# ---- design 1 ----
File: src/rtl/bcd_cascade_cnt_pkg.sv
// Shared definitions for the BCD cascade counter family.
//   BCD_W        - bits per BCD digit
//   SEC_MIN_MAX  - default digit maxima for an MM:SS display
//   CENTI_MAX    - default digit maxima for a 00..99 hundredths display
//   dig_max()    - pulls one digit maximum out of a packed DIG_MAX value
//   clamp_digit()- limits a load nibble to that digit's maximum
package bcd_cascade_cnt_pkg;

  localparam int BCD_W = 4;

  typedef logic [BCD_W-1:0] bcd_t;

  localparam logic [15:0] SEC_MIN_MAX = 16'h5959;
  localparam logic [7:0]  CENTI_MAX   = 8'h99;

  function automatic bcd_t dig_max(input logic [31:0] packed_max, input int idx);
    return packed_max[BCD_W*idx +: BCD_W];
  endfunction

  function automatic bcd_t clamp_digit(input bcd_t v, input bcd_t max_v);
    return (v > max_v) ? max_v : v;
  endfunction

endpackage

File: src/rtl/bcd_cascade_cnt_if.sv
// Control/status bundle of the BCD cascade counter.
//   master: drives CLR, LOAD, DIN, EN, DIR, INC, DEC; observes Q, CA, BO, ZERO, DONE
//   slave : the counter itself (opposite directions)
interface bcd_cascade_cnt_if import bcd_cascade_cnt_pkg::*; #(
  parameter int NDIG = 4
);
  logic                  CLR;
  logic                  LOAD;
  logic [BCD_W*NDIG-1:0] DIN;
  logic                  EN;
  logic                  DIR;
  logic                  INC;
  logic                  DEC;
  logic [BCD_W*NDIG-1:0] Q;
  logic                  CA;
  logic                  BO;
  logic                  ZERO;
  logic                  DONE;

  modport master (
    output CLR, LOAD, DIN, EN, DIR, INC, DEC,
    input  Q, CA, BO, ZERO, DONE
  );

  modport slave (
    input  CLR, LOAD, DIN, EN, DIR, INC, DEC,
    output Q, CA, BO, ZERO, DONE
  );
endinterface

File: src/rtl/bcd_cascade_cnt_digit.sv
// One BCD digit of the cascade counter, counting 0..MAX.
//   CLK, RST       - clock, synchronous active-high reset
//   clr, load, din - synchronous clear / parallel load (din already clamped)
//   up_in, dn_in   - step requests arriving from the lower digit (never both)
//   q              - digit value
//   up_out, dn_out - step handed to the next digit when this one rolls over
module bcd_digit import bcd_cascade_cnt_pkg::*; #(
  parameter bcd_t MAX = 4'd9
) (
  input  logic CLK,
  input  logic RST,
  input  logic clr,
  input  logic load,
  input  bcd_t din,
  input  logic up_in,
  input  logic dn_in,
  output bcd_t q,
  output logic up_out,
  output logic dn_out
);

  bcd_t q_q, q_d;

  always_comb begin
    q_d = q_q;
    if (clr)
      q_d = '0;
    else if (load)
      q_d = din;
    else if (up_in)
      q_d = (q_q == MAX) ? '0 : q_q + 4'd1;
    else if (dn_in)
      q_d = (q_q == '0) ? MAX : q_q - 4'd1;
  end

  always_ff @(posedge CLK) begin
    if (RST) q_q <= '0;
    else     q_q <= q_d;
  end

  assign q      = q_q;
  assign up_out = up_in & (q_q == MAX);
  assign dn_out = dn_in & (q_q == '0);

endmodule

File: src/rtl/bcd_cascade_cnt.sv
// Multi-digit mixed-radix BCD up/down counter with load, clear and
// wrap/saturate behaviour at the count limits.
//   CLK, RST - clock, synchronous active-high reset
//   bus      - slave side of bcd_cascade_cnt_if:
//              CLR/LOAD/DIN/EN/DIR/INC/DEC in, Q/CA/BO/ZERO/DONE out
// Parameters: NDIG digits, DIG_MAX packed per-digit maxima, WRAP (1=wrap, 0=saturate).
module bcd_cascade_cnt import bcd_cascade_cnt_pkg::*; #(
  parameter int                  NDIG    = 4,
  parameter logic [4*NDIG-1:0]   DIG_MAX = SEC_MIN_MAX,
  parameter int                  WRAP    = 1
) (
  input  logic CLK,
  input  logic RST,
  bcd_cascade_cnt_if.slave bus
);

  localparam logic              WRAP_EN = (WRAP != 0);
  localparam logic [4*NDIG-1:0] ONE_VAL = (4*NDIG)'(1);

  bcd_t              q_dig [NDIG];
  logic [NDIG-1:0]   at_max, at_zero;
  logic [NDIG:0]     up_c, dn_c;
  logic [4*NDIG-1:0] q_all;

  logic up_req, dn_req, step_up, step_dn;
  logic all_max, all_zero;
  logic done_d, done_q;

  // Simultaneous up and down requests cancel; load/clear swallow the step.
  always_comb begin
    up_req  = (bus.EN & ~bus.DIR) | bus.INC;
    dn_req  = (bus.EN &  bus.DIR) | bus.DEC;
    step_up = up_req & ~dn_req & ~bus.CLR & ~bus.LOAD;
    step_dn = dn_req & ~up_req & ~bus.CLR & ~bus.LOAD;
    all_max  = &at_max;
    all_zero = &at_zero;
    // Saturate mode: block the step at the limit so no digit moves.
    up_c[0] = step_up & (WRAP_EN | ~all_max);
    dn_c[0] = step_dn & (WRAP_EN | ~all_zero);
    // Only a decrement from exactly 1 lands on zero.
    done_d  = step_dn & (q_all == ONE_VAL);
  end

  for (genvar i = 0; i < NDIG; i++) begin : g_dig
    localparam bcd_t MAX_I = dig_max(32'(DIG_MAX), i);

    bcd_digit #(.MAX(MAX_I)) u_digit (
      .CLK    (CLK),
      .RST    (RST),
      .clr    (bus.CLR),
      .load   (bus.LOAD),
      .din    (clamp_digit(bus.DIN[4*i +: 4], MAX_I)),
      .up_in  (up_c[i]),
      .dn_in  (dn_c[i]),
      .q      (q_dig[i]),
      .up_out (up_c[i+1]),
      .dn_out (dn_c[i+1])
    );

    assign at_max[i]       = (q_dig[i] == MAX_I);
    assign at_zero[i]      = (q_dig[i] == '0);
    assign q_all[4*i +: 4] = q_dig[i];
  end

  always_ff @(posedge CLK) begin
    if (RST) done_q <= 1'b0;
    else     done_q <= done_d;
  end

  // In wrap mode the chain's carry-out is the carry; in saturate mode the
  // chain is blocked at the limit, so carry/borrow come from the limit test.
  assign bus.CA   = WRAP_EN ? up_c[NDIG] : (step_up & all_max);
  assign bus.BO   = WRAP_EN ? dn_c[NDIG] : (step_dn & all_zero);
  assign bus.Q    = q_all;
  assign bus.ZERO = all_zero;
  assign bus.DONE = done_q;

endmodule

File: src/flat_wrapper.sv
// flat-port wrapper written by rule: the top's interface ports become plain ports
module bcd_cascade_cnt_flat import bcd_cascade_cnt_pkg::*;
#(
  parameter int                  NDIG    = 4,
  parameter logic [4*NDIG-1:0]   DIG_MAX = SEC_MIN_MAX,
  parameter int                  WRAP    = 1
)
  (CLK, RST, bus_CLR, bus_LOAD, bus_DIN, bus_EN, bus_DIR, bus_INC, bus_DEC, bus_Q, bus_CA, bus_BO, bus_ZERO, bus_DONE);
  bcd_cascade_cnt_if #(.NDIG(NDIG)) bus_i ();
  input  logic CLK;
  input  logic RST;
  input wire logic [$bits(bus_i.CLR)-1:0] bus_CLR;
  input wire logic [$bits(bus_i.LOAD)-1:0] bus_LOAD;
  input wire logic [$bits(bus_i.DIN)-1:0] bus_DIN;
  input wire logic [$bits(bus_i.EN)-1:0] bus_EN;
  input wire logic [$bits(bus_i.DIR)-1:0] bus_DIR;
  input wire logic [$bits(bus_i.INC)-1:0] bus_INC;
  input wire logic [$bits(bus_i.DEC)-1:0] bus_DEC;
  output wire logic [$bits(bus_i.Q)-1:0] bus_Q;
  output wire logic [$bits(bus_i.CA)-1:0] bus_CA;
  output wire logic [$bits(bus_i.BO)-1:0] bus_BO;
  output wire logic [$bits(bus_i.ZERO)-1:0] bus_ZERO;
  output wire logic [$bits(bus_i.DONE)-1:0] bus_DONE;
  assign bus_i.CLR = bus_CLR;
  assign bus_i.LOAD = bus_LOAD;
  assign bus_i.DIN = bus_DIN;
  assign bus_i.EN = bus_EN;
  assign bus_i.DIR = bus_DIR;
  assign bus_i.INC = bus_INC;
  assign bus_i.DEC = bus_DEC;
  assign bus_Q = bus_i.Q;
  assign bus_CA = bus_i.CA;
  assign bus_BO = bus_i.BO;
  assign bus_ZERO = bus_i.ZERO;
  assign bus_DONE = bus_i.DONE;
  bcd_cascade_cnt #(.NDIG(NDIG), .DIG_MAX(DIG_MAX), .WRAP(WRAP)) u_core (.CLK(CLK), .RST(RST), .bus(bus_i));
endmodule
File: config.mk
export PLATFORM = sky130hd
export DESIGN_NAME = bcd_cascade_cnt_flat
export DESIGN_NICKNAME = d
export VERILOG_FILES = /design/src/rtl/bcd_cascade_cnt_pkg.sv /design/src/rtl/bcd_cascade_cnt_if.sv /design/src/rtl/bcd_cascade_cnt_digit.sv /design/src/rtl/bcd_cascade_cnt.sv /design/src/flat_wrapper.sv
export SDC_FILE = /design/constraint.sdc
export NUM_CORES = 1
export LEC_CHECK = 0
export CAP_MARGIN = 20
export CORE_UTILIZATION = 25
export CTS_CLUSTER_DIAMETER = 150
export DETAILED_ROUTE_END_ITERATION = 10
export GPL_TIMING_DRIVEN = 1
export HOLD_SLACK_MARGIN = 0.05
export PLACE_DENSITY = 0.53
export SYNTH_ARGS = -nofsm -noshare
export SYNTH_HDL_FRONTEND = slang
export SYNTH_HIERARCHICAL = 1
export SYNTH_SLANG_ARGS = --single-unit
File: constraint.sdc
create_clock -name CLK -period 14.35 [get_ports CLK]
set_input_delay 4.305 -clock CLK [delete_from_list [all_inputs] [get_ports CLK]]
set_output_delay 4.305 -clock CLK [all_outputs]
set_load 0.1 [all_outputs]
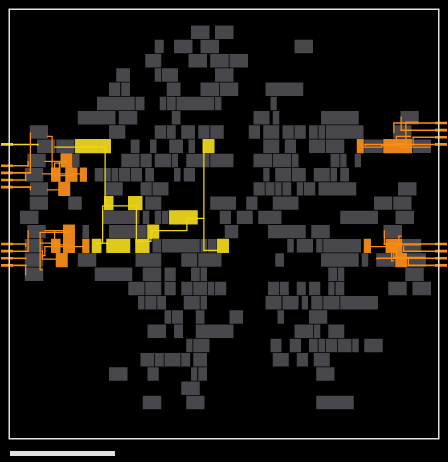
**Above:** design 1 (port wiring).
Scale bar: 20 um.
[orange] bus_DIN | bits: 16 | direction: input | end cells: 16 | wire: 239 um
[yellow] RST | bits: 1 | direction: input | end cells: 11 | wire: 89.8 um
Buffers on Ports: 43
number of ports placed on the die boundary: 44

==> reports/qor_table.md <==
| Item | Value |
|---|---|
| Result of the run | finished clean |
| Register share after synthesis | 21.4% |
| Number of placement rows | 28 |
| Capturing instance or port of the critical path | bus_BO |
| Worst hold path depth | 2 |
| Commonest Layout Cell | sky130_fd_sc_hd__clkdlybuf4s50_1 |
| Detailed placement HPWL | 2.92 mm |
| Post-CTS Setup Repair Bufs | 0 |
| Final setup viols | 0 |
| Final Hold Vio Count | 0 |
| TritonCTS buffer count | 3 |
| Max-area cell class | logic gates |
| Maximum vdd drop | 0.0494 mV |
| Number of cells in Yosys stat | 217 |
| Transition time at the pin with the least slew margin | 0.971 ns |
| Post-cts sizing count | 0 |
| Top cells by instance count after synthesis | 25 x sky130_fd_sc_hd__nor2_1, 17 x sky130_fd_sc_hd__dfxtp_1, 12 x sky130_fd_sc_hd__buf_2, 12 x sky130_fd_sc_hd__nand2b_1, 11 x sky130_fd_sc_hd__nor3_1 |
| Number of synthesized register bits | 17 |
| Dominant cells by area after synthesis | sky130_fd_sc_hd__dfxtp_1 21%, sky130_fd_sc_hd__nor2_1 5.9%, sky130_fd_sc_hd__nand2b_1 4.7%, sky130_fd_sc_hd__xnor2_1 4.4%, sky130_fd_sc_hd__buf_2 3.8% |
| Top cell type by instance count after synthesis | sky130_fd_sc_hd__nor2_1 |
| Parity-gate share of the synthesized area counting xor and xnor cells | 4.40% |
| Number of flip-flops in the largest register | 16 |
| Count of final max-slew check failures | 0 |
| CTS tree | built |
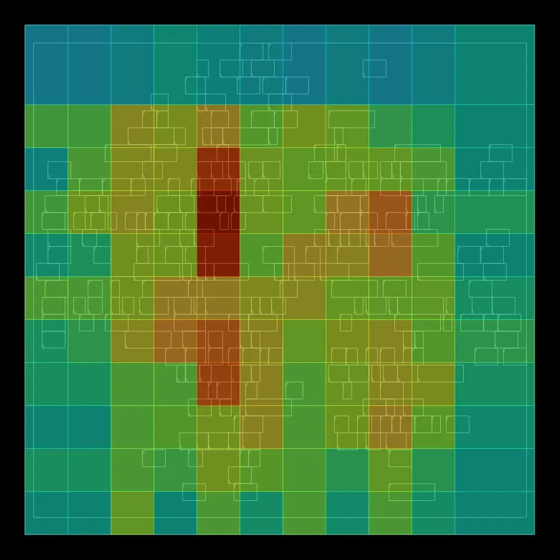
**Above:** design 1 (track usage over the die).
total track usage: 12.9%
global-route track usage on met2: 18.9%
detailed-route wire length per cell: 12.6 um

## through the flow
step,instance area [um2],hold slack [ns],std cells,power [W],util (%)
floorplan,1600,0.940,218,0.0000855,-
global placement,2060,0.677,319,0.000100,34.2
detailed placement,2060,0.687,319,0.000100,34.2
CTS,2100,0.698,323,0.000137,34.9
global route,2100,0.763,323,0.000144,34.9
finish,2100,0.694,323,0.000135,34.9
## report_power, final
part	total (W)	switching (W)	internal [W]
combinational	0.0000452	0.0000278	0.0000174
clock	0.0000364	0.0000167	0.0000197
sequential	0.0000538	0.00000501	0.0000488
total	0.000135	0.0000495	0.0000859

# ---- design 2 ----
File: src/rtl/cpu_pkg.sv
// Shared CPU definitions: register-select width, instruction field layout, opcodes
// and the per-opcode register usage lookup used by the decode stage.
package cpu_pkg;

  localparam int NUM_REGS  = 8;
  localparam int DATA_W    = 16;
  localparam int REG_SEL_W = $clog2(NUM_REGS);

  localparam int OPC_W   = 4;
  localparam int OPC_LSB = 12;
  localparam int RD_LSB  = 9;
  localparam int HI_BIT  = 8;
  localparam int RA_LSB  = 5;
  localparam int RB_LSB  = 2;
  localparam int IMM_W   = 8;

  typedef enum logic [OPC_W-1:0] {
    OP_ADD = 4'h0,
    OP_SUB = 4'h1,
    OP_AND = 4'h2,
    OP_OR  = 4'h3,
    OP_XOR = 4'h4,
    OP_NOT = 4'h5,
    OP_SHL = 4'h6,
    OP_SHR = 4'h7,
    OP_LDI = 4'h8,
    OP_CMP = 4'h9,
    OP_LD  = 4'hA,
    OP_ST  = 4'hB,
    OP_BR  = 4'hC
  } opcode_e;

  typedef struct packed {
    logic use_a;
    logic use_b;
    logic write;
  } reg_use_t;

  // Opcodes 0xD-0xF are NOPs: no sources, no destination write.
  function automatic reg_use_t reg_use(input logic [OPC_W-1:0] opcode);
    reg_use_t u;
    u = '0;
    case (opcode)
      OP_ADD, OP_SUB, OP_AND, OP_OR, OP_XOR, OP_SHL, OP_SHR: begin
        u.use_a = 1'b1;
        u.use_b = 1'b1;
        u.write = 1'b1;
      end
      OP_NOT, OP_LD: begin
        u.use_a = 1'b1;
        u.write = 1'b1;
      end
      OP_LDI: u.write = 1'b1;
      OP_CMP, OP_ST: begin
        u.use_a = 1'b1;
        u.use_b = 1'b1;
      end
      OP_BR:   u.use_b = 1'b1;
      default: u = '0;
    endcase
    return u;
  endfunction

endpackage

File: src/rtl/hazard_scoreboard.sv
// Pending-write scoreboard: one bit per register, set on issue of a writing
// instruction, cleared on writeback; flags a hazard for the offered instruction.
module hazard_scoreboard
  import cpu_pkg::*;
(
  input  logic                 clk,
  input  logic                 rst,
  input  logic                 in_valid,
  input  logic [REG_SEL_W-1:0] rd,
  input  logic [REG_SEL_W-1:0] ra,
  input  logic [REG_SEL_W-1:0] rb,
  input  logic                 use_a,
  input  logic                 use_b,
  input  logic                 write,
  input  logic                 set_en,
  input  logic                 wb_valid,
  input  logic [REG_SEL_W-1:0] wb_select,
  output logic                 hazard
);

  logic [NUM_REGS-1:0] pending;
  logic [NUM_REGS-1:0] set_mask;
  logic [NUM_REGS-1:0] clr_mask;

  // NOTE: every always_comb output gets a default first so no path can infer a latch.
  always_comb begin
    set_mask = '0;
    clr_mask = '0;
    if (set_en)   set_mask[rd]        = 1'b1;
    if (wb_valid) clr_mask[wb_select] = 1'b1;
  end

  // NOTE: state uses non-blocking assignments; clear then set so a same-cycle set wins.
  always_ff @(posedge clk) begin
    if (rst) pending <= '0;
    else     pending <= (pending & ~clr_mask) | set_mask;
  end

  // Hazard looks at the registered mask only, so a writeback unblocks one cycle later.
  assign hazard = in_valid & ((pending[ra] & use_a) |
                              (pending[rb] & use_b) |
                              (pending[rd] & write));

endmodule

File: src/rtl/decode_stage.sv
// Instruction decode stage feeding the 8x16 register file over valid/ready.
// Define DECODE_SCOREBOARD_EN to build the pending-write scoreboard and hazard stall.
module decode_stage
  import cpu_pkg::*;
(
  input  logic                 clk,
  input  logic                 rst,
  input  logic                 in_valid,
  output logic                 in_ready,
  input  logic [DATA_W-1:0]    in_instr,
  output logic                 out_valid,
  input  logic                 out_ready,
  output logic [OPC_W-1:0]     out_opcode,
  output logic [REG_SEL_W-1:0] rD_select,
  output logic [REG_SEL_W-1:0] rA_select,
  output logic [REG_SEL_W-1:0] rB_select,
  output logic [DATA_W-1:0]    out_imm,
  output logic                 rD_write,
  input  logic                 wb_valid,
  input  logic [REG_SEL_W-1:0] wb_select
);

  logic [OPC_W-1:0]     dec_opcode;
  logic [REG_SEL_W-1:0] dec_rd;
  logic [REG_SEL_W-1:0] dec_ra;
  logic [REG_SEL_W-1:0] dec_rb;
  logic [IMM_W-1:0]     dec_imm8;
  logic [DATA_W-1:0]    dec_imm;
  reg_use_t             dec_use;
  logic                 hazard;
  logic                 accept;

  assign dec_opcode = in_instr[OPC_LSB +: OPC_W];
  assign dec_rd     = in_instr[RD_LSB +: REG_SEL_W];
  assign dec_ra     = in_instr[RA_LSB +: REG_SEL_W];
  assign dec_rb     = in_instr[RB_LSB +: REG_SEL_W];
  assign dec_imm8   = in_instr[IMM_W-1:0];
  assign dec_imm    = in_instr[HI_BIT] ? {dec_imm8, {IMM_W{1'b0}}}
                                       : {{IMM_W{1'b0}}, dec_imm8};
  assign dec_use    = reg_use(dec_opcode);

`ifdef DECODE_SCOREBOARD_EN
  hazard_scoreboard u_scoreboard (
    .clk       (clk),
    .rst       (rst),
    .in_valid  (in_valid),
    .rd        (dec_rd),
    .ra        (dec_ra),
    .rb        (dec_rb),
    .use_a     (dec_use.use_a),
    .use_b     (dec_use.use_b),
    .write     (dec_use.write),
    .set_en    (accept & dec_use.write),
    .wb_valid  (wb_valid),
    .wb_select (wb_select),
    .hazard    (hazard)
  );
`else
  logic unused_inputs;
  assign unused_inputs = ^{wb_valid, wb_select, dec_use.use_a, dec_use.use_b};
  assign hazard        = 1'b0;
`endif

  assign in_ready = (!out_valid || out_ready) && !hazard;
  assign accept   = in_valid && in_ready;

  // NOTE: fields are reset too, so no value from before reset is ever visible downstream.
  always_ff @(posedge clk) begin
    if (rst) begin
      out_valid  <= 1'b0;
      out_opcode <= '0;
      rD_select  <= '0;
      rA_select  <= '0;
      rB_select  <= '0;
      out_imm    <= '0;
      rD_write   <= 1'b0;
    end else if (accept) begin
      out_valid  <= 1'b1;
      out_opcode <= dec_opcode;
      rD_select  <= dec_rd;
      rA_select  <= dec_ra;
      rB_select  <= dec_rb;
      out_imm    <= dec_imm;
      rD_write   <= dec_use.write;
    end else if (out_ready) begin
      out_valid  <= 1'b0;
    end
  end

endmodule

File: config.mk
export PLATFORM = sky130hd
export DESIGN_NAME = decode_stage
export DESIGN_NICKNAME = d
export VERILOG_FILES = /design/src/rtl/cpu_pkg.sv /design/src/rtl/hazard_scoreboard.sv /design/src/rtl/decode_stage.sv
export SDC_FILE = /design/constraint.sdc
export NUM_CORES = 1
export LEC_CHECK = 0
export CAP_MARGIN = 0
export CORE_AREA = 2 2 42 82
export CTS_BUF_LIST = sky130_fd_sc_hd__clkbuf_16
export DETAILED_ROUTE_END_ITERATION = 8
export DIE_AREA = 0 0 44 84
export PLACE_DENSITY = 0.8
export REMOVE_ABC_BUFFERS = 1
export SETUP_SLACK_MARGIN = 0.02
export SLEW_MARGIN = 20
export SYNTH_ARGS = -nofsm -noshare
export SYNTH_HDL_FRONTEND = slang
export SYNTH_SLANG_ARGS = --single-unit
File: constraint.sdc
create_clock -name clk -period 1.9 [get_ports clk]
set_input_delay 0.285 -clock clk [delete_from_list [all_inputs] [get_ports clk]]
set_output_delay 0.285 -clock clk [all_outputs]
set_load 0.05 [all_outputs]
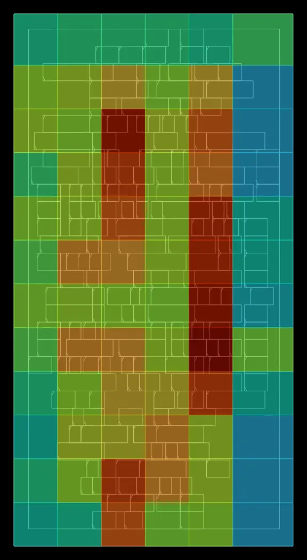
**Above:** design 2 (track usage over the die).
global-route track usage on met3: 6.49%
gr busiest metal: met2

==> reports/qor_table.md <==
| Item | Value |
|---|---|
| Power group with the highest consumption | the clock network |
| Die H | 84 um |
| Result of the run | finished clean |
| Max frequency | 0.577 GHz |
| Required time at the endpoint of the critical path | 1.62 ns |
| Worst Reg2Reg Path Length in Cells | 4 |
| Final Hold Vio Count | 0 |
| Top area contributor share | 48.1% |
| Register share after synthesis | 48.1% |
| Number of enable flip-flop cells | 0 |
| Async SR Flop Fraction | 0% |
| Startpoint type of the worst setup path | flop |
| Cell Area, Synth | 1290 um2 |
| Bufs on Longest Clock Path | 2 |
| Sequential power share | 39.6% |
| Fraction of final layout cells sized beyond drive strength 1 | 10.5% |
| Core region area | 3120 um2 |
| Top cells by instance count after synthesis | 31 x sky130_fd_sc_hd__a21oi_1, 31 x sky130_fd_sc_hd__dfxtp_1, 25 x sky130_fd_sc_hd__o21ai_1 |
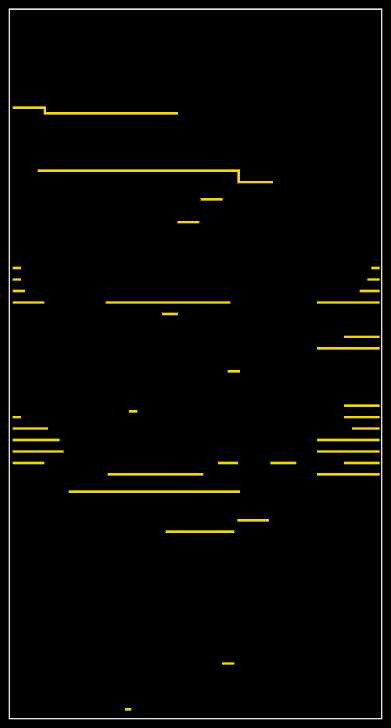
**Above:** design 2 (M3 wires).
longest straight run: 23.7 um
share of all routed wire: 5.7%
main direction: horizontal
wire length on this layer: 203 um
nets with wire on the layer: 31
DRT Wirelength: 3.59 mm
Vias: 1291

-- layout make-up --
class,count,area (um2)
Tap cell,31,38.8
Sequential cell,31,621
Timing Repair Buffer,56,546
Multi-Input combinational cell,93,539
Clock inverter,3,11.3
Fill cell,287,1230
Clock buffer,5,125
Inverter,2,10.0
-- registers in the layout (all words and copies together) (netlist names) --
| signal | count |
|---|---|
| rD_write | 1 |
| rD_select | 3 |
| out_imm | 16 |
| out_valid | 1 |
| out_opcode | 4 |
| rB_select | 3 |
| rA_select | 3 |

# ---- design 3 ----
**Design 3: sequential cells colored by netlist name**

Scale bar: 20 um. Other sequential cells in the stronger gray, the rest of the logic in the fainter gray.
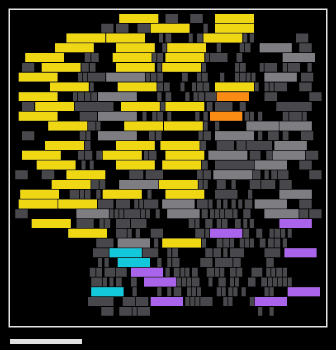
**Design 3: the metal 2 layer**

Scale bar: 20 um.
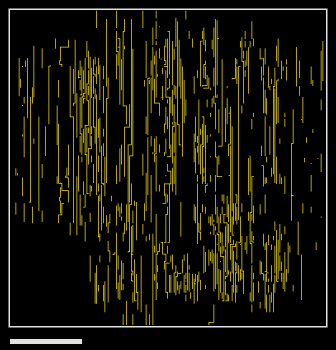
`src/rtl/sqm_bus_writer.sv`:
```
// Queued register writer for a 2-byte-mapped sound chip: FIFO of {adr,data} requests,
// each issued as an address strobe then a data strobe. Optional macro: SQM_ADR_CACHE_EN.
module sqm_bus_writer #(
    parameter int FIFO_DEPTH = 4,
    parameter int STROBE_CYC = 2,
    parameter int RECOV_CYC  = 4
) (
    input  logic                          clk,
    input  logic                          reset,
    input  logic                          req_valid,
    output logic                          req_ready,
    input  logic [3:0]                    req_adr,
    input  logic [7:0]                    req_data,
    output logic                          bus_adr,
    output logic [7:0]                    bus_din,
    output logic                          bus_cs_n,
    output logic                          bus_wr_n,
    output logic                          busy,
    output logic [$clog2(FIFO_DEPTH):0]   level
);

    localparam int PTR_W = $clog2(FIFO_DEPTH);
    localparam int LVL_W = PTR_W + 1;
    localparam int CNT_W = 8;
    localparam logic [LVL_W-1:0] DEPTH_L = LVL_W'(FIFO_DEPTH);
    localparam logic [CNT_W-1:0] STB_LD  = CNT_W'(STROBE_CYC - 1);
    localparam logic [CNT_W-1:0] RCV_LD  = CNT_W'((RECOV_CYC > 0) ? RECOV_CYC - 1 : 0);

    typedef enum logic [2:0] {
        IDLE,
        ADR_SET,
        ADR_WR,
        DAT_SET,
        DAT_WR,
        RECOVER
    } state_t;

    state_t             state_q, state_d;
    logic [CNT_W-1:0]   cnt_q, cnt_d;
    logic [LVL_W-1:0]   level_q, level_d;
    logic [PTR_W-1:0]   wr_ptr_q, rd_ptr_q;
    logic [11:0]        mem_q [FIFO_DEPTH];
    logic [7:0]         data_q;
    logic               bus_adr_q, bus_adr_d;
    logic [7:0]         bus_din_q, bus_din_d;
    logic               cs_n_q, cs_n_d;
    logic               wr_n_q, wr_n_d;
    logic               push, pop, hit;
    logic [11:0]        head;

    assign req_ready = (level_q < DEPTH_L);
    assign push      = req_valid && req_ready;
    assign pop       = (state_q == IDLE) && (level_q != '0);
    assign head      = mem_q[rd_ptr_q];

`ifdef SQM_ADR_CACHE_EN
    logic [3:0] last_adr_q, last_adr_d;
    logic       adr_vld_q, adr_vld_d;

    assign hit = adr_vld_q && (last_adr_q == head[11:8]);

    always_ff @(posedge clk or posedge reset) begin
        if (reset) begin
            last_adr_q <= 4'h0;
            adr_vld_q  <= 1'b0;
        end else begin
            last_adr_q <= last_adr_d;
            adr_vld_q  <= adr_vld_d;
        end
    end

    // A completed address strobe leaves the chip's address latch holding din[3:0].
    always_comb begin
        last_adr_d = last_adr_q;
        adr_vld_d  = adr_vld_q;
        if (state_q == ADR_WR && cnt_q == '0) begin
            last_adr_d = bus_din_q[3:0];
            adr_vld_d  = 1'b1;
        end
    end
`else
    assign hit = 1'b0;
`endif

    always_comb begin
        level_d = level_q;
        case ({push, pop})
            2'b10:   level_d = level_q + 1'b1;
            2'b01:   level_d = level_q - 1'b1;
            default: level_d = level_q;
        endcase
    end

    always_ff @(posedge clk) begin
        if (push) mem_q[wr_ptr_q] <= {req_adr, req_data};
        if (pop)  data_q <= head[7:0];
    end

    always_comb begin
        state_d   = state_q;
        cnt_d     = cnt_q;
        bus_adr_d = bus_adr_q;
        bus_din_d = bus_din_q;
        cs_n_d    = 1'b1;
        wr_n_d    = 1'b1;
        case (state_q)
            IDLE: begin
                if (pop) begin
                    if (hit) begin
                        state_d   = DAT_SET;
                        bus_adr_d = 1'b1;
                        bus_din_d = head[7:0];
                    end else begin
                        state_d   = ADR_SET;
                        bus_adr_d = 1'b0;
                        bus_din_d = {4'h0, head[11:8]};
                    end
                end
            end
            ADR_SET: begin
                state_d = ADR_WR;
                cnt_d   = STB_LD;
                cs_n_d  = 1'b0;
                wr_n_d  = 1'b0;
            end
            ADR_WR: begin
                if (cnt_q == '0) begin
                    state_d   = DAT_SET;
                    bus_adr_d = 1'b1;
                    bus_din_d = data_q;
                end else begin
                    cnt_d  = cnt_q - 1'b1;
                    cs_n_d = 1'b0;
                    wr_n_d = 1'b0;
                end
            end
            DAT_SET: begin
                state_d = DAT_WR;
                cnt_d   = STB_LD;
                cs_n_d  = 1'b0;
                wr_n_d  = 1'b0;
            end
            DAT_WR: begin
                if (cnt_q == '0) begin
                    if (RECOV_CYC == 0) begin
                        state_d = IDLE;
                    end else begin
                        state_d = RECOVER;
                        cnt_d   = RCV_LD;
                    end
                end else begin
                    cnt_d  = cnt_q - 1'b1;
                    cs_n_d = 1'b0;
                    wr_n_d = 1'b0;
                end
            end
            RECOVER: begin
                if (cnt_q == '0) state_d = IDLE;
                else             cnt_d   = cnt_q - 1'b1;
            end
            default: state_d = IDLE;
        endcase
    end

    always_ff @(posedge clk or posedge reset) begin
        if (reset) begin
            state_q   <= IDLE;
            cnt_q     <= '0;
            level_q   <= '0;
            wr_ptr_q  <= '0;
            rd_ptr_q  <= '0;
            bus_adr_q <= 1'b0;
            bus_din_q <= 8'h00;
            cs_n_q    <= 1'b1;
            wr_n_q    <= 1'b1;
        end else begin
            state_q   <= state_d;
            cnt_q     <= cnt_d;
            level_q   <= level_d;
            if (push) wr_ptr_q <= wr_ptr_q + 1'b1;
            if (pop)  rd_ptr_q <= rd_ptr_q + 1'b1;
            bus_adr_q <= bus_adr_d;
            bus_din_q <= bus_din_d;
            cs_n_q    <= cs_n_d;
            wr_n_q    <= wr_n_d;
        end
    end

    assign bus_adr  = bus_adr_q;
    assign bus_din  = bus_din_q;
    assign bus_cs_n = cs_n_q;
    assign bus_wr_n = wr_n_q;
    assign busy     = (level_q != '0) || (state_q != IDLE);
    assign level    = level_q;

endmodule

```
`config.mk`:
```
export PLATFORM = sky130hd
export DESIGN_NAME = sqm_bus_writer
export DESIGN_NICKNAME = d
export VERILOG_FILES = /design/src/rtl/sqm_bus_writer.sv
export SDC_FILE = /design/constraint.sdc
export NUM_CORES = 1
export LEC_CHECK = 0
export ABC_AREA = 1
export CAP_MARGIN = 20
export CORE_UTILIZATION = 50
export CTS_BUF_LIST = sky130_fd_sc_hd__clkbuf_8
export DETAILED_ROUTE_END_ITERATION = 8
export GPL_TIMING_DRIVEN = 0
export PLACE_DENSITY = 0.7
export SYNTH_ARGS = -nofsm -noshare
export SYNTH_HDL_FRONTEND = slang
export SYNTH_SLANG_ARGS = --single-unit
```
`constraint.sdc`:
```
create_clock -name clk -period 6.9 [get_ports clk]
set_input_delay 1.38 -clock clk [delete_from_list [all_inputs] [get_ports clk]]
set_output_delay 1.38 -clock clk [all_outputs]
set_load 0.02 [all_outputs]
```
==> reports/qor_table.md <==
| Item | Value |
|---|---|
| Setup crit start | level[0] |
| Result of the run | finished clean |
| Library cell used as clock root buffer | sky130_fd_sc_hd__clkbuf_8 |
| Portion of netlist area occupied by mux cells | 0% |
| Switching fraction of total power | 39.6% |
| Leak pwr | 1.83 nW |
| Int Pwr | 0.00122 W |
| Post-place setup slack | 3.71 ns |
| Fin Setup TNS | 0 ns |
| Final setup viols | 0 |
| Number of antenna violations at the first check in global routing | 0 |
| Area growth, synth to finish | 19.4% |
| Worst Hold Margin | 0.508 ns |
| Initial DRT Pass Iterations | 4 |
| Startpoint type of the worst setup path | flop |
| DR iter-0 viols | 194 |
| Power group with the highest consumption | combinational cells |
| Final Hold Vio Count | 0 |
| Register-to-register setup slack | 4.13 ns |
| Transition time at the pin with the least slew margin | 0.598 ns |
| Number of routed nets with antenna violations | 0 |
| Via density | 5.10 |
| Required time at the endpoint of the critical path | 5.52 ns |
| Total track usage | 19.5% |
| HP Class | flop to flop |
About 'sequential cells colored by netlist name' of design 3:
[orange] rd_ptr_q | flops: 2
[purple] cnt_q | flops: 8
[cyan] level | flops: 3
[yellow] mem_q | flops: 48
sequential cell area: 2380 um2
power drawn by the sequential cells: 0.000781 W
end-of-flow core utilization: 61.3%
Seq area share: 53.9%

About 'the metal 2 layer' of design 3:
share of all routed wire: 49%
wire length on this layer: 3430 um
longest straight run: 42.7 um
Vias: 2517
DRT Wirelength: 6.96 mm
global-route track usage on met2: 31.1%

## area by class of cell
class / count / area, um2 / area share (%)
Clock buffer: 9 / 124 / 2.80
Buffer: 11 / 76.3 / 1.73
Timing Repair Buffer: 35 / 373 / 8.43
Inverter: 40 / 151 / 3.42
Multi-Input combinational cell: 209 / 1090 / 24.7
Tap cell: 99 / 124 / 2.80
Clock inverter: 7 / 97.6 / 2.21
Sequential cell: 84 / 2380 / 53.9

# ---- design 4 ----
**Design 4: selected gate families**

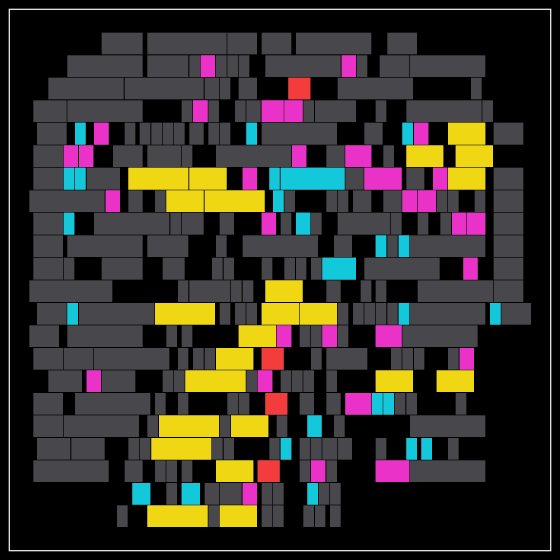
**Design 4: sequential cells colored by netlist name**

Scale bar: 20 um. Other sequential cells in the stronger gray, the rest of the logic in the fainter gray.
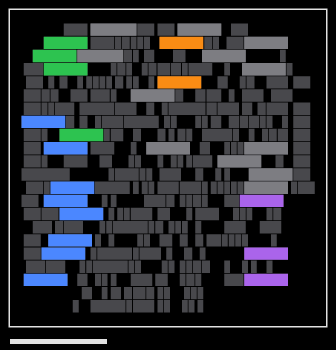
==> config.mk <==
export PLATFORM = sky130hd
export DESIGN_NAME = unsat_clause_selector
export DESIGN_NICKNAME = d
export VERILOG_FILES = /design/src/rtl/unsat_clause_selector.sv
export SDC_FILE = /design/constraint.sdc
export NUM_CORES = 1
export LEC_CHECK = 0
export ABC_AREA = 1
export CAP_MARGIN = 20
export CORE_MARGIN = 2
export CORE_UTILIZATION = 55
export DETAILED_ROUTE_END_ITERATION = 6
export GPL_TIMING_DRIVEN = 0
export PLACE_DENSITY = 0.79
export SLEW_MARGIN = 10
export SYNTH_ARGS = -nofsm -noshare
export SYNTH_HDL_FRONTEND = slang
export SYNTH_SLANG_ARGS = --single-unit
==> constraint.sdc <==
create_clock -name in_clk -period 4.3 [get_ports in_clk]
set_input_delay 0.86 -clock in_clk [delete_from_list [all_inputs] [get_ports in_clk]]
set_output_delay 0.86 -clock in_clk [all_outputs]
set_load 0.005 [all_outputs]
==> src/rtl/unsat_clause_selector.sv <==
// Sequential unsatisfied-clause selector: snapshots clause flags, counts the unsatisfied
// ones, then scans for one chosen by lowest-index, uniform-random or round-robin policy.
module unsat_clause_selector #(
    parameter int MAXIMUM_BIT_WIDTH_OF_CLAUSES_INDEX = 2,
    parameter int RANDOM_WIDTH                       = 8
) (
    input  logic                                          in_clk,
    input  logic                                          in_reset,
    input  logic                                          in_start,
    input  logic [1:0]                                    in_mode,
    input  logic [(2**MAXIMUM_BIT_WIDTH_OF_CLAUSES_INDEX)-1:0] in_clause_satisfied,
    input  logic [RANDOM_WIDTH-1:0]                       in_random,
    input  logic                                          in_ack,
    output logic                                          out_busy,
    output logic                                          out_valid,
    output logic                                          out_all_satisfied,
    output logic [MAXIMUM_BIT_WIDTH_OF_CLAUSES_INDEX-1:0] out_clause_index,
    output logic [MAXIMUM_BIT_WIDTH_OF_CLAUSES_INDEX:0]   out_unsat_count
);
    localparam int IW = MAXIMUM_BIT_WIDTH_OF_CLAUSES_INDEX;
    localparam int N  = 2 ** IW;
    localparam int CW = IW + 1;
    localparam int PW = RANDOM_WIDTH + CW;

    typedef enum logic [1:0] {ST_IDLE, ST_COUNT, ST_SCAN, ST_DONE} state_t;

    state_t                  state_q, state_d;
    logic [N-1:0]            snap_q, snap_d;
    logic [1:0]              mode_q, mode_d;
    logic [RANDOM_WIDTH-1:0] rand_q, rand_d;
    logic [CW-1:0]           remaining_q, remaining_d;
    logic [IW-1:0]           ptr_q, ptr_d;
    logic [IW-1:0]           last_q, last_d;
    logic [IW-1:0]           index_q, index_d;
    logic [CW-1:0]           count_q, count_d;
    logic                    all_sat_q, all_sat_d;

    logic [CW-1:0]           unsat_cnt;
    logic [PW-1:0]           product;
    logic [CW-1:0]           rand_target;

    always_comb begin
        unsat_cnt = '0;
        for (int i = 0; i < N; i++) begin
            unsat_cnt = unsat_cnt + {{IW{1'b0}}, ~snap_q[i]};
        end
    end

    // Scaled multiply maps the random word onto [0, count) without a divider.
    assign product     = PW'(rand_q) * PW'(unsat_cnt);
    assign rand_target = CW'(product >> RANDOM_WIDTH);

    always_comb begin
        state_d     = state_q;
        snap_d      = snap_q;
        mode_d      = mode_q;
        rand_d      = rand_q;
        remaining_d = remaining_q;
        ptr_d       = ptr_q;
        last_d      = last_q;
        index_d     = index_q;
        count_d     = count_q;
        all_sat_d   = all_sat_q;
        case (state_q)
            ST_IDLE: begin
                all_sat_d = 1'b0;
                if (in_start) begin
                    snap_d  = in_clause_satisfied;
                    mode_d  = in_mode;
                    rand_d  = in_random;
                    state_d = ST_COUNT;
                end
            end
            ST_COUNT: begin
                count_d = unsat_cnt;
                if (unsat_cnt == '0) begin
                    all_sat_d = 1'b1;
                    index_d   = '0;
                    state_d   = ST_DONE;
                end else begin
                    state_d = ST_SCAN;
                    case (mode_q)
                        2'd1: begin
                            remaining_d = rand_target;
                            ptr_d       = '0;
                        end
                        2'd2: begin
                            remaining_d = '0;
                            ptr_d       = last_q + IW'(1);
                        end
                        default: begin
                            remaining_d = '0;
                            ptr_d       = '0;
                        end
                    endcase
                end
            end
            ST_SCAN: begin
                ptr_d = ptr_q + IW'(1);
                if (!snap_q[ptr_q]) begin
                    if (remaining_q == '0) begin
                        index_d = ptr_q;
                        if (mode_q == 2'd2) begin
                            last_d = ptr_q;
                        end
                        state_d = ST_DONE;
                    end else begin
                        remaining_d = remaining_q - CW'(1);
                    end
                end
            end
            ST_DONE: begin
                if (in_ack) begin
                    state_d = ST_IDLE;
                end
            end
            default: state_d = ST_IDLE;
        endcase
    end

    always_ff @(posedge in_clk or posedge in_reset) begin
        if (in_reset) begin
            state_q     <= ST_IDLE;
            snap_q      <= '0;
            mode_q      <= '0;
            rand_q      <= '0;
            remaining_q <= '0;
            ptr_q       <= '0;
            last_q      <= IW'(N - 1);
            index_q     <= '0;
            count_q     <= '0;
            all_sat_q   <= 1'b0;
        end else begin
            state_q     <= state_d;
            snap_q      <= snap_d;
            mode_q      <= mode_d;
            rand_q      <= rand_d;
            remaining_q <= remaining_d;
            ptr_q       <= ptr_d;
            last_q      <= last_d;
            index_q     <= index_d;
            count_q     <= count_d;
            all_sat_q   <= all_sat_d;
        end
    end

    assign out_busy          = (state_q == ST_COUNT) || (state_q == ST_SCAN);
    assign out_valid         = (state_q == ST_DONE);
    assign out_all_satisfied = all_sat_q;
    assign out_clause_index  = index_q;
    assign out_unsat_count   = count_q;

endmodule

==> reports/qor_table.md <==
| Item | Value |
|---|---|
| Result of the run | finished clean |
| Number of flip-flops in the largest register | 8 |
| Area of the die | 4260 um2 |
| DR iter-0 viols | 97 |
| Worst path cell trace | inv_1 > fa_1 > ha_1 > ha_1 > buf_4 > nand2_1 > fa_1 > inv_1 > ha_1 > nand2_1 > inv_1 > a21oi_1 > nand2_1 > nand2_1 > nand3_1 > a21boi_2 |
| Die H | 65.3 um |
| Cell Area, Synth | 2060 um2 |
| Reg2Reg Capture Point | remaining_q[0] |
| TritonCTS buffer count | 5 |
| Worst setup skew after layout | 0.00867 ns |
| Count of final max-slew check failures | 0 |
| Fraction of area in clock buffers and inverters | 4.05% |
| Area growth, synth to finish | 21.3% |
| Count of unique library cells instantiated by Yosys | 32 |
| Worst Hold Margin | 0.488 ns |
| Total DRC errors in the routed layout | 0 |
| Beginning of the worst register-to-register path | snap_q[1] |
| Sum of routed wire segments on met1 | 1.74 mm |
| Most used flip-flop cell after synthesis | sky130_fd_sc_hd__dfrtp_1 |
About 'selected gate families' of design 4:
[cyan] NOR gates | cells: 25
[red] AND-OR and OR-AND gates | cells: 4
[yellow] adder and majority cells | cells: 23
[magenta] inverting AOI/OAI gates | cells: 31

About 'sequential cells colored by netlist name' of design 4:
[orange] ptr_q | flops: 2
[blue] rand_q | flops: 8
[purple] remaining_q | flops: 3
[green] snap_q | flops: 4 | where: north-west
not colored: 12
Seq area share: 29.1%
sequential cell area: 728 um2
end-of-flow core utilization: 68.9%

## tightest hold or removal path, delay by kind of cell, from the launching register on
kind             cells  cell delay [ns]
flip-flops           1             0.35
AND/OR/NAND/NOR      2             0.11
## kinds of logic after synthesis
kind of cell | after synthesis | synth area share (%)
mux | 7 | 3.82
fa+ha+maj | 23 | 16.5
compound gates | 35 | 10.5
simple gates | 110 | 24.0
buf+inv | 52 | 9.94
flops | 29 | 35.3
## power by group
group          internal [W]  total, W  leakage, nW  switching, W
clock network      0.000144  0.000248       0.0542      0.000104
registers          0.000411  0.000508        0.340     0.0000969
logic              0.000556   0.00134        0.932      0.000782

# ---- design 5 ----
**Design 5: selected gate families**

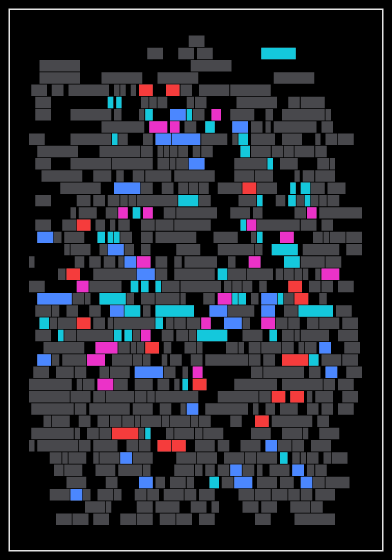
**Design 5: sequential cells colored by netlist name**

Scale bar: 20 um. Other sequential cells in the stronger gray, the rest of the logic in the fainter gray.
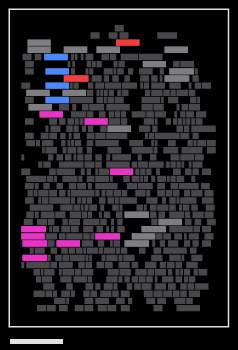
File: config.mk
export PLATFORM = sky130hd
export DESIGN_NAME = player_motion
export DESIGN_NICKNAME = d
export VERILOG_FILES = /design/src/rtl/player_motion.sv
export SDC_FILE = /design/constraint.sdc
export NUM_CORES = 1
export LEC_CHECK = 0
export CAP_MARGIN = 20
export CORE_ASPECT_RATIO = 1.5
export CORE_MARGIN = 4
export CORE_UTILIZATION = 41
export DETAILED_ROUTE_END_ITERATION = 10
export PLACE_DENSITY = 0.66
export SETUP_SLACK_MARGIN = 0.3
export SYNTH_ARGS = -nofsm -noshare
export SYNTH_HDL_FRONTEND = slang
export SYNTH_SLANG_ARGS = --single-unit
File: constraint.sdc
create_clock -name clk -period 2.65 [get_ports clk]
set_input_delay 0.53 -clock clk [delete_from_list [all_inputs] [get_ports clk]]
set_output_delay 0.53 -clock clk [all_outputs]
set_load 0.005 [all_outputs]
File: src/rtl/player_motion.sv
// player_motion: pac-man style movement controller.
//   Buttons are synchronised and latched as a pending turn; turns apply only
//   on grid-aligned positions (reversals apply at once). Position advances by
//   STEP on each frame_tick, clamped to the playfield.
// Ports:
//   clk, rst (async, active-low), soft_reset (sync re-spawn pulse)
//   frame_tick            one-clk pulse per video frame
//   btn_up/down/left/right raw asynchronous buttons
//   h_cnt, v_cnt          VGA scan position
//   player_x, player_y    sprite top-left corner (registered)
//   dir                   0 right, 1 left, 2 up, 3 down (registered)
//   moving                player advancing each frame (registered)
//   player_pixel          scan position inside the SIZE x SIZE sprite box
module player_motion #(
  parameter int unsigned SIZE    = 16,
  parameter int unsigned STEP    = 2,
  parameter int unsigned GRID    = 8,
  parameter int unsigned X_MIN   = 0,
  parameter int unsigned X_MAX   = 624,
  parameter int unsigned Y_MIN   = 0,
  parameter int unsigned Y_MAX   = 464,
  parameter int unsigned SPAWN_X = 312,
  parameter int unsigned SPAWN_Y = 232
) (
  input  logic        clk,
  input  logic        rst,
  input  logic        soft_reset,
  input  logic        frame_tick,
  input  logic        btn_up,
  input  logic        btn_down,
  input  logic        btn_left,
  input  logic        btn_right,
  input  logic [10:0] h_cnt,
  input  logic [9:0]  v_cnt,
  output logic [9:0]  player_x,
  output logic [9:0]  player_y,
  output logic [1:0]  dir,
  output logic        moving,
  output logic        player_pixel
);

  typedef enum logic [1:0] {
    DIR_RIGHT = 2'd0,
    DIR_LEFT  = 2'd1,
    DIR_UP    = 2'd2,
    DIR_DOWN  = 2'd3
  } dir_t;

  localparam logic [10:0] STEP11 = 11'(STEP);
  localparam logic [10:0] SIZE11 = 11'(SIZE);
  localparam logic [10:0] XMIN11 = 11'(X_MIN);
  localparam logic [10:0] XMAX11 = 11'(X_MAX);
  localparam logic [10:0] YMIN11 = 11'(Y_MIN);
  localparam logic [10:0] YMAX11 = 11'(Y_MAX);
  localparam logic [9:0]  SPX    = 10'(SPAWN_X);
  localparam logic [9:0]  SPY    = 10'(SPAWN_Y);
  localparam logic [9:0]  GMASK  = 10'(GRID - 1);

  // bit order {up, down, left, right}
  logic [3:0]  sync1, sync2;
  dir_t        dir_q, dir_n, pend_dir, pend_dir_n;
  logic        moving_q, moving_n, pend_valid, pend_valid_n, turn_ok;
  logic [9:0]  x_q, y_q, x_n, y_n;
  logic [10:0] x_ext, y_ext, v_ext;

  assign x_ext = {1'b0, x_q};
  assign y_ext = {1'b0, y_q};
  assign v_ext = {1'b0, v_cnt};

  always_ff @(posedge clk or negedge rst) begin
    if (!rst) begin
      sync1 <= '0;
      sync2 <= '0;
    end else begin
      sync1 <= {btn_up, btn_down, btn_left, btn_right};
      sync2 <= sync1;
    end
  end

  always_ff @(posedge clk or negedge rst) begin
    if (!rst) begin
      x_q        <= SPX;
      y_q        <= SPY;
      dir_q      <= DIR_LEFT;
      moving_q   <= 1'b0;
      pend_dir   <= DIR_RIGHT;
      pend_valid <= 1'b0;
    end else begin
      x_q        <= x_n;
      y_q        <= y_n;
      dir_q      <= dir_n;
      moving_q   <= moving_n;
      pend_dir   <= pend_dir_n;
      pend_valid <= pend_valid_n;
    end
  end

  always_comb begin
    x_n          = x_q;
    y_n          = y_q;
    dir_n        = dir_q;
    moving_n     = moving_q;
    pend_dir_n   = pend_dir;
    pend_valid_n = pend_valid;
    turn_ok      = 1'b0;

    if (sync2[3]) begin
      pend_dir_n   = DIR_UP;
      pend_valid_n = 1'b1;
    end else if (sync2[2]) begin
      pend_dir_n   = DIR_DOWN;
      pend_valid_n = 1'b1;
    end else if (sync2[1]) begin
      pend_dir_n   = DIR_LEFT;
      pend_valid_n = 1'b1;
    end else if (sync2[0]) begin
      pend_dir_n   = DIR_RIGHT;
      pend_valid_n = 1'b1;
    end

    if (soft_reset) begin
      x_n          = SPX;
      y_n          = SPY;
      dir_n        = DIR_LEFT;
      moving_n     = 1'b0;
      pend_valid_n = 1'b0;
    end else if (frame_tick) begin
      // opposite directions differ only in bit 0 of the encoding
      turn_ok = pend_valid &&
                (!moving_q || ((pend_dir ^ dir_q) == 2'b01) ||
                 (((x_q & GMASK) == '0) && ((y_q & GMASK) == '0)));
      if (turn_ok) begin
        dir_n        = pend_dir;
        pend_valid_n = 1'b0;  // consume overrides a same-clk capture
      end
      if (turn_ok || moving_q) begin
        moving_n = 1'b1;
        // clamp decisions are made at 11 bits before truncating
        unique case (dir_n)
          DIR_RIGHT:
            if (x_ext >= XMAX11)                moving_n = 1'b0;
            else if (x_ext + STEP11 >= XMAX11)  x_n = 10'(XMAX11);
            else                                x_n = 10'(x_ext + STEP11);
          DIR_LEFT:
            if (x_ext <= XMIN11)                moving_n = 1'b0;
            else if (x_ext < XMIN11 + STEP11)   x_n = 10'(XMIN11);
            else                                x_n = 10'(x_ext - STEP11);
          DIR_DOWN:
            if (y_ext >= YMAX11)                moving_n = 1'b0;
            else if (y_ext + STEP11 >= YMAX11)  y_n = 10'(YMAX11);
            else                                y_n = 10'(y_ext + STEP11);
          DIR_UP:
            if (y_ext <= YMIN11)                moving_n = 1'b0;
            else if (y_ext < YMIN11 + STEP11)   y_n = 10'(YMIN11);
            else                                y_n = 10'(y_ext - STEP11);
          default: moving_n = 1'b0;
        endcase
      end
    end
  end

  assign player_x     = x_q;
  assign player_y     = y_q;
  assign dir          = dir_q;
  assign moving       = moving_q;
  assign player_pixel = (h_cnt >= x_ext) && (h_cnt < x_ext + SIZE11) &&
                        (v_ext >= y_ext) && (v_ext < y_ext + SIZE11);

endmodule

==> reports/qor_table.md <==
| Item | Value |
|---|---|
| Power, Total | 0.00349 W |
| Highest fanout seen on the critical path | 4 |
| Number of cells in Yosys stat | 396 |
| DRT Wirelength | 11.6 mm |
| Result of the run | finished with violations |
| Transition time at the pin with the least slew margin | 0.901 ns |
| Gate Area | 2910 um2 |
| Worst Setup Slack, final | -0.221 ns |
| Final Hold Vio Count | 0 |
| Post-CTS Setup Repair Bufs | 10 |
| Path type of the worst setup path | flop to output pin |
| Final Wtd Congestion | 0.914 |
| Highest routing layer actually used | met4 |
| Combinational share of power | 64.3% |
| Cell count after placement | 610 |
| Power density over the cells | 645 nW/um2 |
| Total number of warnings across the stage logs | 40 |
| Global-route track usage on met3 | 2.33% |
| Final setup viols | 1 |
| Clock network power | 0.000569 W |
| Slowest Stage Delay on Critical Path | 0.59 ns |
| Most used flip-flop cell after synthesis | sky130_fd_sc_hd__dfrtp_1 |
| First-pass GRT wire length | 18.3 mm |
| Worst hold path depth | 0 |
| Register share after synthesis | 23.8% |
| Violated checks | negative setup slack |
| Die H | 120 um |
| Int Pwr | 0.00209 W |
| Power group with the highest consumption | combinational cells |
| DR iter-0 viols | 251 |
About 'selected gate families' of design 5:
[blue] AND-OR and OR-AND gates | cells: 29 | where: widely spread
[magenta] AND and OR gates | cells: 20
[red] XOR/XNOR gates | cells: 17
[cyan] NOR gates | cells: 47
Commonest Layout Cell: sky130_fd_sc_hd__buf_4
proportion of cell area occupied by multi-input gates: 53.7%

About 'sequential cells colored by netlist name' of design 5:
[magenta] player_x | flops: 9
[red] dir | flops: 2
[blue] sync2 | flops: 4 | where: north-west
Seq area share: 15.0%
sequential cell area: 813 um2
power drawn by the sequential cells: 0.000678 W

## cells by family after synthesis
| group | after synthesis | synth area share [%] |
|---|---|---|
| compound gates | 126 | 26.4 |
| xor+xnor | 17 | 4.36 |
| fa+ha+maj | 42 | 15.4 |
| buf+inv | 44 | 5.93 |
| flops | 32 | 23.8 |
| mux | 11 | 4.39 |
| other cells | 1 | 0.110 |
| simple gates | 123 | 19.7 |
## cell type report
class	count	share of cell area [%]
Multi-Input combinational cell	321	53.7
Timing Repair Buffer	148	24.3
Sequential cell	32	15.0
Tap cell	105	2.43
Clock buffer	5	2.31
Inverter	25	1.83
Clock inverter	3	0.439

# ---- design 6 ----
**Design 6: the metal 2 layer**

Scale bar: 20 um.
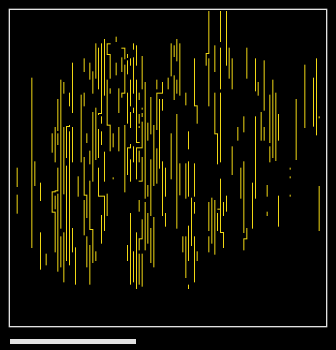
### config.mk
export PLATFORM = sky130hd
export DESIGN_NAME = score_pulse_gen
export DESIGN_NICKNAME = d
export VERILOG_FILES = /design/src/rtl/score_pulse_gen_pkg.sv /design/src/rtl/score_pulse_gen_sat_accum.sv /design/src/rtl/score_pulse_gen.sv
export SDC_FILE = /design/constraint.sdc
export NUM_CORES = 1
export LEC_CHECK = 0
export ABC_CLOCK_PERIOD_IN_PS = 6410
export CAP_MARGIN = 20
export CORE_MARGIN = 3
export CORE_UTILIZATION = 57
export DETAILED_ROUTE_END_ITERATION = 12
export PLACE_DENSITY = 0.93
export SLEW_MARGIN = 5
export SYNTH_ARGS = -nofsm -noshare
export SYNTH_HDL_FRONTEND = slang
export SYNTH_HIERARCHICAL = 1
export SYNTH_SLANG_ARGS = --single-unit
### constraint.sdc
create_clock -name clk -period 6.41 [get_ports clk]
set_clock_uncertainty 0.15 [all_clocks]
set_input_delay 1.282 -clock clk [delete_from_list [all_inputs] [get_ports clk]]
set_output_delay 1.282 -clock clk [all_outputs]
set_load 0.01 [all_outputs]
### src/rtl/score_pulse_gen_pkg.sv
// Shared definitions for the score pulse generator: state encoding and
// default timing / saturation parameters.
package score_pulse_gen_pkg;

    typedef enum logic [1:0] {
        ST_IDLE = 2'd0,
        ST_HIGH = 2'd1,
        ST_LOW  = 2'd2
    } state_e;

    localparam int unsigned DEF_HIGH_CYCLES = 32'd4;
    localparam int unsigned DEF_LOW_CYCLES  = 32'd4;
    localparam int unsigned DEF_PEND_MAX    = 32'd31;

    // Phase counter counts down to zero, so a phase of N cycles loads N-1.
    function automatic logic [3:0] phase_load(input int unsigned cycles);
        return 4'(cycles - 32'd1);
    endfunction

endpackage

### src/rtl/score_pulse_gen_sat_accum.sv
// 5-bit saturating accumulator: adds up to 15 and optionally removes one,
// clipping at MAX and flagging when the clip happened.
module sat_accum
    import score_pulse_gen_pkg::*;
#(
    parameter int unsigned MAX = DEF_PEND_MAX
) (
    input  logic [4:0] acc_i,
    input  logic [3:0] add_i,
    input  logic       dec_i,
    output logic [4:0] sum_o,
    output logic       sat_o
);

    logic [5:0] raw_s;
    logic [5:0] net_s;

    assign raw_s = {1'b0, acc_i} + {2'b00, add_i};

    // Apply the decrement (never below zero), then clip to MAX.
    always_comb begin
        net_s = raw_s;
        if (dec_i && (raw_s != 6'd0)) begin
            net_s = raw_s - 6'd1;
        end else begin
            net_s = raw_s;
        end
        if (net_s > 6'(MAX)) begin
            sum_o = 5'(MAX);
            sat_o = 1'b1;
        end else begin
            sum_o = net_s[4:0];
            sat_o = 1'b0;
        end
    end

endmodule

### src/rtl/score_pulse_gen.sv
// Converts point requests into a train of score_update pulses (one falling
// edge per point) with a stable enable, for a downstream edge-counting scorer.
module score_pulse_gen
    import score_pulse_gen_pkg::*;
#(
    parameter int unsigned HIGH_CYCLES = DEF_HIGH_CYCLES,
    parameter int unsigned LOW_CYCLES  = DEF_LOW_CYCLES,
    parameter int unsigned PEND_MAX    = DEF_PEND_MAX
) (
    input  logic       clk,
    input  logic       rst,
    input  logic       req,
    input  logic [3:0] points,
    output logic       ack,
    output logic       score_update,
    output logic       en,
    output logic       busy,
    output logic [4:0] pending,
    output logic       overflow
);

    localparam logic [3:0] HIGH_LOAD = phase_load(HIGH_CYCLES);
    localparam logic [3:0] LOW_LOAD  = phase_load(LOW_CYCLES);

    state_e     state_q, state_d;
    logic [3:0] phase_q, phase_d;
    logic [4:0] pending_q, pending_d;
    logic       ack_q, su_q, en_q, busy_q, overflow_q;
    logic [3:0] add_pts_s;
    logic       emit_s;
    logic       sat_s;

    assign add_pts_s = req ? points : 4'd0;
    // A point leaves the pending pool on the last HIGH cycle (the falling edge).
    assign emit_s    = (state_q == ST_HIGH) && (phase_q == 4'd0);

    sat_accum #(
        .MAX (PEND_MAX)
    ) u_pending_acc (
        .acc_i (pending_q),
        .add_i (add_pts_s),
        .dec_i (emit_s),
        .sum_o (pending_d),
        .sat_o (sat_s)
    );

    // Next-state and phase reload; points accepted this edge count toward starting a pulse.
    always_comb begin
        state_d = state_q;
        phase_d = phase_q;
        case (state_q)
            ST_IDLE: begin
                if (pending_d != 5'd0) begin
                    state_d = ST_HIGH;
                    phase_d = HIGH_LOAD;
                end else begin
                    state_d = ST_IDLE;
                    phase_d = 4'd0;
                end
            end
            ST_HIGH: begin
                if (phase_q == 4'd0) begin
                    state_d = ST_LOW;
                    phase_d = LOW_LOAD;
                end else begin
                    phase_d = phase_q - 4'd1;
                end
            end
            ST_LOW: begin
                if (phase_q != 4'd0) begin
                    phase_d = phase_q - 4'd1;
                end else if (pending_d != 5'd0) begin
                    state_d = ST_HIGH;
                    phase_d = HIGH_LOAD;
                end else begin
                    state_d = ST_IDLE;
                    phase_d = 4'd0;
                end
            end
            default: begin
                state_d = ST_IDLE;
                phase_d = 4'd0;
            end
        endcase
    end

    // FSM state, pending pool and all registered outputs.
    always_ff @(posedge clk or posedge rst) begin
        if (rst) begin
            state_q    <= ST_IDLE;
            phase_q    <= 4'd0;
            pending_q  <= 5'd0;
            ack_q      <= 1'b0;
            su_q       <= 1'b0;
            en_q       <= 1'b0;
            busy_q     <= 1'b0;
            overflow_q <= 1'b0;
        end else begin
            state_q    <= state_d;
            phase_q    <= phase_d;
            pending_q  <= pending_d;
            ack_q      <= req;
            su_q       <= (state_d == ST_HIGH);
            en_q       <= (state_d != ST_IDLE);
            busy_q     <= (state_d != ST_IDLE) || (pending_d != 5'd0);
            overflow_q <= overflow_q | sat_s;
        end
    end

    assign ack          = ack_q;
    assign score_update = su_q;
    assign en           = en_q;
    assign busy         = busy_q;
    assign pending      = pending_q;
    assign overflow     = overflow_q;

endmodule

==> reports/qor_table.md <==
| Item | Value |
|---|---|
| Fin Setup TNS | 0 ns |
| Worst Setup Slack, final | 1.47 ns |
| Worst Hold Margin | 0.329 ns |
| Count of unique library cells instantiated by Yosys | 41 |
| Met1 track utilization from global routing | 23.6% |
| Top area contributor share | 36.2% |
| Register share after synthesis | 36.2% |
| Post-cts sizing count | 0 |
| Fp_density | 62.0% |
| DR WL met2 | 1.04 mm |
| Tapcells inserted | 25 |
| Total track usage | 20.2% |
| Average cell area after synthesis | 9.96 um2 |
| Result of the run | finished clean |
| Dominant delay contributor by cell family on the critical path | simple AND/OR/NAND/NOR gates |
| Detailed placement HPWL | 1.65 mm |
| Required time at the endpoint of the critical path | 6.38 ns |
| Cell count after placement | 149 |
| Number of antenna violations at the first check in global routing | 0 |
| Count of final max-slew check failures | 0 |
| Sequential cell area | 400 um2 |
| Buffers on Ports | 16 |
| Bufs w/o clock | 16 |
| Highest fanout seen on the critical path | 6 |
| Portion of netlist area occupied by mux cells | 1.92% |
| Post-route insts no fill | 153 |
| Power, Total | 0.000620 W |
| Clk ins delay skew pair | 0.29 ns |
| Post-CTS Setup Repair Bufs | 0 |
| Slew HR | 50.4% |
Notes on 'the metal 2 layer' of design 6 above:
nets with wire on the layer: 125
share of all routed wire: 49%
main direction: vertical
wire length on this layer: 1040 um
longest straight run: 26.9 um
global-route track usage on met2: 33.7%
DRT Wirelength: 2.12 mm

-- sequential cells by signal, summed over array words and instances, names as in the netlist --
name,count
busy,1
score_update,1
en,1
state_q,2
pending,5
overflow,1
phase_q,4
ack,1
-- how the worst min path moves through the flow --
stage                         from       end  slack (ns)  cells past startpoint
final                     overflow  overflow        0.33                      1
after global routing      overflow  overflow        0.34                      1
after CTS                 overflow  overflow        0.33                      1
after detailed placement  overflow  overflow        0.30                      1
after global placement    overflow  overflow        0.30                      1
after floorplan           overflow  overflow        0.36                      1

# ---- design 7 ----
File: src/rtl/lieat_exu_wbck_pkg.sv
// Shared writeback definitions: datapath widths, source indices and the arbiter pick helper.
`ifndef XLEN
`define XLEN 32
`endif
`ifndef REG_AW
`define REG_AW 5
`endif

package lieat_exu_wbck_pkg;

  localparam int XLEN            = `XLEN;
  localparam int REG_AW          = `REG_AW;
  localparam int STARVE_MAX_DFLT = 4;

  // Lower index means higher base priority.
  localparam int WBCK_SRC_LSU = 0;
  localparam int WBCK_SRC_MDV = 1;
  localparam int WBCK_SRC_ALU = 2;
  localparam int WBCK_NSRC    = 3;

  // Keeps only the lowest set bit, i.e. the highest-priority requester.
  function automatic logic [WBCK_NSRC-1:0] pick_first(input logic [WBCK_NSRC-1:0] req);
    return req & (~req + 3'd1);
  endfunction

endpackage

File: src/rtl/lieat_exu_wbck_starve_cnt.sv
// Per-source saturating count of consecutive lost arbitrations; flags the source as starved at the limit.
module lieat_wbck_starve_cnt
  import lieat_exu_wbck_pkg::*;
#(
  parameter int STARVE_MAX = STARVE_MAX_DFLT
) (
  input  logic clk,
  input  logic rstn,
  input  logic valid,
  input  logic ready,
  output logic starved
);

  localparam int             CW      = $clog2(STARVE_MAX + 1);
  localparam logic [CW-1:0]  CNT_MAX = CW'(STARVE_MAX);

  logic [CW-1:0] cnt_d;
  logic [CW-1:0] cnt_q;

  always_comb begin
    cnt_d = '0;
    if (valid && !ready) begin
      if (cnt_q == CNT_MAX) begin
        cnt_d = cnt_q;
      end else begin
        cnt_d = cnt_q + CW'(1);
      end
    end else begin
      cnt_d = '0;
    end
  end

  always_ff @(posedge clk) begin
    if (!rstn) begin
      cnt_q <= '0;
    end else begin
      cnt_q <= cnt_d;
    end
  end

  assign starved = (cnt_q == CNT_MAX);

endmodule

File: src/rtl/lieat_exu_wbck.sv
// EXU writeback arbiter (LSU > MDV > ALU with starvation preemption) and regfile write register stage.
// Defining LIEAT_WBCK_FWD_EN enables the same-cycle bypass outputs; otherwise fwd_* are tied to 0.
module lieat_exu_wbck
  import lieat_exu_wbck_pkg::*;
#(
  parameter int STARVE_MAX = STARVE_MAX_DFLT
) (
  input  logic              clk,
  input  logic              rstn,
  input  logic              alu_wbck_valid,
  output logic              alu_wbck_ready,
  input  logic [XLEN-1:0]   alu_wbck_data,
  input  logic [REG_AW-1:0] alu_wbck_rd,
  input  logic              lsu_wbck_valid,
  output logic              lsu_wbck_ready,
  input  logic [XLEN-1:0]   lsu_wbck_data,
  input  logic [REG_AW-1:0] lsu_wbck_rd,
  input  logic              mdv_wbck_valid,
  output logic              mdv_wbck_ready,
  input  logic [XLEN-1:0]   mdv_wbck_data,
  input  logic [REG_AW-1:0] mdv_wbck_rd,
  output logic              rf_wen,
  output logic [REG_AW-1:0] rf_waddr,
  output logic [XLEN-1:0]   rf_wdata,
  output logic              fwd_valid,
  output logic [REG_AW-1:0] fwd_rd,
  output logic [XLEN-1:0]   fwd_data
);

  logic [WBCK_NSRC-1:0] vld_s;
  logic [WBCK_NSRC-1:0] starved_s;
  logic [WBCK_NSRC-1:0] gnt_s;
  logic [REG_AW-1:0]    sel_rd_s;
  logic [XLEN-1:0]      sel_data_s;

  logic                 rf_wen_d,   rf_wen_q;
  logic [REG_AW-1:0]    rf_waddr_d, rf_waddr_q;
  logic [XLEN-1:0]      rf_wdata_d, rf_wdata_q;

  assign vld_s[WBCK_SRC_LSU] = lsu_wbck_valid;
  assign vld_s[WBCK_SRC_MDV] = mdv_wbck_valid;
  assign vld_s[WBCK_SRC_ALU] = alu_wbck_valid;

  for (genvar i = 0; i < WBCK_NSRC; i++) begin : g_starve
    lieat_wbck_starve_cnt #(.STARVE_MAX(STARVE_MAX)) u_cnt (
      .clk     (clk),
      .rstn    (rstn),
      .valid   (vld_s[i]),
      .ready   (gnt_s[i]),
      .starved (starved_s[i])
    );
  end

  // Starved requesters preempt; base priority resolves ties in both tiers.
  always_comb begin
    gnt_s = '0;
    if (!rstn) begin
      gnt_s = '0;
    end else if (|(starved_s & vld_s)) begin
      gnt_s = pick_first(starved_s & vld_s);
    end else begin
      gnt_s = pick_first(vld_s);
    end
  end

  assign lsu_wbck_ready = gnt_s[WBCK_SRC_LSU];
  assign mdv_wbck_ready = gnt_s[WBCK_SRC_MDV];
  assign alu_wbck_ready = gnt_s[WBCK_SRC_ALU];

  always_comb begin
    sel_rd_s   = '0;
    sel_data_s = '0;
    if (gnt_s[WBCK_SRC_LSU]) begin
      sel_rd_s   = lsu_wbck_rd;
      sel_data_s = lsu_wbck_data;
    end else if (gnt_s[WBCK_SRC_MDV]) begin
      sel_rd_s   = mdv_wbck_rd;
      sel_data_s = mdv_wbck_data;
    end else if (gnt_s[WBCK_SRC_ALU]) begin
      sel_rd_s   = alu_wbck_rd;
      sel_data_s = alu_wbck_data;
    end else begin
      sel_rd_s   = '0;
      sel_data_s = '0;
    end
  end

  // Writes to x0 are consumed but never reach the regfile; address/data hold otherwise.
  always_comb begin
    rf_wen_d   = (|gnt_s) && (sel_rd_s != '0);
    rf_waddr_d = rf_waddr_q;
    rf_wdata_d = rf_wdata_q;
    if (rf_wen_d) begin
      rf_waddr_d = sel_rd_s;
      rf_wdata_d = sel_data_s;
    end else begin
      rf_waddr_d = rf_waddr_q;
      rf_wdata_d = rf_wdata_q;
    end
  end

  always_ff @(posedge clk) begin
    if (!rstn) begin
      rf_wen_q   <= 1'b0;
      rf_waddr_q <= '0;
      rf_wdata_q <= '0;
    end else begin
      rf_wen_q   <= rf_wen_d;
      rf_waddr_q <= rf_waddr_d;
      rf_wdata_q <= rf_wdata_d;
    end
  end

  assign rf_wen   = rf_wen_q;
  assign rf_waddr = rf_waddr_q;
  assign rf_wdata = rf_wdata_q;

`ifdef LIEAT_WBCK_FWD_EN
  assign fwd_valid = rf_wen_d;
  assign fwd_rd    = sel_rd_s;
  assign fwd_data  = sel_data_s;
`else
  assign fwd_valid = 1'b0;
  assign fwd_rd    = '0;
  assign fwd_data  = '0;
`endif

endmodule

File: config.mk
export PLATFORM = sky130hd
export DESIGN_NAME = lieat_exu_wbck
export DESIGN_NICKNAME = d
export VERILOG_FILES = /design/src/rtl/lieat_exu_wbck_pkg.sv /design/src/rtl/lieat_exu_wbck_starve_cnt.sv /design/src/rtl/lieat_exu_wbck.sv
export SDC_FILE = /design/constraint.sdc
export NUM_CORES = 1
export LEC_CHECK = 0
export CAP_MARGIN = 20
export CORE_MARGIN = 5
export CORE_UTILIZATION = 34
export DETAILED_ROUTE_END_ITERATION = 16
export PLACE_DENSITY_LB_ADDON = 0.12
export REMOVE_ABC_BUFFERS = 1
export SLEW_MARGIN = 0
export SYNTH_ARGS = -nofsm -noshare
export SYNTH_HDL_FRONTEND = slang
export SYNTH_SLANG_ARGS = --single-unit
export TNS_END_PERCENT = 100
File: constraint.sdc
create_clock -name clk -period 2.8 [get_ports clk]
set_clock_uncertainty 0.05 [all_clocks]
set_input_delay 0.56 -clock clk [delete_from_list [all_inputs] [get_ports clk]]
set_output_delay 0.56 -clock clk [all_outputs]
set_load 0.03 [all_outputs]
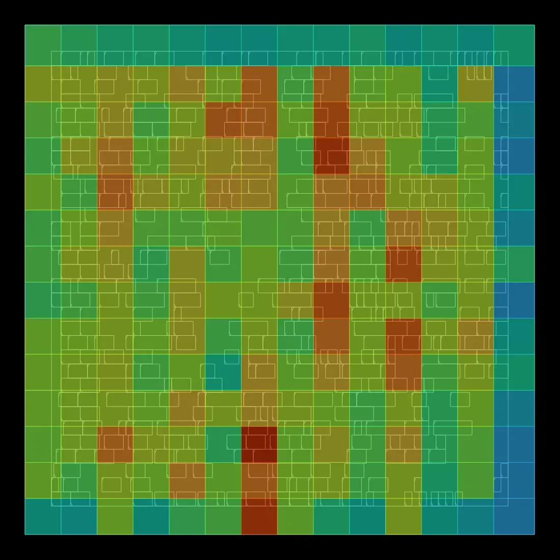
**Above:** design 7 (track usage over the die).
met1 track utilization from global routing: 19.3%
detailed-route wire length per cell: 15.7 um
end-of-flow core utilization: 56.7%
gr busiest metal: met2

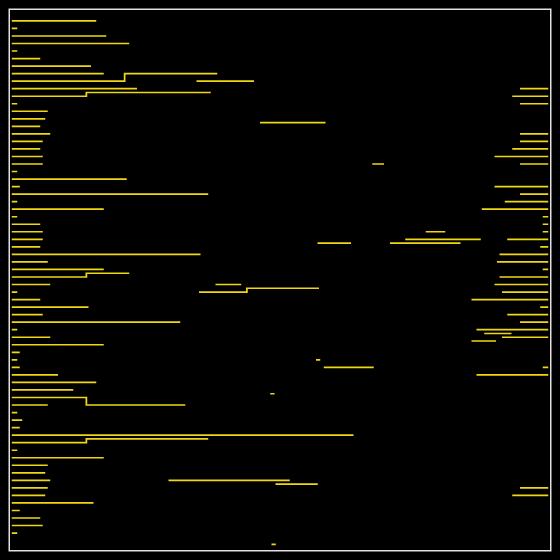
**Above:** design 7 (M3 wires).
main direction: horizontal
share of all routed wire: 13%
longest straight run: 61.4 um
wire length on this layer: 1080 um
nets with wire on the layer: 113
Vias: 2622
global-route track usage on met3: 8.33%
DRT Wirelength: 8.52 mm

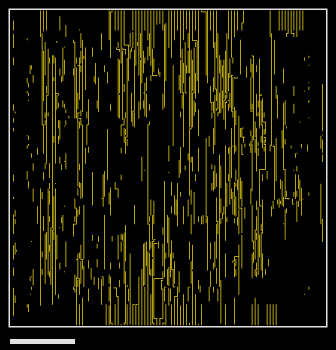
**Above:** design 7 (the metal 2 layer).
Scale bar: 20 um.
main direction: vertical
nets with wire on the layer: 496

==> reports/qor_table.md <==
| Item | Value |
|---|---|
| Result of the run | finished clean |
| Area share of and/or/nand/nor cells after synthesis | 11.8% |
| Most used flip-flop cell after synthesis | sky130_fd_sc_hd__dfxtp_1 |
| Cell area reported after detailed placement | 4230 um2 |
| Sum of routed wire segments on met1 | 3.12 mm |
| Parity-gate share of the synthesized area counting xor and xnor cells | 0.673% |
| Number of antenna violations at the first check in global routing | 0 |
| Number of flip-flops in the largest register | 32 |
| Worst Hold Margin | 0.407 ns |
| Capturing instance or port of the critical path | mdv_wbck_ready |
| Hold-critical path endpoint | rf_wdata[10] |
| Worst Setup Slack, final | 0.164 ns |
| Seq_cells | 47 |
| Average cell area after synthesis | 9.40 um2 |
| Top area contributor share | 36.1% |
| Final net count | 564 |
| Signal buf overhead | 40.2% |
| Total number of warnings across the stage logs | 28 |
| Max-area cell class | buffers |
| Clock slew seen by the registers of the worst setup and hold paths | 0.08 ns |
| Number of ports placed on the die boundary | 195 |
| Register share after synthesis | 36.1% |
| Worst hold path depth | 2 |
| Largest net degree at the start of global routing | 38 |
| Multi-input gate count | 201 |
| Synthesis warning total | 0 |
| First-pass GRT wire length | 13.4 mm |
| Bufs w/o clock | 178 |
| Register-to-register setup slack | 0.39 ns |
| Cell count after placement | 536 |
[critical path, cell delays in order]
cell                              delay [ns]
sky130_fd_sc_hd__clkdlybuf4s50_1        0.61
sky130_fd_sc_hd__nand2_1                0.20
sky130_fd_sc_hd__o32ai_4                0.32
sky130_fd_sc_hd__buf_4                  0.16
sky130_fd_sc_hd__buf_4                  0.16
[power by group]
group	total, W	internal (W)	switching (W)
clock network	0.000374	0.000167	0.000207
registers	0.000759	0.000728	0.0000312
logic	0.000703	0.000345	0.000358
total	0.00184	0.00124	0.000596

# ---- design 8 ----
### src/rtl/boot_loader_ctrl.sv
// boot_loader_ctrl: sequences a UART program download into instruction memory and holds the core in reset meanwhile
module boot_loader_ctrl #(
  parameter int IMEM_ADDR_W    = 10,
  parameter int TIMEOUT_CYCLES = 1_000_000
) (
  input  logic                   clk,
  input  logic                   rst,
  input  logic                   flash,
  input  logic                   rx_valid,
  input  logic [7:0]             rx_data,
  output logic                   imem_we,
  output logic [IMEM_ADDR_W-1:0] imem_addr,
  output logic [31:0]            imem_wdata,
  output logic                   core_hold,
  output logic                   loading,
  output logic                   load_error,
  output logic [15:0]            words_loaded
);
  typedef enum logic [2:0] {RUN, LEN0, LEN1, DATA, CSUM, DONE, ERROR} state_t;
  localparam int TW = $clog2(TIMEOUT_CYCLES + 1);
  localparam logic [16:0] MAX_WORDS = 17'(1) << IMEM_ADDR_W;
  state_t state, state_nx;
  logic [2:0] fsync;
  logic [7:0] len_lo;
  logic [15:0] len;
  logic [1:0] bcnt;
  logic [23:0] wbuf;
  logic [7:0] csum;
  logic [TW-1:0] timer;
  logic flash_edge, busy, take, timeout, last_word;
  logic [16:0] len_in;
  assign flash_edge = fsync[1] & ~fsync[2];
  assign busy = state inside {LEN0, LEN1, DATA, CSUM};
  // a restart wins over a byte arriving in the same cycle
  assign take = busy & rx_valid & ~flash_edge;
  assign timeout = busy & ~rx_valid & (timer == TW'(TIMEOUT_CYCLES - 1));
  assign last_word = bcnt == 2'd3 && words_loaded == len - 16'd1;
  assign len_in = {1'b0, rx_data, len_lo};
  assign core_hold = state != RUN;
  assign loading = busy;
  assign load_error = state == ERROR;
  always_ff @(posedge clk or negedge rst) begin
    if (!rst) begin
      state <= RUN;
      fsync <= '0;
    end else begin
      state <= state_nx;
      fsync <= {fsync[1:0], flash};
    end
  end
  always_comb begin
    state_nx = state;
    if (flash_edge) state_nx = LEN0;
    else if (timeout) state_nx = ERROR;
    else if (state == DONE) state_nx = RUN;
    else if (take)
      case (state)
        LEN0: state_nx = LEN1;
        LEN1: state_nx = len_in > MAX_WORDS ? ERROR : len_in == '0 ? CSUM : DATA;
        DATA: state_nx = last_word ? CSUM : DATA;
        CSUM: state_nx = (csum ^ rx_data) == 8'h00 ? DONE : ERROR;
        default: state_nx = state;
      endcase
  end
  always_ff @(posedge clk or negedge rst) begin
    if (!rst) begin
      imem_we <= 1'b0;
      imem_addr <= '0;
      imem_wdata <= '0;
      words_loaded <= '0;
      len_lo <= '0;
      len <= '0;
      bcnt <= '0;
      wbuf <= '0;
      csum <= '0;
      timer <= '0;
    end else begin
      imem_we <= 1'b0;
      if (flash_edge) begin
        imem_addr <= '0;
        words_loaded <= '0;
        bcnt <= '0;
        csum <= '0;
        timer <= '0;
      end else if (busy) begin
        timer <= take ? '0 : timer + TW'(1);
        if (take) begin
          csum <= csum ^ rx_data;
          if (state == LEN0) len_lo <= rx_data;
          if (state == LEN1) len <= {rx_data, len_lo};
          if (state == DATA) begin
            bcnt <= bcnt + 2'd1;
            wbuf <= {rx_data, wbuf[23:8]};
            if (bcnt == 2'd3) begin
              imem_we <= 1'b1;
              imem_wdata <= {rx_data, wbuf};
              imem_addr <= words_loaded[IMEM_ADDR_W-1:0];
              words_loaded <= words_loaded + 16'(words_loaded != 16'hFFFF);
            end
          end
        end
      end
    end
  end
endmodule
### config.mk
export PLATFORM = sky130hd
export DESIGN_NAME = boot_loader_ctrl
export DESIGN_NICKNAME = d
export VERILOG_FILES = /design/src/rtl/boot_loader_ctrl.sv
export SDC_FILE = /design/constraint.sdc
export NUM_CORES = 1
export LEC_CHECK = 0
export CORE_MARGIN = 2
export CORE_UTILIZATION = 63
export CTS_BUF_LIST = sky130_fd_sc_hd__clkbuf_8
export DETAILED_ROUTE_END_ITERATION = 8
export PLACE_DENSITY_LB_ADDON = 0.1
export SLEW_MARGIN = 20
export SYNTH_ARGS = -nofsm -noshare
export SYNTH_HDL_FRONTEND = slang
export SYNTH_SLANG_ARGS = --single-unit
### constraint.sdc
create_clock -name clk -period 6 [get_ports clk]
set_input_delay 0.9 -clock clk [delete_from_list [all_inputs] [get_ports clk]]
set_output_delay 0.9 -clock clk [all_outputs]
set_load 0.02 [all_outputs]
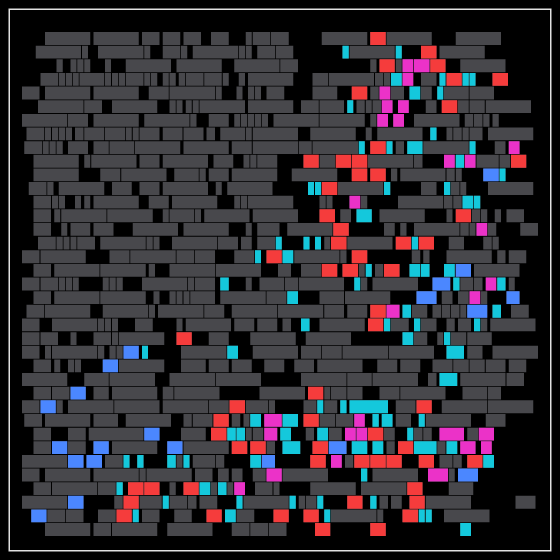
**Above:** design 8 (selected gate families).
[magenta] AND and OR gates | cells: 29
[cyan] NOR gates | cells: 89
[blue] AND-OR and OR-AND gates | cells: 21
[red] XOR/XNOR gates | cells: 61

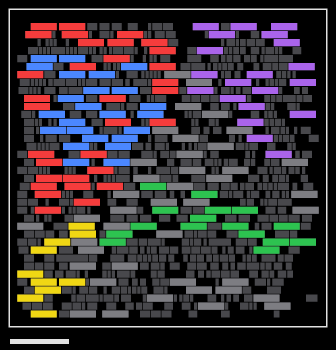
**Above:** design 8 (sequential cells colored by netlist name).
Scale bar: 20 um. Other sequential cells in the stronger gray, the rest of the logic in the fainter gray.
[purple] timer | flops: 20 | where: north-east
[blue] wbuf | flops: 24
[yellow] imem_addr | flops: 10 | where: south-west
[green] len | flops: 16
[red] imem_wdata | flops: 32
not colored: 41
power drawn by the sequential cells: 0.00151 W
Seq area share: 45.0%

==> reports/qor_table.md <==
| Item | Value |
|---|---|
| Fraction of area in clock buffers and inverters | 4.88% |
| Beginning of the worst register-to-register path | len[0] |
| Number of routed nets with antenna violations | 0 |
| Final net count | 733 |
| Number of sinks driven by the clock tree | 143 |
| Core region area | 10400 um2 |
| Count of unique library cells instantiated by Yosys | 59 |
| Final Wtd Congestion | 0.871 |
| Total DRC errors in the routed layout | 0 |
| Register share after synthesis | 52.8% |
| Top Layout Cells | 143 x sky130_fd_sc_hd__dfrtp_1, 132 x sky130_fd_sc_hd__nand2_1, 72 x sky130_fd_sc_hd__clkdlybuf4s50_1 |
| Result of the run | finished clean |
| Area of the die | 11600 um2 |
| Switching fraction of total power | 35.9% |
| Leak pwr | 3.56 nW |
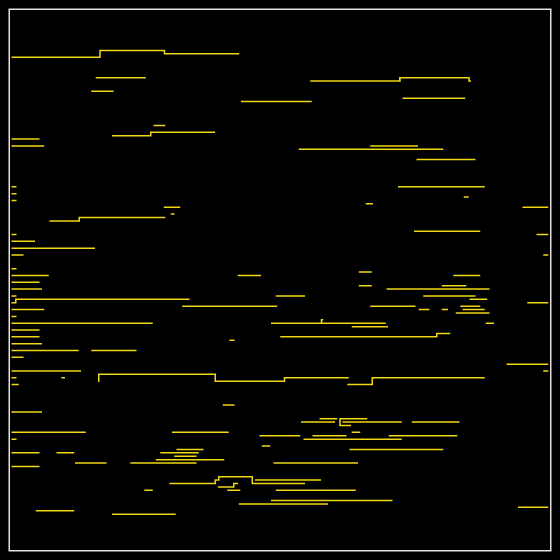
**Above:** design 8 (M3 wires).
main direction: horizontal
longest straight run: 34.5 um
wire length on this layer: 1060 um
share of all routed wire: 6.9%
nets with wire on the layer: 82
DRT Wirelength: 15.4 mm
Vias: 5165

-- per-stage QoR --
step	util (%)	setup WS (ns)	total power, W	area (um2)
4_1_cts	76.6	1.97	0.00329	7940
3_3_place_gp	72.9	1.67	0.00249	7550
5_1_grt	76.6	2.18	0.00348	7950
3_5_place_dp	72.9	1.51	0.00254	7550
6_report	76.6	2.38	0.00328	7950
2_1_floorplan	-	3.39	0.00221	6770
-- sequential cells by signal (all words and copies together), names as in the netlist --
register / flops
timer: 20
imem_we: 1
imem_wdata: 32
len: 16
imem_addr: 10
fsync: 3
wbuf: 24
state: 3
words_loaded: 16
csum: 8
bcnt: 2
len_lo: 8

# ---- design 9 ----
**Design 9: sequential cells colored by netlist name**

Scale bar: 20 um. Other sequential cells in the stronger gray, the rest of the logic in the fainter gray.
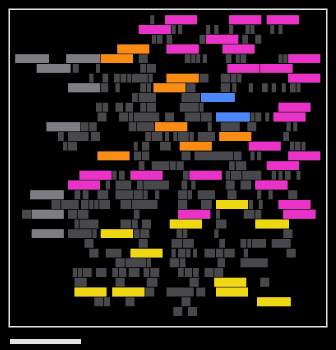
## src/rtl/pattern_gen_pkg.sv

```systemverilog
// Shared encodings and the per-pixel colour rule for the LED panel test-pattern generator.
package pattern_pkg;

  typedef enum logic [1:0] {
    FADE_R   = 2'd0,
    FADE_G   = 2'd1,
    FADE_B   = 2'd2,
    GRADIENT = 2'd3
  } mode_e;

  typedef enum logic [1:0] {
    IDLE = 2'd0,
    FILL = 2'd1,
    SWAP = 2'd2
  } state_e;

  // Channels are computed at the widest supported width; callers keep the low CW bits.
  localparam int unsigned CHAN_MAX = 32;
  typedef logic [CHAN_MAX-1:0] chan_t;

  typedef struct packed {
    chan_t blue;
    chan_t green;
    chan_t red;
  } pixel_t;

  function automatic pixel_t pixel_colour(input mode_e mode, input chan_t row, input chan_t col,
                                          input chan_t level, input int unsigned row_shift,
                                          input int unsigned col_shift);
    pixel_t p;
    p = '0;
    case (mode)
      FADE_R: p.red = level;
      FADE_G: p.green = level;
      FADE_B: p.blue = level;
      default: begin
        p.red   = col << col_shift;
        p.green = level;
        p.blue  = row << row_shift;
      end
    endcase
    return p;
  endfunction

endpackage

```

## src/rtl/pattern_gen_button_sync.sv

```systemverilog
// Two-flop synchroniser for an active-low push button, emitting a one-cycle pulse per press.
module button_sync (
  input  logic clk,
  input  logic rst,
  input  logic btn_i,
  output logic fall_o
);

  logic [1:0] sync_q;
  logic       prev_q;

  always_ff @(posedge clk or negedge rst) begin
    if (!rst) begin
      sync_q <= 2'b11;
      prev_q <= 1'b1;
    end else begin
      sync_q <= {sync_q[0], btn_i};
      prev_q <= sync_q[1];
    end
  end

  assign fall_o = prev_q & ~sync_q[1];

endmodule

```

## src/rtl/pattern_gen.sv

```systemverilog
// Fills one RGB frame per animation step, one pixel per accepted write, then
// hands the frame to the display through the selected/actual buffer handshake.
module pattern_gen
  import pattern_pkg::*;
#(
  parameter int unsigned ROW_BITS = 5,
  parameter int unsigned COL_BITS = 5,
  parameter int unsigned CW       = 8,
  parameter int unsigned STEP     = 1
) (
  input  logic                         clk,
  input  logic                         rst,
  input  logic                         run_i,
  input  logic                         trigger_i,
  output logic [ROW_BITS+COL_BITS-1:0] wr_addr_o,
  output logic [3*CW-1:0]              wr_data_o,
  output logic                         wr_ena_o,
  input  logic                         wr_rdy_i,
  output logic                         selected_buffer_o,
  input  logic                         actual_buffer_i,
  output logic [1:0]                   mode_o,
  output logic [7:0]                   led_o
);

  localparam int unsigned AW = ROW_BITS + COL_BITS;
  localparam logic [CW-1:0] STEP_C = CW'(STEP);

  state_e            state_q, state_d;
  mode_e             mode_q, mode_d;
  logic [AW-1:0]     addr_q, addr_d, pix_addr;
  logic [3*CW-1:0]   data_q, data_d, pix_data;
  logic [CW-1:0]     level_q, level_d;
  logic              ena_q, ena_d, sel_q, sel_d, pend_q, pend_d;
  logic              press;
  pixel_t            pix;
  pixel_t            unused_pix;

  button_sync u_trigger_sync (
    .clk    (clk),
    .rst    (rst),
    .btn_i  (trigger_i),
    .fall_o (press)
  );

  // The pixel after the one on the bus, or pixel 0 while the bus is still empty.
  assign pix_addr   = ena_q ? addr_q + 1'b1 : addr_q;
  assign pix        = pixel_colour(mode_q, chan_t'(pix_addr[AW-1:COL_BITS]),
                                   chan_t'(pix_addr[COL_BITS-1:0]), chan_t'(level_q),
                                   CW - ROW_BITS, CW - COL_BITS);
  assign unused_pix = pix;
  assign pix_data   = {pix.blue[CW-1:0], pix.green[CW-1:0], pix.red[CW-1:0]};

  always_ff @(posedge clk or negedge rst) begin
    if (!rst) begin
      state_q <= IDLE;
      mode_q  <= GRADIENT;
      addr_q  <= '0;
      data_q  <= '0;
      level_q <= '0;
      ena_q   <= 1'b0;
      sel_q   <= 1'b0;
      pend_q  <= 1'b0;
    end else begin
      state_q <= state_d;
      mode_q  <= mode_d;
      addr_q  <= addr_d;
      data_q  <= data_d;
      level_q <= level_d;
      ena_q   <= ena_d;
      sel_q   <= sel_d;
      pend_q  <= pend_d;
    end
  end

  always_comb begin
    state_d = state_q;
    mode_d  = mode_q;
    addr_d  = addr_q;
    data_d  = data_q;
    level_d = level_q;
    ena_d   = ena_q;
    sel_d   = sel_q;
    pend_d  = pend_q | press;

    case (state_q)
      IDLE: begin
        if (run_i) begin
          state_d = FILL;
          addr_d  = '0;
        end
      end
      FILL: begin
        if (!ena_q) begin
          ena_d  = 1'b1;
          data_d = pix_data;
        end else if (wr_rdy_i) begin
          addr_d = pix_addr;
          data_d = pix_data;
          if (&addr_q) begin
            ena_d   = 1'b0;
            state_d = SWAP;
          end
        end
      end
      SWAP: begin
        // A press landing in the consuming cycle survives for the next frame.
        if (actual_buffer_i == sel_q) begin
          sel_d   = ~sel_q;
          level_d = level_q + STEP_C;
          if (pend_q) begin
            mode_d  = mode_e'(mode_q + 2'd1);
            level_d = '0;
            pend_d  = press;
          end
          state_d = run_i ? FILL : IDLE;
        end
      end
      default: state_d = IDLE;
    endcase
  end

  assign wr_addr_o         = addr_q;
  assign wr_data_o         = data_q;
  assign wr_ena_o          = ena_q;
  assign selected_buffer_o = sel_q;
  assign mode_o            = mode_q;
  assign led_o             = 8'(level_q);

endmodule

```

## config.mk

```make
export PLATFORM = sky130hd
export DESIGN_NAME = pattern_gen
export DESIGN_NICKNAME = d
export VERILOG_FILES = /design/src/rtl/pattern_gen_pkg.sv /design/src/rtl/pattern_gen_button_sync.sv /design/src/rtl/pattern_gen.sv
export SDC_FILE = /design/constraint.sdc
export NUM_CORES = 1
export LEC_CHECK = 0
export CAP_MARGIN = 20
export CORE_UTILIZATION = 35
export DETAILED_ROUTE_END_ITERATION = 16
export DONT_BUFFER_PORTS = 1
export GPL_ROUTABILITY_DRIVEN = 0
export PLACE_DENSITY = 0.51
export SYNTH_ARGS = -nofsm -noshare
export SYNTH_HDL_FRONTEND = slang
export SYNTH_SLANG_ARGS = --single-unit
```

## constraint.sdc

```tcl
create_clock -name clk -period 1.6 [get_ports clk]
set_input_delay 0.4 -clock clk [delete_from_list [all_inputs] [get_ports clk]]
set_output_delay 0.4 -clock clk [all_outputs]
set_load 0.03 [all_outputs]
```

==> reports/qor_table.md <==
| Item | Value |
|---|---|
| Result of the run | finished with violations |
| Violated checks | negative hold slack |
| Worst path cell trace | xor2_2 > or2_1 > nor2_8 > mux2_4 |
| Number of synthesized register bits | 52 |
| Number of ports placed on the die boundary | 52 |
| Clk ins delay skew pair | 0.30 ns |
| Clk network pwr share | 27.5% |
| Transition time at the pin with the least slew margin | 0.468 ns |
| Number of routed nets with antenna violations | 0 |
| Cell Area, Synth | 2610 um2 |
| Final Hold Vio Count | 52 |
| Largest net degree at the start of global routing | 53 |
| Slew HR | 68.8% |
| Maximum vdd drop | 0.441 mV |
| Worst Hold Margin | -0.221 ns |
| DRT Wirelength | 5.96 mm |
| Number of nets at floorplan | 272 |
| Number of antenna violations at the first check in global routing | 0 |
| Cell area reported after detailed placement | 2910 um2 |
| Int Pwr | 0.00228 W |
| Total number of warnings across the stage logs | 30 |
| Wire length on met3 | 333 um |
## Picture notes: 'sequential cells colored by netlist name' of design 9
[yellow] wr_addr_o | flops: 10
[magenta] wr_data_o | flops: 24
[blue] mode_o | flops: 2
[orange] led_o | flops: 8
not colored: 8

## power by group through the flow
stage	registers (W)	clock network, W	logic, W
after floorplan	0.00187	0	0.000408
after global placement	0.00175	0	0.000771
after detailed placement	0.00176	0	0.000780
after CTS	0.00174	0.000990	0.000784
after global routing	0.00176	0.00104	0.000858
final	0.00173	0.000953	0.000786
## through the flow
stage | std cells | hold WS [ns]
after floorplan | 261 | 0.104
after global placement | 379 | 0.105
after detailed placement | 379 | 0.105
after CTS | 387 | -0.237
after global routing | 387 | -0.244
final | 387 | -0.221

# ---- design 10 ----
$ cat config.mk
export PLATFORM = sky130hd
export DESIGN_NAME = control
export DESIGN_NICKNAME = d
export VERILOG_FILES = /design/src/rtl/control.sv
export SDC_FILE = /design/constraint.sdc
export NUM_CORES = 1
export LEC_CHECK = 0
export CAP_MARGIN = 10
export CORE_AREA = 2 2 39 41
export DETAILED_ROUTE_END_ITERATION = 10
export DIE_AREA = 0 0 41 43
export DONT_BUFFER_PORTS = 1
export GPL_ROUTABILITY_DRIVEN = 0
export SETUP_SLACK_MARGIN = 0.05
export SYNTH_ARGS = -nofsm -noshare
export SYNTH_HDL_FRONTEND = slang
export SYNTH_SLANG_ARGS = --single-unit
$ cat constraint.sdc
create_clock -name clk -period 2.4 [get_ports clk]
set_input_delay 0.48 -clock clk [delete_from_list [all_inputs] [get_ports clk]]
set_output_delay 0.48 -clock clk [all_outputs]
set_load 0.05 [all_outputs]
$ cat src/rtl/control.sv
// Radix-4 (modified Booth) iteration controller for the multdiv multiplier.
// Decodes the current 3-bit Booth window into adder-stage controls and runs
// a saturating 4-bit iteration counter that flags the last of 16 iterations.
module control (
    input  logic [2:0] in,
    output logic       aos,
    output logic       sm,
    output logic       nop,
    output logic       done,
    input  logic       clr,
    input  logic       clk,
    output logic [3:0] count
);

    localparam logic [3:0] LAST_ITER = 4'd15;

    logic [3:0] count_r;
    logic [2:0] decode_s;

    // Booth window to {nop, aos, sm}. Both zero-digit windows (000 and 111)
    // collapse onto the same +0 encoding so no negative-zero path exists.
    function automatic logic [2:0] booth_decode(input logic [2:0] window);
        logic [2:0] ctl;
        case (window)
            3'b000:  ctl = 3'b100;
            3'b001:  ctl = 3'b000;
            3'b010:  ctl = 3'b000;
            3'b011:  ctl = 3'b001;
            3'b100:  ctl = 3'b011;
            3'b101:  ctl = 3'b010;
            3'b110:  ctl = 3'b010;
            3'b111:  ctl = 3'b100;
            default: ctl = 3'b100;
        endcase
        return ctl;
    endfunction

    // Zero-latency decode of the current Booth window.
    always_comb begin
        decode_s = booth_decode(in);
        nop      = decode_s[2];
        aos      = decode_s[1];
        sm       = decode_s[0];
    end

    // Iteration counter: cleared asynchronously by clr, counts up once per
    // edge and saturates on the final iteration until the next clear.
    always_ff @(posedge clk or posedge clr) begin
        if (clr) begin
            count_r <= 4'd0;
        end else if (count_r != LAST_ITER) begin
            count_r <= count_r + 4'd1;
        end else begin
            count_r <= count_r;
        end
    end

    // Completion flag decoded straight from the counter register.
    always_comb begin
        count = count_r;
        done  = (count_r == LAST_ITER);
    end

endmodule

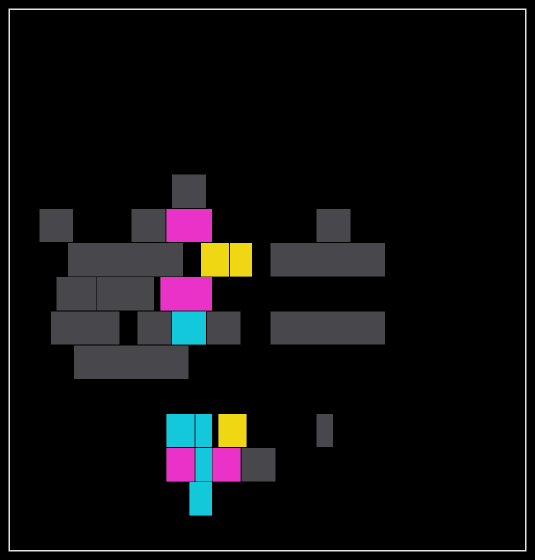
**Above:** design 10 (selected gate families).
[yellow] inverting AOI/OAI gates | cells: 3
[cyan] NAND gates | cells: 5
[magenta] AND and OR gates | cells: 4
post-route insts no fill: 43
proportion of cell area occupied by multi-input gates: 41.8%
Commonest Layout Cell: sky130_fd_sc_hd__dfrtp_1

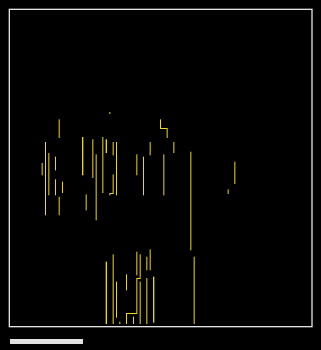
**Above:** design 10 (the metal 2 layer).
Scale bar: 10 um.
wire length on this layer: 177 um
share of all routed wire: 39%
Vias: 184
DRT Wirelength: 447 um
global-route track usage on met2: 6.25%

==> power by group <==
| group | switching, W | internal (W) | total (W) |
|---|---|---|---|
| clock | 0.0000248 | 0.0000558 | 0.0000806 |
| sequential | 0 | 0.0000678 | 0.0000678 |
| combinational | 0.0000157 | 0.00000403 | 0.0000198 |
| total | 0.0000406 | 0.000128 | 0.000168 |
==> area by class of cell <==
| cell class | count | area, um2 |
|---|---|---|
| timing repair buffer | 3 | 22.5 |
| tap | 16 | 20.0 |
| sequential | 4 | 100 |
| fill | 148 | 1090 |
| clock buffer | 3 | 22.5 |
| multi-input combinational | 16 | 121 |
| inverter | 1 | 3.75 |
==> reports/qor_table.md <==
| Item | Value |
|---|---|
| End-of-flow core utilization | 21.0% |
| Portion of netlist area occupied by mux cells | 6.67% |
| Detailed placement HPWL | 347 um |
| Final instance area | 290 um2 |
| Required time at the endpoint of the critical path | 1.92 ns |
| Power, Total | 0.000168 W |
| Instance count of the mapped netlist | 21 |
| Core region area | 1380 um2 |
| Top cell type by instance count after synthesis | sky130_fd_sc_hd__dfrtp_1 |
| DR iter-0 viols | 3 |
| Slew HR | 61.6% |
| Fraction of final layout cells sized beyond drive strength 1 | 29.6% |
| Fin Setup TNS | 0 ns |
| CTS tree | built |
| Total number of warnings across the stage logs | 26 |
| Hold buffer count at cts | 0 |
| Result of the run | finished clean |
| Wire length on met3 | 56 um |
| Worst Setup Slack, final | 0.419 ns |
| Area share of and/or/nand/nor cells after synthesis | 26.7% |
| Dominant cells by area after synthesis | sky130_fd_sc_hd__dfrtp_1 44%, sky130_fd_sc_hd__mux2_4 6.7%, sky130_fd_sc_hd__ha_1 5.6%, sky130_fd_sc_hd__and3_4 5.0%, sky130_fd_sc_hd__and4b_1 4.4% |
| Number of cells in Yosys stat | 21 |
| Post-layout min period | 1.98 ns |

# ---- design 11 ----
`config.mk`:
```
export PLATFORM = sky130hd
export DESIGN_NAME = apb_tan_sweep
export DESIGN_NICKNAME = d
export VERILOG_FILES = /design/src/rtl/apb_tan_pkg.sv /design/src/rtl/apb_tan_res_fifo.sv /design/src/rtl/apb_tan_sweep.sv
export SDC_FILE = /design/constraint.sdc
export NUM_CORES = 1
export LEC_CHECK = 0
export CAP_MARGIN = 20
export CORE_ASPECT_RATIO = 1.4
export CORE_MARGIN = 2
export CORE_UTILIZATION = 24
export CTS_BUF_LIST = sky130_fd_sc_hd__clkbuf_8 sky130_fd_sc_hd__clkbuf_16
export DETAILED_ROUTE_END_ITERATION = 6
export GPL_ROUTABILITY_DRIVEN = 0
export PLACE_DENSITY = 0.42
export SYNTH_ARGS = -nofsm -noshare
export SYNTH_HDL_FRONTEND = slang
export SYNTH_SLANG_ARGS = --single-unit
```
`constraint.sdc`:
```
create_clock -name PCLK -period 4.6 [get_ports PCLK]
set_clock_uncertainty 0.2 [all_clocks]
set_input_delay 0.46 -clock PCLK [delete_from_list [all_inputs] [get_ports PCLK]]
set_output_delay 0.46 -clock PCLK [all_outputs]
set_load 0.05 [all_outputs]
```
`src/rtl/apb_tan_pkg.sv`:
```
// apb_tan_pkg: shared state encoding, default register addresses and result record for the APB sweep
package apb_tan_pkg;
    localparam logic [31:0] CTRL_ADDR = 32'h0;
    localparam logic [31:0] OUT_ADDR  = 32'h4;
    typedef enum logic [2:0] {IDLE, WR_SETUP, WR_ACCESS, RD_SETUP, RD_ACCESS, STALL} state_t;
    typedef struct packed {
        logic [31:0] n;
        logic [31:0] data;
    } res_t;
endpackage

```
`src/rtl/apb_tan_res_fifo.sv`:
```
// apb_tan_res_fifo: first-word fall-through result buffer with count-based full/empty
//   PCLK/PRESET : clock, synchronous active-low reset
//   push/wdata  : write an entry (ignored when full unless a pop frees a slot)
//   pop         : drop the head entry (ignored when empty)
//   rdata       : head entry, zero while empty
//   count/full/empty : occupancy
module apb_tan_res_fifo import apb_tan_pkg::*; #(
    parameter int DEPTH = 4
) (
    input  logic                     PCLK,
    input  logic                     PRESET,
    input  logic                     push,
    input  res_t                     wdata,
    input  logic                     pop,
    output res_t                     rdata,
    output logic [$clog2(DEPTH):0]   count,
    output logic                     full,
    output logic                     empty
);
    localparam int AW = $clog2(DEPTH);
    localparam int CW = AW + 1;
    res_t           mem [DEPTH];
    logic [AW-1:0]  wp, rp;
    logic           do_push, do_pop;
    assign empty   = count == '0;
    assign full    = count == CW'(DEPTH);
    assign do_pop  = pop && !empty;
    assign do_push = push && (!full || do_pop);
    assign rdata   = empty ? '0 : mem[rp];
    always_ff @(posedge PCLK) begin
        if (do_push) mem[wp] <= wdata;
    end
    always_ff @(posedge PCLK) begin
        if (!PRESET) begin
            wp    <= '0;
            rp    <= '0;
            count <= '0;
        end else begin
            wp    <= do_push ? wp + AW'(1) : wp;
            rp    <= do_pop ? rp + AW'(1) : rp;
            count <= count + CW'(do_push) - CW'(do_pop);
        end
    end
endmodule

```
`src/rtl/apb_tan_sweep.sv`:
```
// apb_tan_sweep: walks n over [n_first, n_last], writing each n to a completer and buffering its result
//   PCLK/PRESET          : clock, synchronous active-low reset
//   start/n_first/n_last : sweep request and inclusive range
//   busy/done/err        : sweep status, one-cycle completion and error pulses
//   res_*                : first-word fall-through result stream {n, data}
//   PSEL..PREADY         : APB requester port
module apb_tan_sweep #(
    parameter int          FIFO_DEPTH = 4,
    parameter logic [31:0] CTRL_ADDR  = apb_tan_pkg::CTRL_ADDR,
    parameter logic [31:0] OUT_ADDR   = apb_tan_pkg::OUT_ADDR,
    parameter int          TIMEOUT    = 16
) (
    input  logic        PCLK,
    input  logic        PRESET,
    input  logic        start,
    input  logic [31:0] n_first,
    input  logic [31:0] n_last,
    output logic        busy,
    output logic        done,
    output logic        err,
    output logic        res_valid,
    input  logic        res_ready,
    output logic [31:0] res_n,
    output logic [31:0] res_data,
    output logic        PSEL,
    output logic        PENABLE,
    output logic        PWRITE,
    output logic [31:0] PADDR,
    output logic [31:0] PWDATA,
    input  logic [31:0] PRDATA,
    input  logic        PREADY
);
    import apb_tan_pkg::*;
    localparam int CW = $clog2(FIFO_DEPTH) + 1;
    localparam int TW = $clog2(TIMEOUT + 1);
    state_t         state, nxt;
    logic [31:0]    n, n_nxt, n_end;
    logic [TW-1:0]  tcnt;
    logic           acc, push, fin, bad, pop, full, empty, in_acc, tmo;
    logic           room_idle, room_push, wr_ph, rd_ph;
    logic [CW-1:0]  cnt;
    res_t           wr_ent, head;
    assign pop       = res_ready && !empty;
    assign res_valid = !empty;
    assign res_n     = head.n;
    assign res_data  = head.data;
    assign wr_ent    = '{n: n, data: PRDATA};
    // space is judged on the occupancy that will exist after this cycle's push/pop
    assign room_idle = !(cnt == CW'(FIFO_DEPTH) && !pop);
    assign room_push = !(cnt == CW'(FIFO_DEPTH - 1) && !pop);
    assign in_acc    = state == WR_ACCESS || state == RD_ACCESS;
    assign tmo       = in_acc && !PREADY && tcnt == TW'(TIMEOUT - 1);
    assign wr_ph     = nxt == WR_SETUP || nxt == WR_ACCESS;
    assign rd_ph     = nxt == RD_SETUP || nxt == RD_ACCESS;
    apb_tan_res_fifo #(.DEPTH(FIFO_DEPTH)) u_fifo (
        .PCLK   (PCLK),
        .PRESET (PRESET),
        .push   (push),
        .wdata  (wr_ent),
        .pop    (pop),
        .rdata  (head),
        .count  (cnt),
        .full   (full),
        .empty  (empty)
    );
    always_comb begin
        nxt   = state;
        n_nxt = n;
        acc   = 1'b0;
        push  = 1'b0;
        fin   = 1'b0;
        bad   = 1'b0;
        case (state)
            IDLE: begin
                acc   = start && n_last >= n_first;
                bad   = start && n_last < n_first;
                nxt   = acc ? (room_idle ? WR_SETUP : STALL) : IDLE;
                n_nxt = acc ? n_first : n;
            end
            WR_SETUP:  nxt = WR_ACCESS;
            WR_ACCESS: begin
                bad = tmo;
                nxt = PREADY ? RD_SETUP : tmo ? IDLE : WR_ACCESS;
            end
            RD_SETUP:  nxt = RD_ACCESS;
            RD_ACCESS: begin
                push  = PREADY;
                fin   = PREADY && n == n_end;
                bad   = tmo;
                // equality test before increment keeps n_last = all-ones from wrapping
                n_nxt = (PREADY && !fin) ? n + 32'd1 : n;
                nxt   = (fin || tmo) ? IDLE : !PREADY ? RD_ACCESS : room_push ? WR_SETUP : STALL;
            end
            STALL:     nxt = full ? STALL : WR_SETUP;
            default:   nxt = IDLE;
        endcase
    end
    // bus and status outputs are registered from the next state so they line up with it
    always_ff @(posedge PCLK) begin
        if (!PRESET) begin
            state   <= IDLE;
            n       <= '0;
            n_end   <= '0;
            tcnt    <= '0;
            busy    <= 1'b0;
            done    <= 1'b0;
            err     <= 1'b0;
            PSEL    <= 1'b0;
            PENABLE <= 1'b0;
            PWRITE  <= 1'b0;
            PADDR   <= '0;
            PWDATA  <= '0;
        end else begin
            state   <= nxt;
            n       <= n_nxt;
            n_end   <= acc ? n_last : n_end;
            tcnt    <= (in_acc && nxt == state) ? tcnt + TW'(1) : '0;
            busy    <= nxt != IDLE;
            done    <= fin;
            err     <= bad;
            PSEL    <= wr_ph || rd_ph;
            PENABLE <= nxt == WR_ACCESS || nxt == RD_ACCESS;
            PWRITE  <= wr_ph;
            PADDR   <= wr_ph ? CTRL_ADDR : rd_ph ? OUT_ADDR : '0;
            PWDATA  <= wr_ph ? n_nxt : '0;
        end
    end
endmodule

```
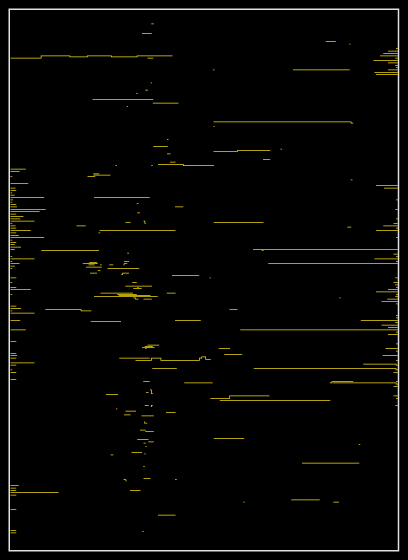
**Above:** design 11 (M3 wires).
main direction: horizontal
nets with wire on the layer: 176
wire length on this layer: 2180 um
share of all routed wire: 4.5%

[path summary, 6_finish.rpt]
path / depth (start not counted) / startpoint / end
max reg2reg: 10 / n[27] / PWDATA[4]
min reg2reg: 1 / tcnt[0] / tcnt[0]
max: 11 / n_first[11] / PWDATA[12]
min: 1 / tcnt[0] / tcnt[0]
[power breakdown]
part	internal [W]	total, W	leakage (nW)	switching, W
Sequential	0.00379	0.00398	3.30	0.000192
Clock	0.00204	0.00344	0.703	0.00140
Combinational	0.00141	0.00381	3.27	0.00239
Total	0.00725	0.0112	7.28	0.00398
==> reports/qor_table.md <==
| Item | Value |
|---|---|
| Result of the run | finished clean |
| Fin Setup TNS | 0 ns |
| Parity-gate share of the synthesized area counting xor and xnor cells | 2.66% |
| Register-to-register setup slack | 0.97 ns |
| Top cell type by instance count after synthesis | sky130_fd_sc_hd__edfxtp_1 |
| Final Hold Vio Count | 0 |
| Path type of the worst setup path | input port to flop |
| Fraction of area in clock buffers and inverters | 6.77% |
| Portion of netlist area occupied by mux cells | 9.25% |
| HP Class | flop to flop |
| Power density over the cells | 540 nW/um2 |
| Number of cells in Yosys stat | 1198 |
| Total DRC errors in the routed layout | 0 |
| CP max-delay cell | sky130_fd_sc_hd__a2111oi_0 |
| Wire length on met3 | 2.18 mm |
| Total track usage | 13.8% |
| Proportion of cell area occupied by multi-input gates | 26.6% |
| Logic inverters | 51 |
| Number of enable flip-flop cells | 256 |

# ---- design 12 ----
**Design 12: track usage over the die**

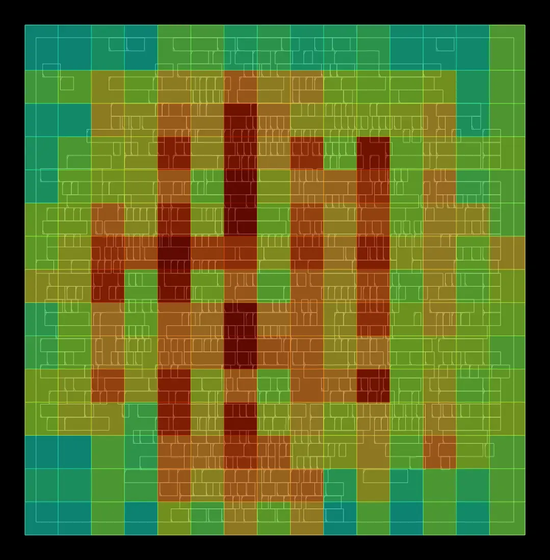
**Design 12: sequential cells colored by netlist name**

Scale bar: 20 um. Other sequential cells in the stronger gray, the rest of the logic in the fainter gray.
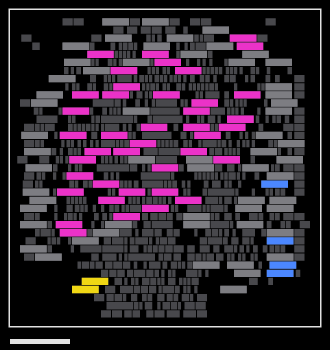
### src/rtl/dau_result_rx_pkg.sv
// dau_result_rx_pkg: shared DAU symbol codes and symbol class constants
package dau_result_rx_pkg;
  localparam int DAU_SYM_WIDTH = 5;
  typedef logic [DAU_SYM_WIDTH-1:0] dau_sym_t;
  localparam dau_sym_t SYM_PLUS    = 5'd10;
  localparam dau_sym_t SYM_MINUS   = 5'd11;
  localparam dau_sym_t SYM_MUL     = 5'd12;
  localparam dau_sym_t SYM_DIV     = 5'd13;
  localparam dau_sym_t SYM_RESULT  = 5'd14;
  localparam dau_sym_t SYM_RESET   = 5'd15;
  localparam dau_sym_t SYM_COMMA   = 5'd16;
  localparam dau_sym_t SYM_SEP     = 5'd17;
  localparam dau_sym_t SYM_INVALID = 5'd31;
  localparam int SYM_CLS_W = 3;
  typedef logic [SYM_CLS_W-1:0] sym_cls_t;
  localparam sym_cls_t SYM_CLS_DIGIT = 3'd0;
  localparam sym_cls_t SYM_CLS_MINUS = 3'd1;
  localparam sym_cls_t SYM_CLS_COMMA = 3'd2;
  localparam sym_cls_t SYM_CLS_SEP   = 3'd3;
  localparam sym_cls_t SYM_CLS_IDLE  = 3'd4;
  localparam sym_cls_t SYM_CLS_OTHER = 3'd5;
endpackage

### src/rtl/dau_sym_decode.sv
// dau_sym_decode: classify a DAU symbol and extract its digit value (0 for non-digits)
module dau_sym_decode
  import dau_result_rx_pkg::*;
(
  input  logic [DAU_SYM_WIDTH-1:0] i_symbol,
  output logic [SYM_CLS_W-1:0]     o_class,
  output logic [3:0]               o_digit
);
  logic is_digit;
  always_comb begin
    is_digit = i_symbol <= DAU_SYM_WIDTH'(9);
    o_digit  = is_digit ? i_symbol[3:0] : 4'd0;
    o_class  = is_digit                 ? SYM_CLS_DIGIT :
               i_symbol == SYM_MINUS    ? SYM_CLS_MINUS :
               i_symbol == SYM_COMMA    ? SYM_CLS_COMMA :
               i_symbol == SYM_SEP      ? SYM_CLS_SEP   :
               i_symbol == SYM_INVALID  ? SYM_CLS_IDLE  : SYM_CLS_OTHER;
  end
endmodule

### src/rtl/dau_result_rx.sv
// dau_result_rx: parse one DAU result frame into BCD and commit it to stable display outputs
module dau_result_rx
  import dau_result_rx_pkg::*;
#(
  parameter  int NUM_DIGITS = 10,
  localparam int CNT_W      = $clog2(NUM_DIGITS+1)
)(
  input  logic                     i_clk,
  input  logic                     i_rst_n,
  input  logic [DAU_SYM_WIDTH-1:0] i_symbol,
  input  logic                     i_symbol_valid,
  input  logic                     i_clear,
  output logic [4*NUM_DIGITS-1:0]  o_digits,
  output logic                     o_neg,
  output logic [CNT_W-1:0]         o_num_digits,
  output logic [CNT_W-1:0]         o_frac_digits,
  output logic                     o_frame_valid,
  output logic                     o_frame_done,
  output logic                     o_error
);
  localparam logic [1:0] S_IDLE = 2'd0, S_INT = 2'd1, S_FRAC = 2'd2, S_DRAIN = 2'd3;
  logic [1:0] state, nxt;
  logic [SYM_CLS_W-1:0] cls;
  logic [3:0] dig;
  logic [4*NUM_DIGITS-1:0] w_digits;
  logic w_neg;
  logic [CNT_W-1:0] w_cnt, w_frac;
  logic act, full, shift, inc_frac, set_neg, commit, set_err;
  dau_sym_decode u_dec (.i_symbol(i_symbol), .o_class(cls), .o_digit(dig));
  always_comb begin
    nxt      = state;
    shift    = 1'b0;
    inc_frac = 1'b0;
    set_neg  = 1'b0;
    commit   = 1'b0;
    set_err  = 1'b0;
    act      = i_symbol_valid && cls != SYM_CLS_IDLE;
    full     = w_cnt == CNT_W'(NUM_DIGITS);
    if (act)
      case (state)
        S_IDLE: begin
          nxt     = (cls == SYM_CLS_DIGIT || cls == SYM_CLS_MINUS) ? S_INT :
                    cls == SYM_CLS_COMMA ? S_FRAC : S_IDLE;
          shift   = cls == SYM_CLS_DIGIT || cls == SYM_CLS_COMMA;
          set_neg = cls == SYM_CLS_MINUS;
        end
        S_INT, S_FRAC: begin
          if (cls == SYM_CLS_DIGIT) begin
            shift    = !full;
            inc_frac = !full && state == S_FRAC;
            nxt      = full ? S_DRAIN : state;
          end else if (cls == SYM_CLS_COMMA && state == S_INT) nxt = S_FRAC;
          else if (cls == SYM_CLS_SEP) begin
            commit  = w_cnt != '0;
            set_err = w_cnt == '0;
            nxt     = S_IDLE;
          end else nxt = S_DRAIN;
          set_err = set_err || nxt == S_DRAIN;
        end
        default: nxt = cls == SYM_CLS_SEP ? S_IDLE : S_DRAIN;
      endcase
  end
  // A comma in S_IDLE shifts the decoder's 0 digit value, giving the implicit leading zero
  always_ff @(posedge i_clk or negedge i_rst_n)
    if (!i_rst_n) begin
      state         <= S_IDLE;
      w_digits      <= '0;
      w_neg         <= 1'b0;
      w_cnt         <= '0;
      w_frac        <= '0;
      o_digits      <= '0;
      o_neg         <= 1'b0;
      o_num_digits  <= '0;
      o_frac_digits <= '0;
      o_frame_valid <= 1'b0;
      o_frame_done  <= 1'b0;
      o_error       <= 1'b0;
    end else if (i_clear) begin
      state         <= S_IDLE;
      w_digits      <= '0;
      w_neg         <= 1'b0;
      w_cnt         <= '0;
      w_frac        <= '0;
      o_digits      <= '0;
      o_neg         <= 1'b0;
      o_num_digits  <= '0;
      o_frac_digits <= '0;
      o_frame_valid <= 1'b0;
      o_frame_done  <= 1'b0;
      o_error       <= 1'b0;
    end else begin
      state        <= nxt;
      o_frame_done <= commit;
      if (nxt == S_IDLE) begin
        w_digits <= '0;
        w_neg    <= 1'b0;
        w_cnt    <= '0;
        w_frac   <= '0;
      end else begin
        if (shift) begin
          w_digits <= {w_digits[4*NUM_DIGITS-5:0], dig};
          w_cnt    <= w_cnt + 1'b1;
        end
        if (inc_frac) w_frac <= w_frac + 1'b1;
        if (set_neg) w_neg <= 1'b1;
      end
      if (commit) begin
        o_digits      <= w_digits;
        o_neg         <= w_neg;
        o_num_digits  <= w_cnt;
        o_frac_digits <= w_frac;
        o_frame_valid <= 1'b1;
        o_error       <= 1'b0;
      end else if (set_err) o_error <= 1'b1;
    end
endmodule
### config.mk
export PLATFORM = sky130hd
export DESIGN_NAME = dau_result_rx
export DESIGN_NICKNAME = d
export VERILOG_FILES = /design/src/rtl/dau_result_rx_pkg.sv /design/src/rtl/dau_sym_decode.sv /design/src/rtl/dau_result_rx.sv
export SDC_FILE = /design/constraint.sdc
export NUM_CORES = 1
export LEC_CHECK = 0
export ABC_AREA = 1
export ABC_CLOCK_PERIOD_IN_PS = 1800
export CAP_MARGIN = 10
export CORE_AREA = 2 2 102 104
export CTS_CLUSTER_DIAMETER = 50
export DETAILED_ROUTE_END_ITERATION = 6
export DIE_AREA = 0 0 104 106
export PLACE_DENSITY = 0.74
export SKIP_LAST_GASP = 1
export SYNTH_ARGS = -nofsm -noshare
export SYNTH_HDL_FRONTEND = slang
export SYNTH_SLANG_ARGS = --single-unit
export TNS_END_PERCENT = 1
### constraint.sdc
create_clock -name i_clk -period 1.8 [get_ports i_clk]
set_clock_uncertainty 0.05 [all_clocks]
set_input_delay 0.18 -clock i_clk [delete_from_list [all_inputs] [get_ports i_clk]]
set_output_delay 0.18 -clock i_clk [all_outputs]
set_load 0.005 [all_outputs]
==> reports/qor_table.md <==
| Item | Value |
|---|---|
| Result of the run | finished with violations |
| Violated checks | negative setup slack |
| Startpoint type of the worst setup path | flop |
| Critical path arrival | 2.13 ns |
| Dominant delay contributor by cell family on the critical path | simple AND/OR/NAND/NOR gates |
| Final setup viols | 49 |
| Filler Cell Count | 840 |
| Worst Setup Slack, final | -0.119 ns |
| H-Tree Level Count | 3 |
| Power density over the cells | 707 nW/um2 |
| Top Layout Cells | 188 x sky130_fd_sc_hd__nand2_1, 103 x sky130_fd_sc_hd__dfrtp_1, 99 x sky130_fd_sc_hd__nand3_1 |
| DR WL met2 | 6.05 mm |
| CTS tree | built |
| Number of enable flip-flop cells | 0 |
| Library cell used as clock root buffer | sky130_fd_sc_hd__clkbuf_8 |
| Maximum vdd drop | 0.476 mV |
| Number of sinks driven by the clock tree | 103 |
| DRT Wirelength | 12.2 mm |
| Cell count after placement | 811 |
| Gate Area | 1930 um2 |
Notes on 'track usage over the die' of design 12 above:
end-of-flow core utilization: 64.3%
met1 track utilization from global routing: 29.6%
detailed-route wire length per cell: 14.4 um
total track usage: 23.0%
gr busiest metal: met2

Notes on 'sequential cells colored by netlist name' of design 12 above:
[yellow] state | flops: 2
[blue] o_frac_digits | flops: 4 | where: south-east
[magenta] w_digits | flops: 40
not colored: 57

==> state kept, by name, summed over array words and instances (netlist names) <==
signal and flops:
o_neg 1, w_neg 1, state 2, o_error 1, w_frac 4, o_frac_digits 4
w_digits 40, w_cnt 4, o_frame_valid 1, o_digits 40, o_frame_done 1, o_num_digits 4
==> power groups by stage <==
stage               combinational (W)  sequential [W]  clock (W)
finish                       0.000612         0.00232    0.00161
global route                 0.000659         0.00232    0.00171
CTS                          0.000583         0.00232    0.00164
detailed placement           0.000437         0.00237          0
global placement             0.000429         0.00237          0
floorplan                    0.000232         0.00237          0

# ---- design 13 ----
### src/rtl/half_adder_pkg.sv
// Shared constants and helpers for the half_adder_unit slice: lane limit,
// carry popcount and reset values of the registered outputs.
package half_adder_pkg;

  localparam int MAX_WIDTH = 64;
  localparam int POP_W     = 7;

  localparam logic [MAX_WIDTH-1:0] RST_SUM   = '0;
  localparam logic [MAX_WIDTH-1:0] RST_CARRY = '0;
  localparam logic                 RST_VALID = 1'b0;

  function automatic logic [POP_W-1:0] popcount(input logic [MAX_WIDTH-1:0] v);
    logic [POP_W-1:0] n;
    n = '0;
    for (int i = 0; i < MAX_WIDTH; i++) begin
      n = n + {{(POP_W-1){1'b0}}, v[i]};
    end
    return n;
  endfunction

endpackage

### src/rtl/half_adder_bit.sv
// One combinational half-adder lane: sum = a ^ b, c_out = a & b.
module half_adder_bit (
  input  logic a,
  input  logic b,
  output logic sum,
  output logic c_out
);

  assign sum   = a ^ b;
  assign c_out = a & b;

endmodule

### src/rtl/half_adder_unit.sv
// WIDTH independent half-adder lanes with a combinational result and a
// one-cycle registered result; optional carry counter under HALF_ADDER_CARRY_CNT_EN.
module half_adder_unit
  import half_adder_pkg::*;
#(
  parameter int WIDTH = 1,
  parameter int CNT_W = 16
) (
  input  logic             clk,
  input  logic             rst,
  input  logic [WIDTH-1:0] a,
  input  logic [WIDTH-1:0] b,
  input  logic             in_valid,
  output logic [WIDTH-1:0] sum,
  output logic [WIDTH-1:0] c_out,
  output logic [WIDTH-1:0] sum_q,
  output logic [WIDTH-1:0] c_out_q,
  output logic             out_valid
`ifdef HALF_ADDER_CARRY_CNT_EN
  ,
  output logic [CNT_W-1:0] carry_cnt
`endif
);

  if (WIDTH < 1 || WIDTH > MAX_WIDTH || CNT_W < 1) begin : g_bad_param
    $error("half_adder_unit: WIDTH must be 1..64 and CNT_W at least 1");
  end

  for (genvar i = 0; i < WIDTH; i++) begin : g_lane
    half_adder_bit u_bit (
      .a    (a[i]),
      .b    (b[i]),
      .sum  (sum[i]),
      .c_out(c_out[i])
    );
  end

  // Valid semantics: in_valid qualifies a/b for capture on each rising edge;
  // out_valid is in_valid delayed one cycle. There is no ready: every valid
  // pair is accepted, and the result registers hold while in_valid is low.
  always_ff @(posedge clk or posedge rst) begin
    if (rst) begin
      sum_q     <= RST_SUM[WIDTH-1:0];
      c_out_q   <= RST_CARRY[WIDTH-1:0];
      out_valid <= RST_VALID;
    end else begin
      out_valid <= in_valid;
      if (in_valid) begin
        sum_q   <= sum;
        c_out_q <= c_out;
      end
    end
  end

`ifdef HALF_ADDER_CARRY_CNT_EN
  localparam int SUM_W = CNT_W + POP_W + 1;

  logic [MAX_WIDTH-1:0] carry_pad;
  logic [SUM_W-1:0]     cnt_sum;
  logic [CNT_W-1:0]     cnt_next;

  always_comb begin
    carry_pad              = '0;
    carry_pad[WIDTH-1:0]   = c_out;
    cnt_sum  = {{(POP_W+1){1'b0}}, carry_cnt}
             + {{(CNT_W+1){1'b0}}, popcount(carry_pad)};
    // Clamp to all-ones rather than letting the count wrap.
    cnt_next = (cnt_sum > {{(POP_W+1){1'b0}}, {CNT_W{1'b1}}}) ? {CNT_W{1'b1}}
                                                               : cnt_sum[CNT_W-1:0];
  end

  always_ff @(posedge clk or posedge rst) begin
    if (rst) begin
      carry_cnt <= '0;
    end else if (in_valid) begin
      carry_cnt <= cnt_next;
    end
  end
`endif

endmodule

### config.mk
export PLATFORM = sky130hd
export DESIGN_NAME = half_adder_unit
export DESIGN_NICKNAME = d
export VERILOG_FILES = /design/src/rtl/half_adder_pkg.sv /design/src/rtl/half_adder_bit.sv /design/src/rtl/half_adder_unit.sv
export SDC_FILE = /design/constraint.sdc
export NUM_CORES = 1
export LEC_CHECK = 0
export ABC_AREA = 1
export CAP_MARGIN = 15
export CORE_AREA = 4 4 41 43
export CTS_CLUSTER_SIZE = 10
export DETAILED_ROUTE_END_ITERATION = 8
export DIE_AREA = 0 0 45 47
export PLACE_DENSITY = 0.38
export SLEW_MARGIN = 20
export SYNTH_ARGS = -nofsm -noshare
export SYNTH_HDL_FRONTEND = slang
export SYNTH_HIERARCHICAL = 1
export SYNTH_SLANG_ARGS = --single-unit
### constraint.sdc
create_clock -name clk -period 0.8 [get_ports clk]
set_input_delay 0.12 -clock clk [delete_from_list [all_inputs] [get_ports clk]]
set_output_delay 0.12 -clock clk [all_outputs]
set_load 0.02 [all_outputs]
==> reports/qor_table.md <==
| Item | Value |
|---|---|
| Worst Setup Slack, final | -0.0712 ns |
| Leak pwr | 0.149 nW |
| Violated checks | negative setup slack |
| Hold buffer count at cts | 0 |
| Final setup viols | 4 |
| Setup crit start | c_out_q |
| Seq area share | 26.2% |
| Result of the run | finished with violations |
| Final Wtd Congestion | 0.712 |
| Total DRC errors in the routed layout | 0 |
| Top cells by instance count after synthesis | 6 x sky130_fd_sc_hd__nand2_1, 3 x sky130_fd_sc_hd__dfrtp_1, 2 x sky130_fd_sc_hd__inv_1 |
| Instance count of the mapped netlist | 12 |
| Buffers on Ports | 9 |
| Area of the die | 2120 um2 |
| Fraction of area in clock buffers and inverters | 9.17% |
| Power density over the cells | 2070 nW/um2 |
==> metrics by stage <==
step	hold slack, ns	utilization (%)	total power, W	std cells
after floorplan	-0.126	-	0.000221	12
after global placement	0.297	17.4	0.000284	36
after detailed placement	0.307	17.4	0.000286	36
after CTS	0.0604	20.4	0.000586	41
after global routing	0.0885	22.0	0.000621	43
final	0.0652	22.0	0.000593	43
==> power by group through the flow <==
stage	clock network, W	logic (W)	registers [W]
finish	0.000270	0.000149	0.000173
detailed placement	0	0.000113	0.000173
floorplan	0	0.0000317	0.000189
global route	0.000285	0.000161	0.000175
CTS	0.000284	0.000128	0.000174
global placement	0	0.000111	0.000173
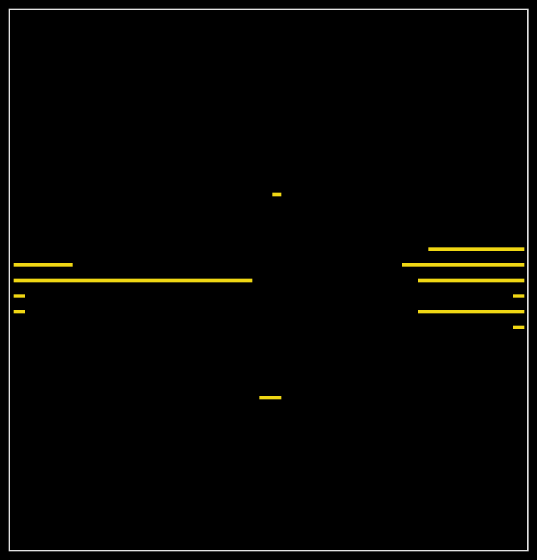
**Above:** design 13 (M3 wires).
share of all routed wire: 16%
longest straight run: 20.5 um
nets with wire on the layer: 11
wire length on this layer: 66.2 um
main direction: horizontal
Vias: 141
global-route track usage on met3: 4.21%
DRT Wirelength: 412 um

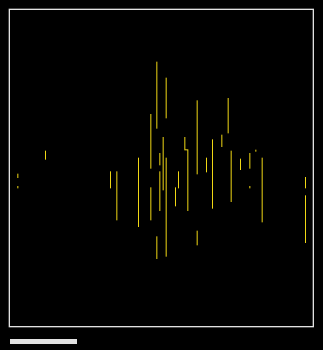
**Above:** design 13 (the metal 2 layer).
Scale bar: 10 um.
main direction: vertical
share of all routed wire: 39%
longest straight run: 14.6 um
nets with wire on the layer: 28
wire length on this layer: 161 um
global-route track usage on met2: 5.65%



==> gallery <==
The metal 2 layer.
shot_01.png
Scale bar: 20 um.
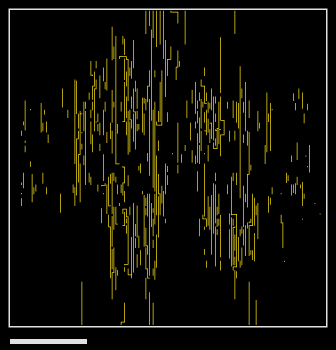
shot_02.png
Scale bar: 20 um.
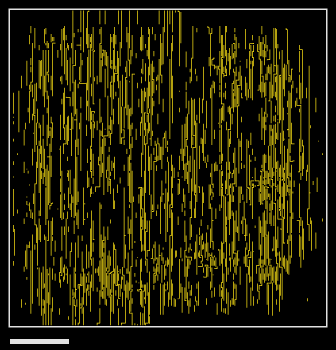
shot_03.png
Scale bar: 20 um.
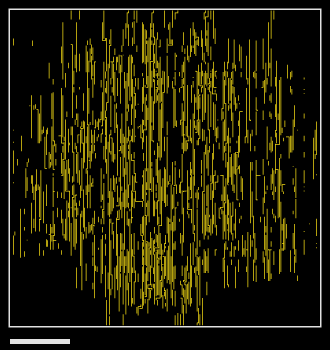
shot_04.png
Scale bar: 20 um.
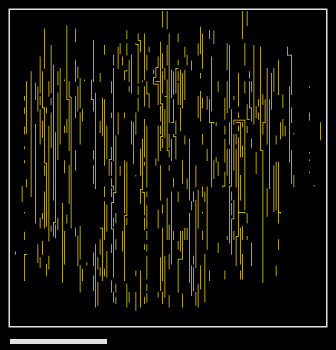
shot_05.png
Scale bar: 20 um.
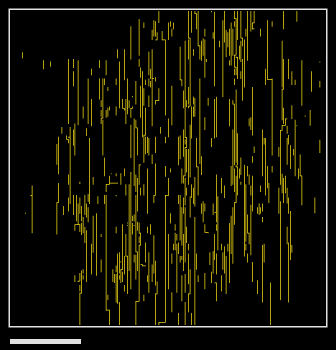
shot_06.png
Scale bar: 10 um.
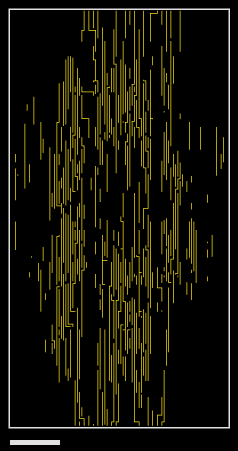
| from | picture |
|---|---|
| design 4 | shot_04.png |
| design 2 | shot_06.png |
| design 12 | shot_03.png |
| design 9 | shot_05.png |
| design 1 | shot_01.png |
| design 8 | shot_02.png |

Key to shot_02.png:
wire length on this layer: 7230 um
nets with wire on the layer: 653
longest straight run: 48.6 um
share of all routed wire: 47%


==> screenshots <==
M3 wires.
image #1
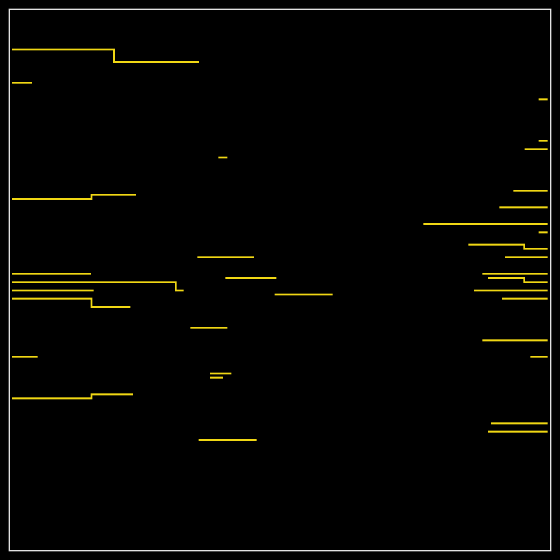
image #2
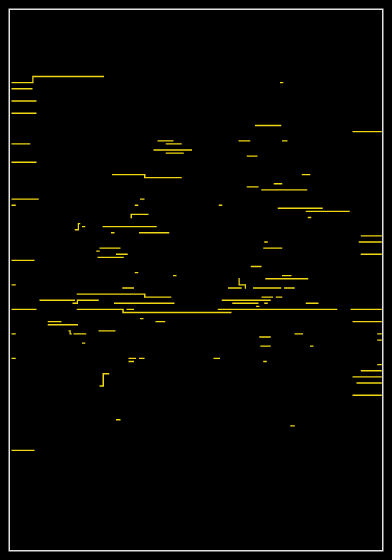
image #3
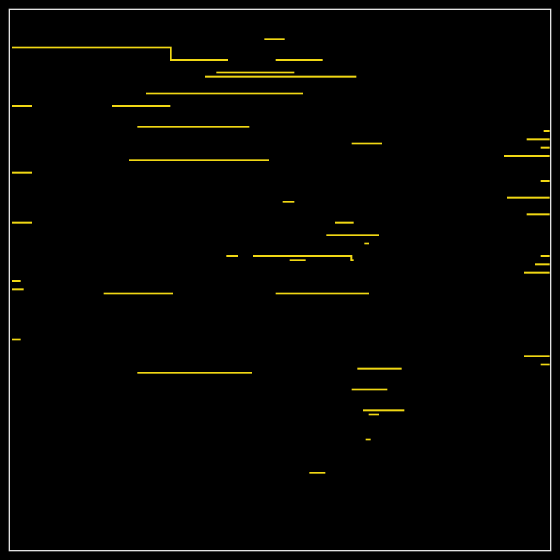
image #4
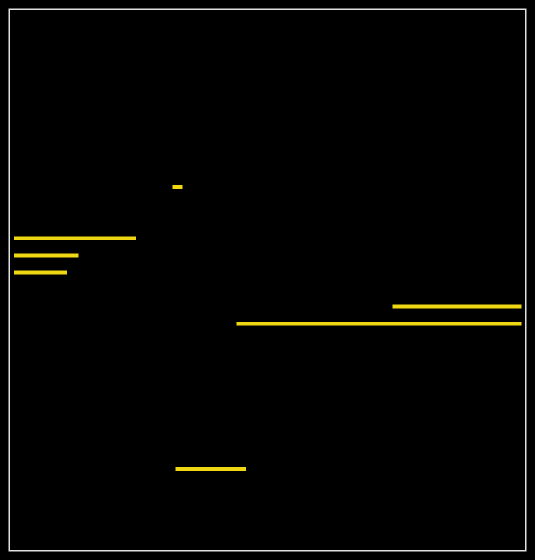
image #5
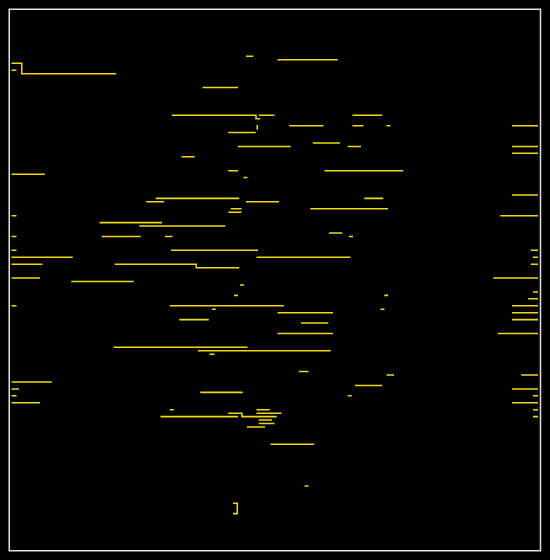
image #6
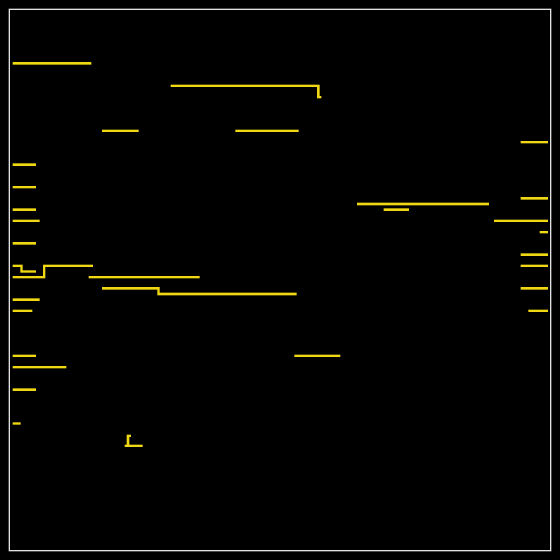
image #3 -> design 3
image #6 -> design 4
image #4 -> design 10
image #5 -> design 12
image #2 -> design 5
image #1 -> design 9

Key to image #3:
wire length on this layer: 313 um
longest straight run: 25.8 um

Power and IR drop assume default switching activity.
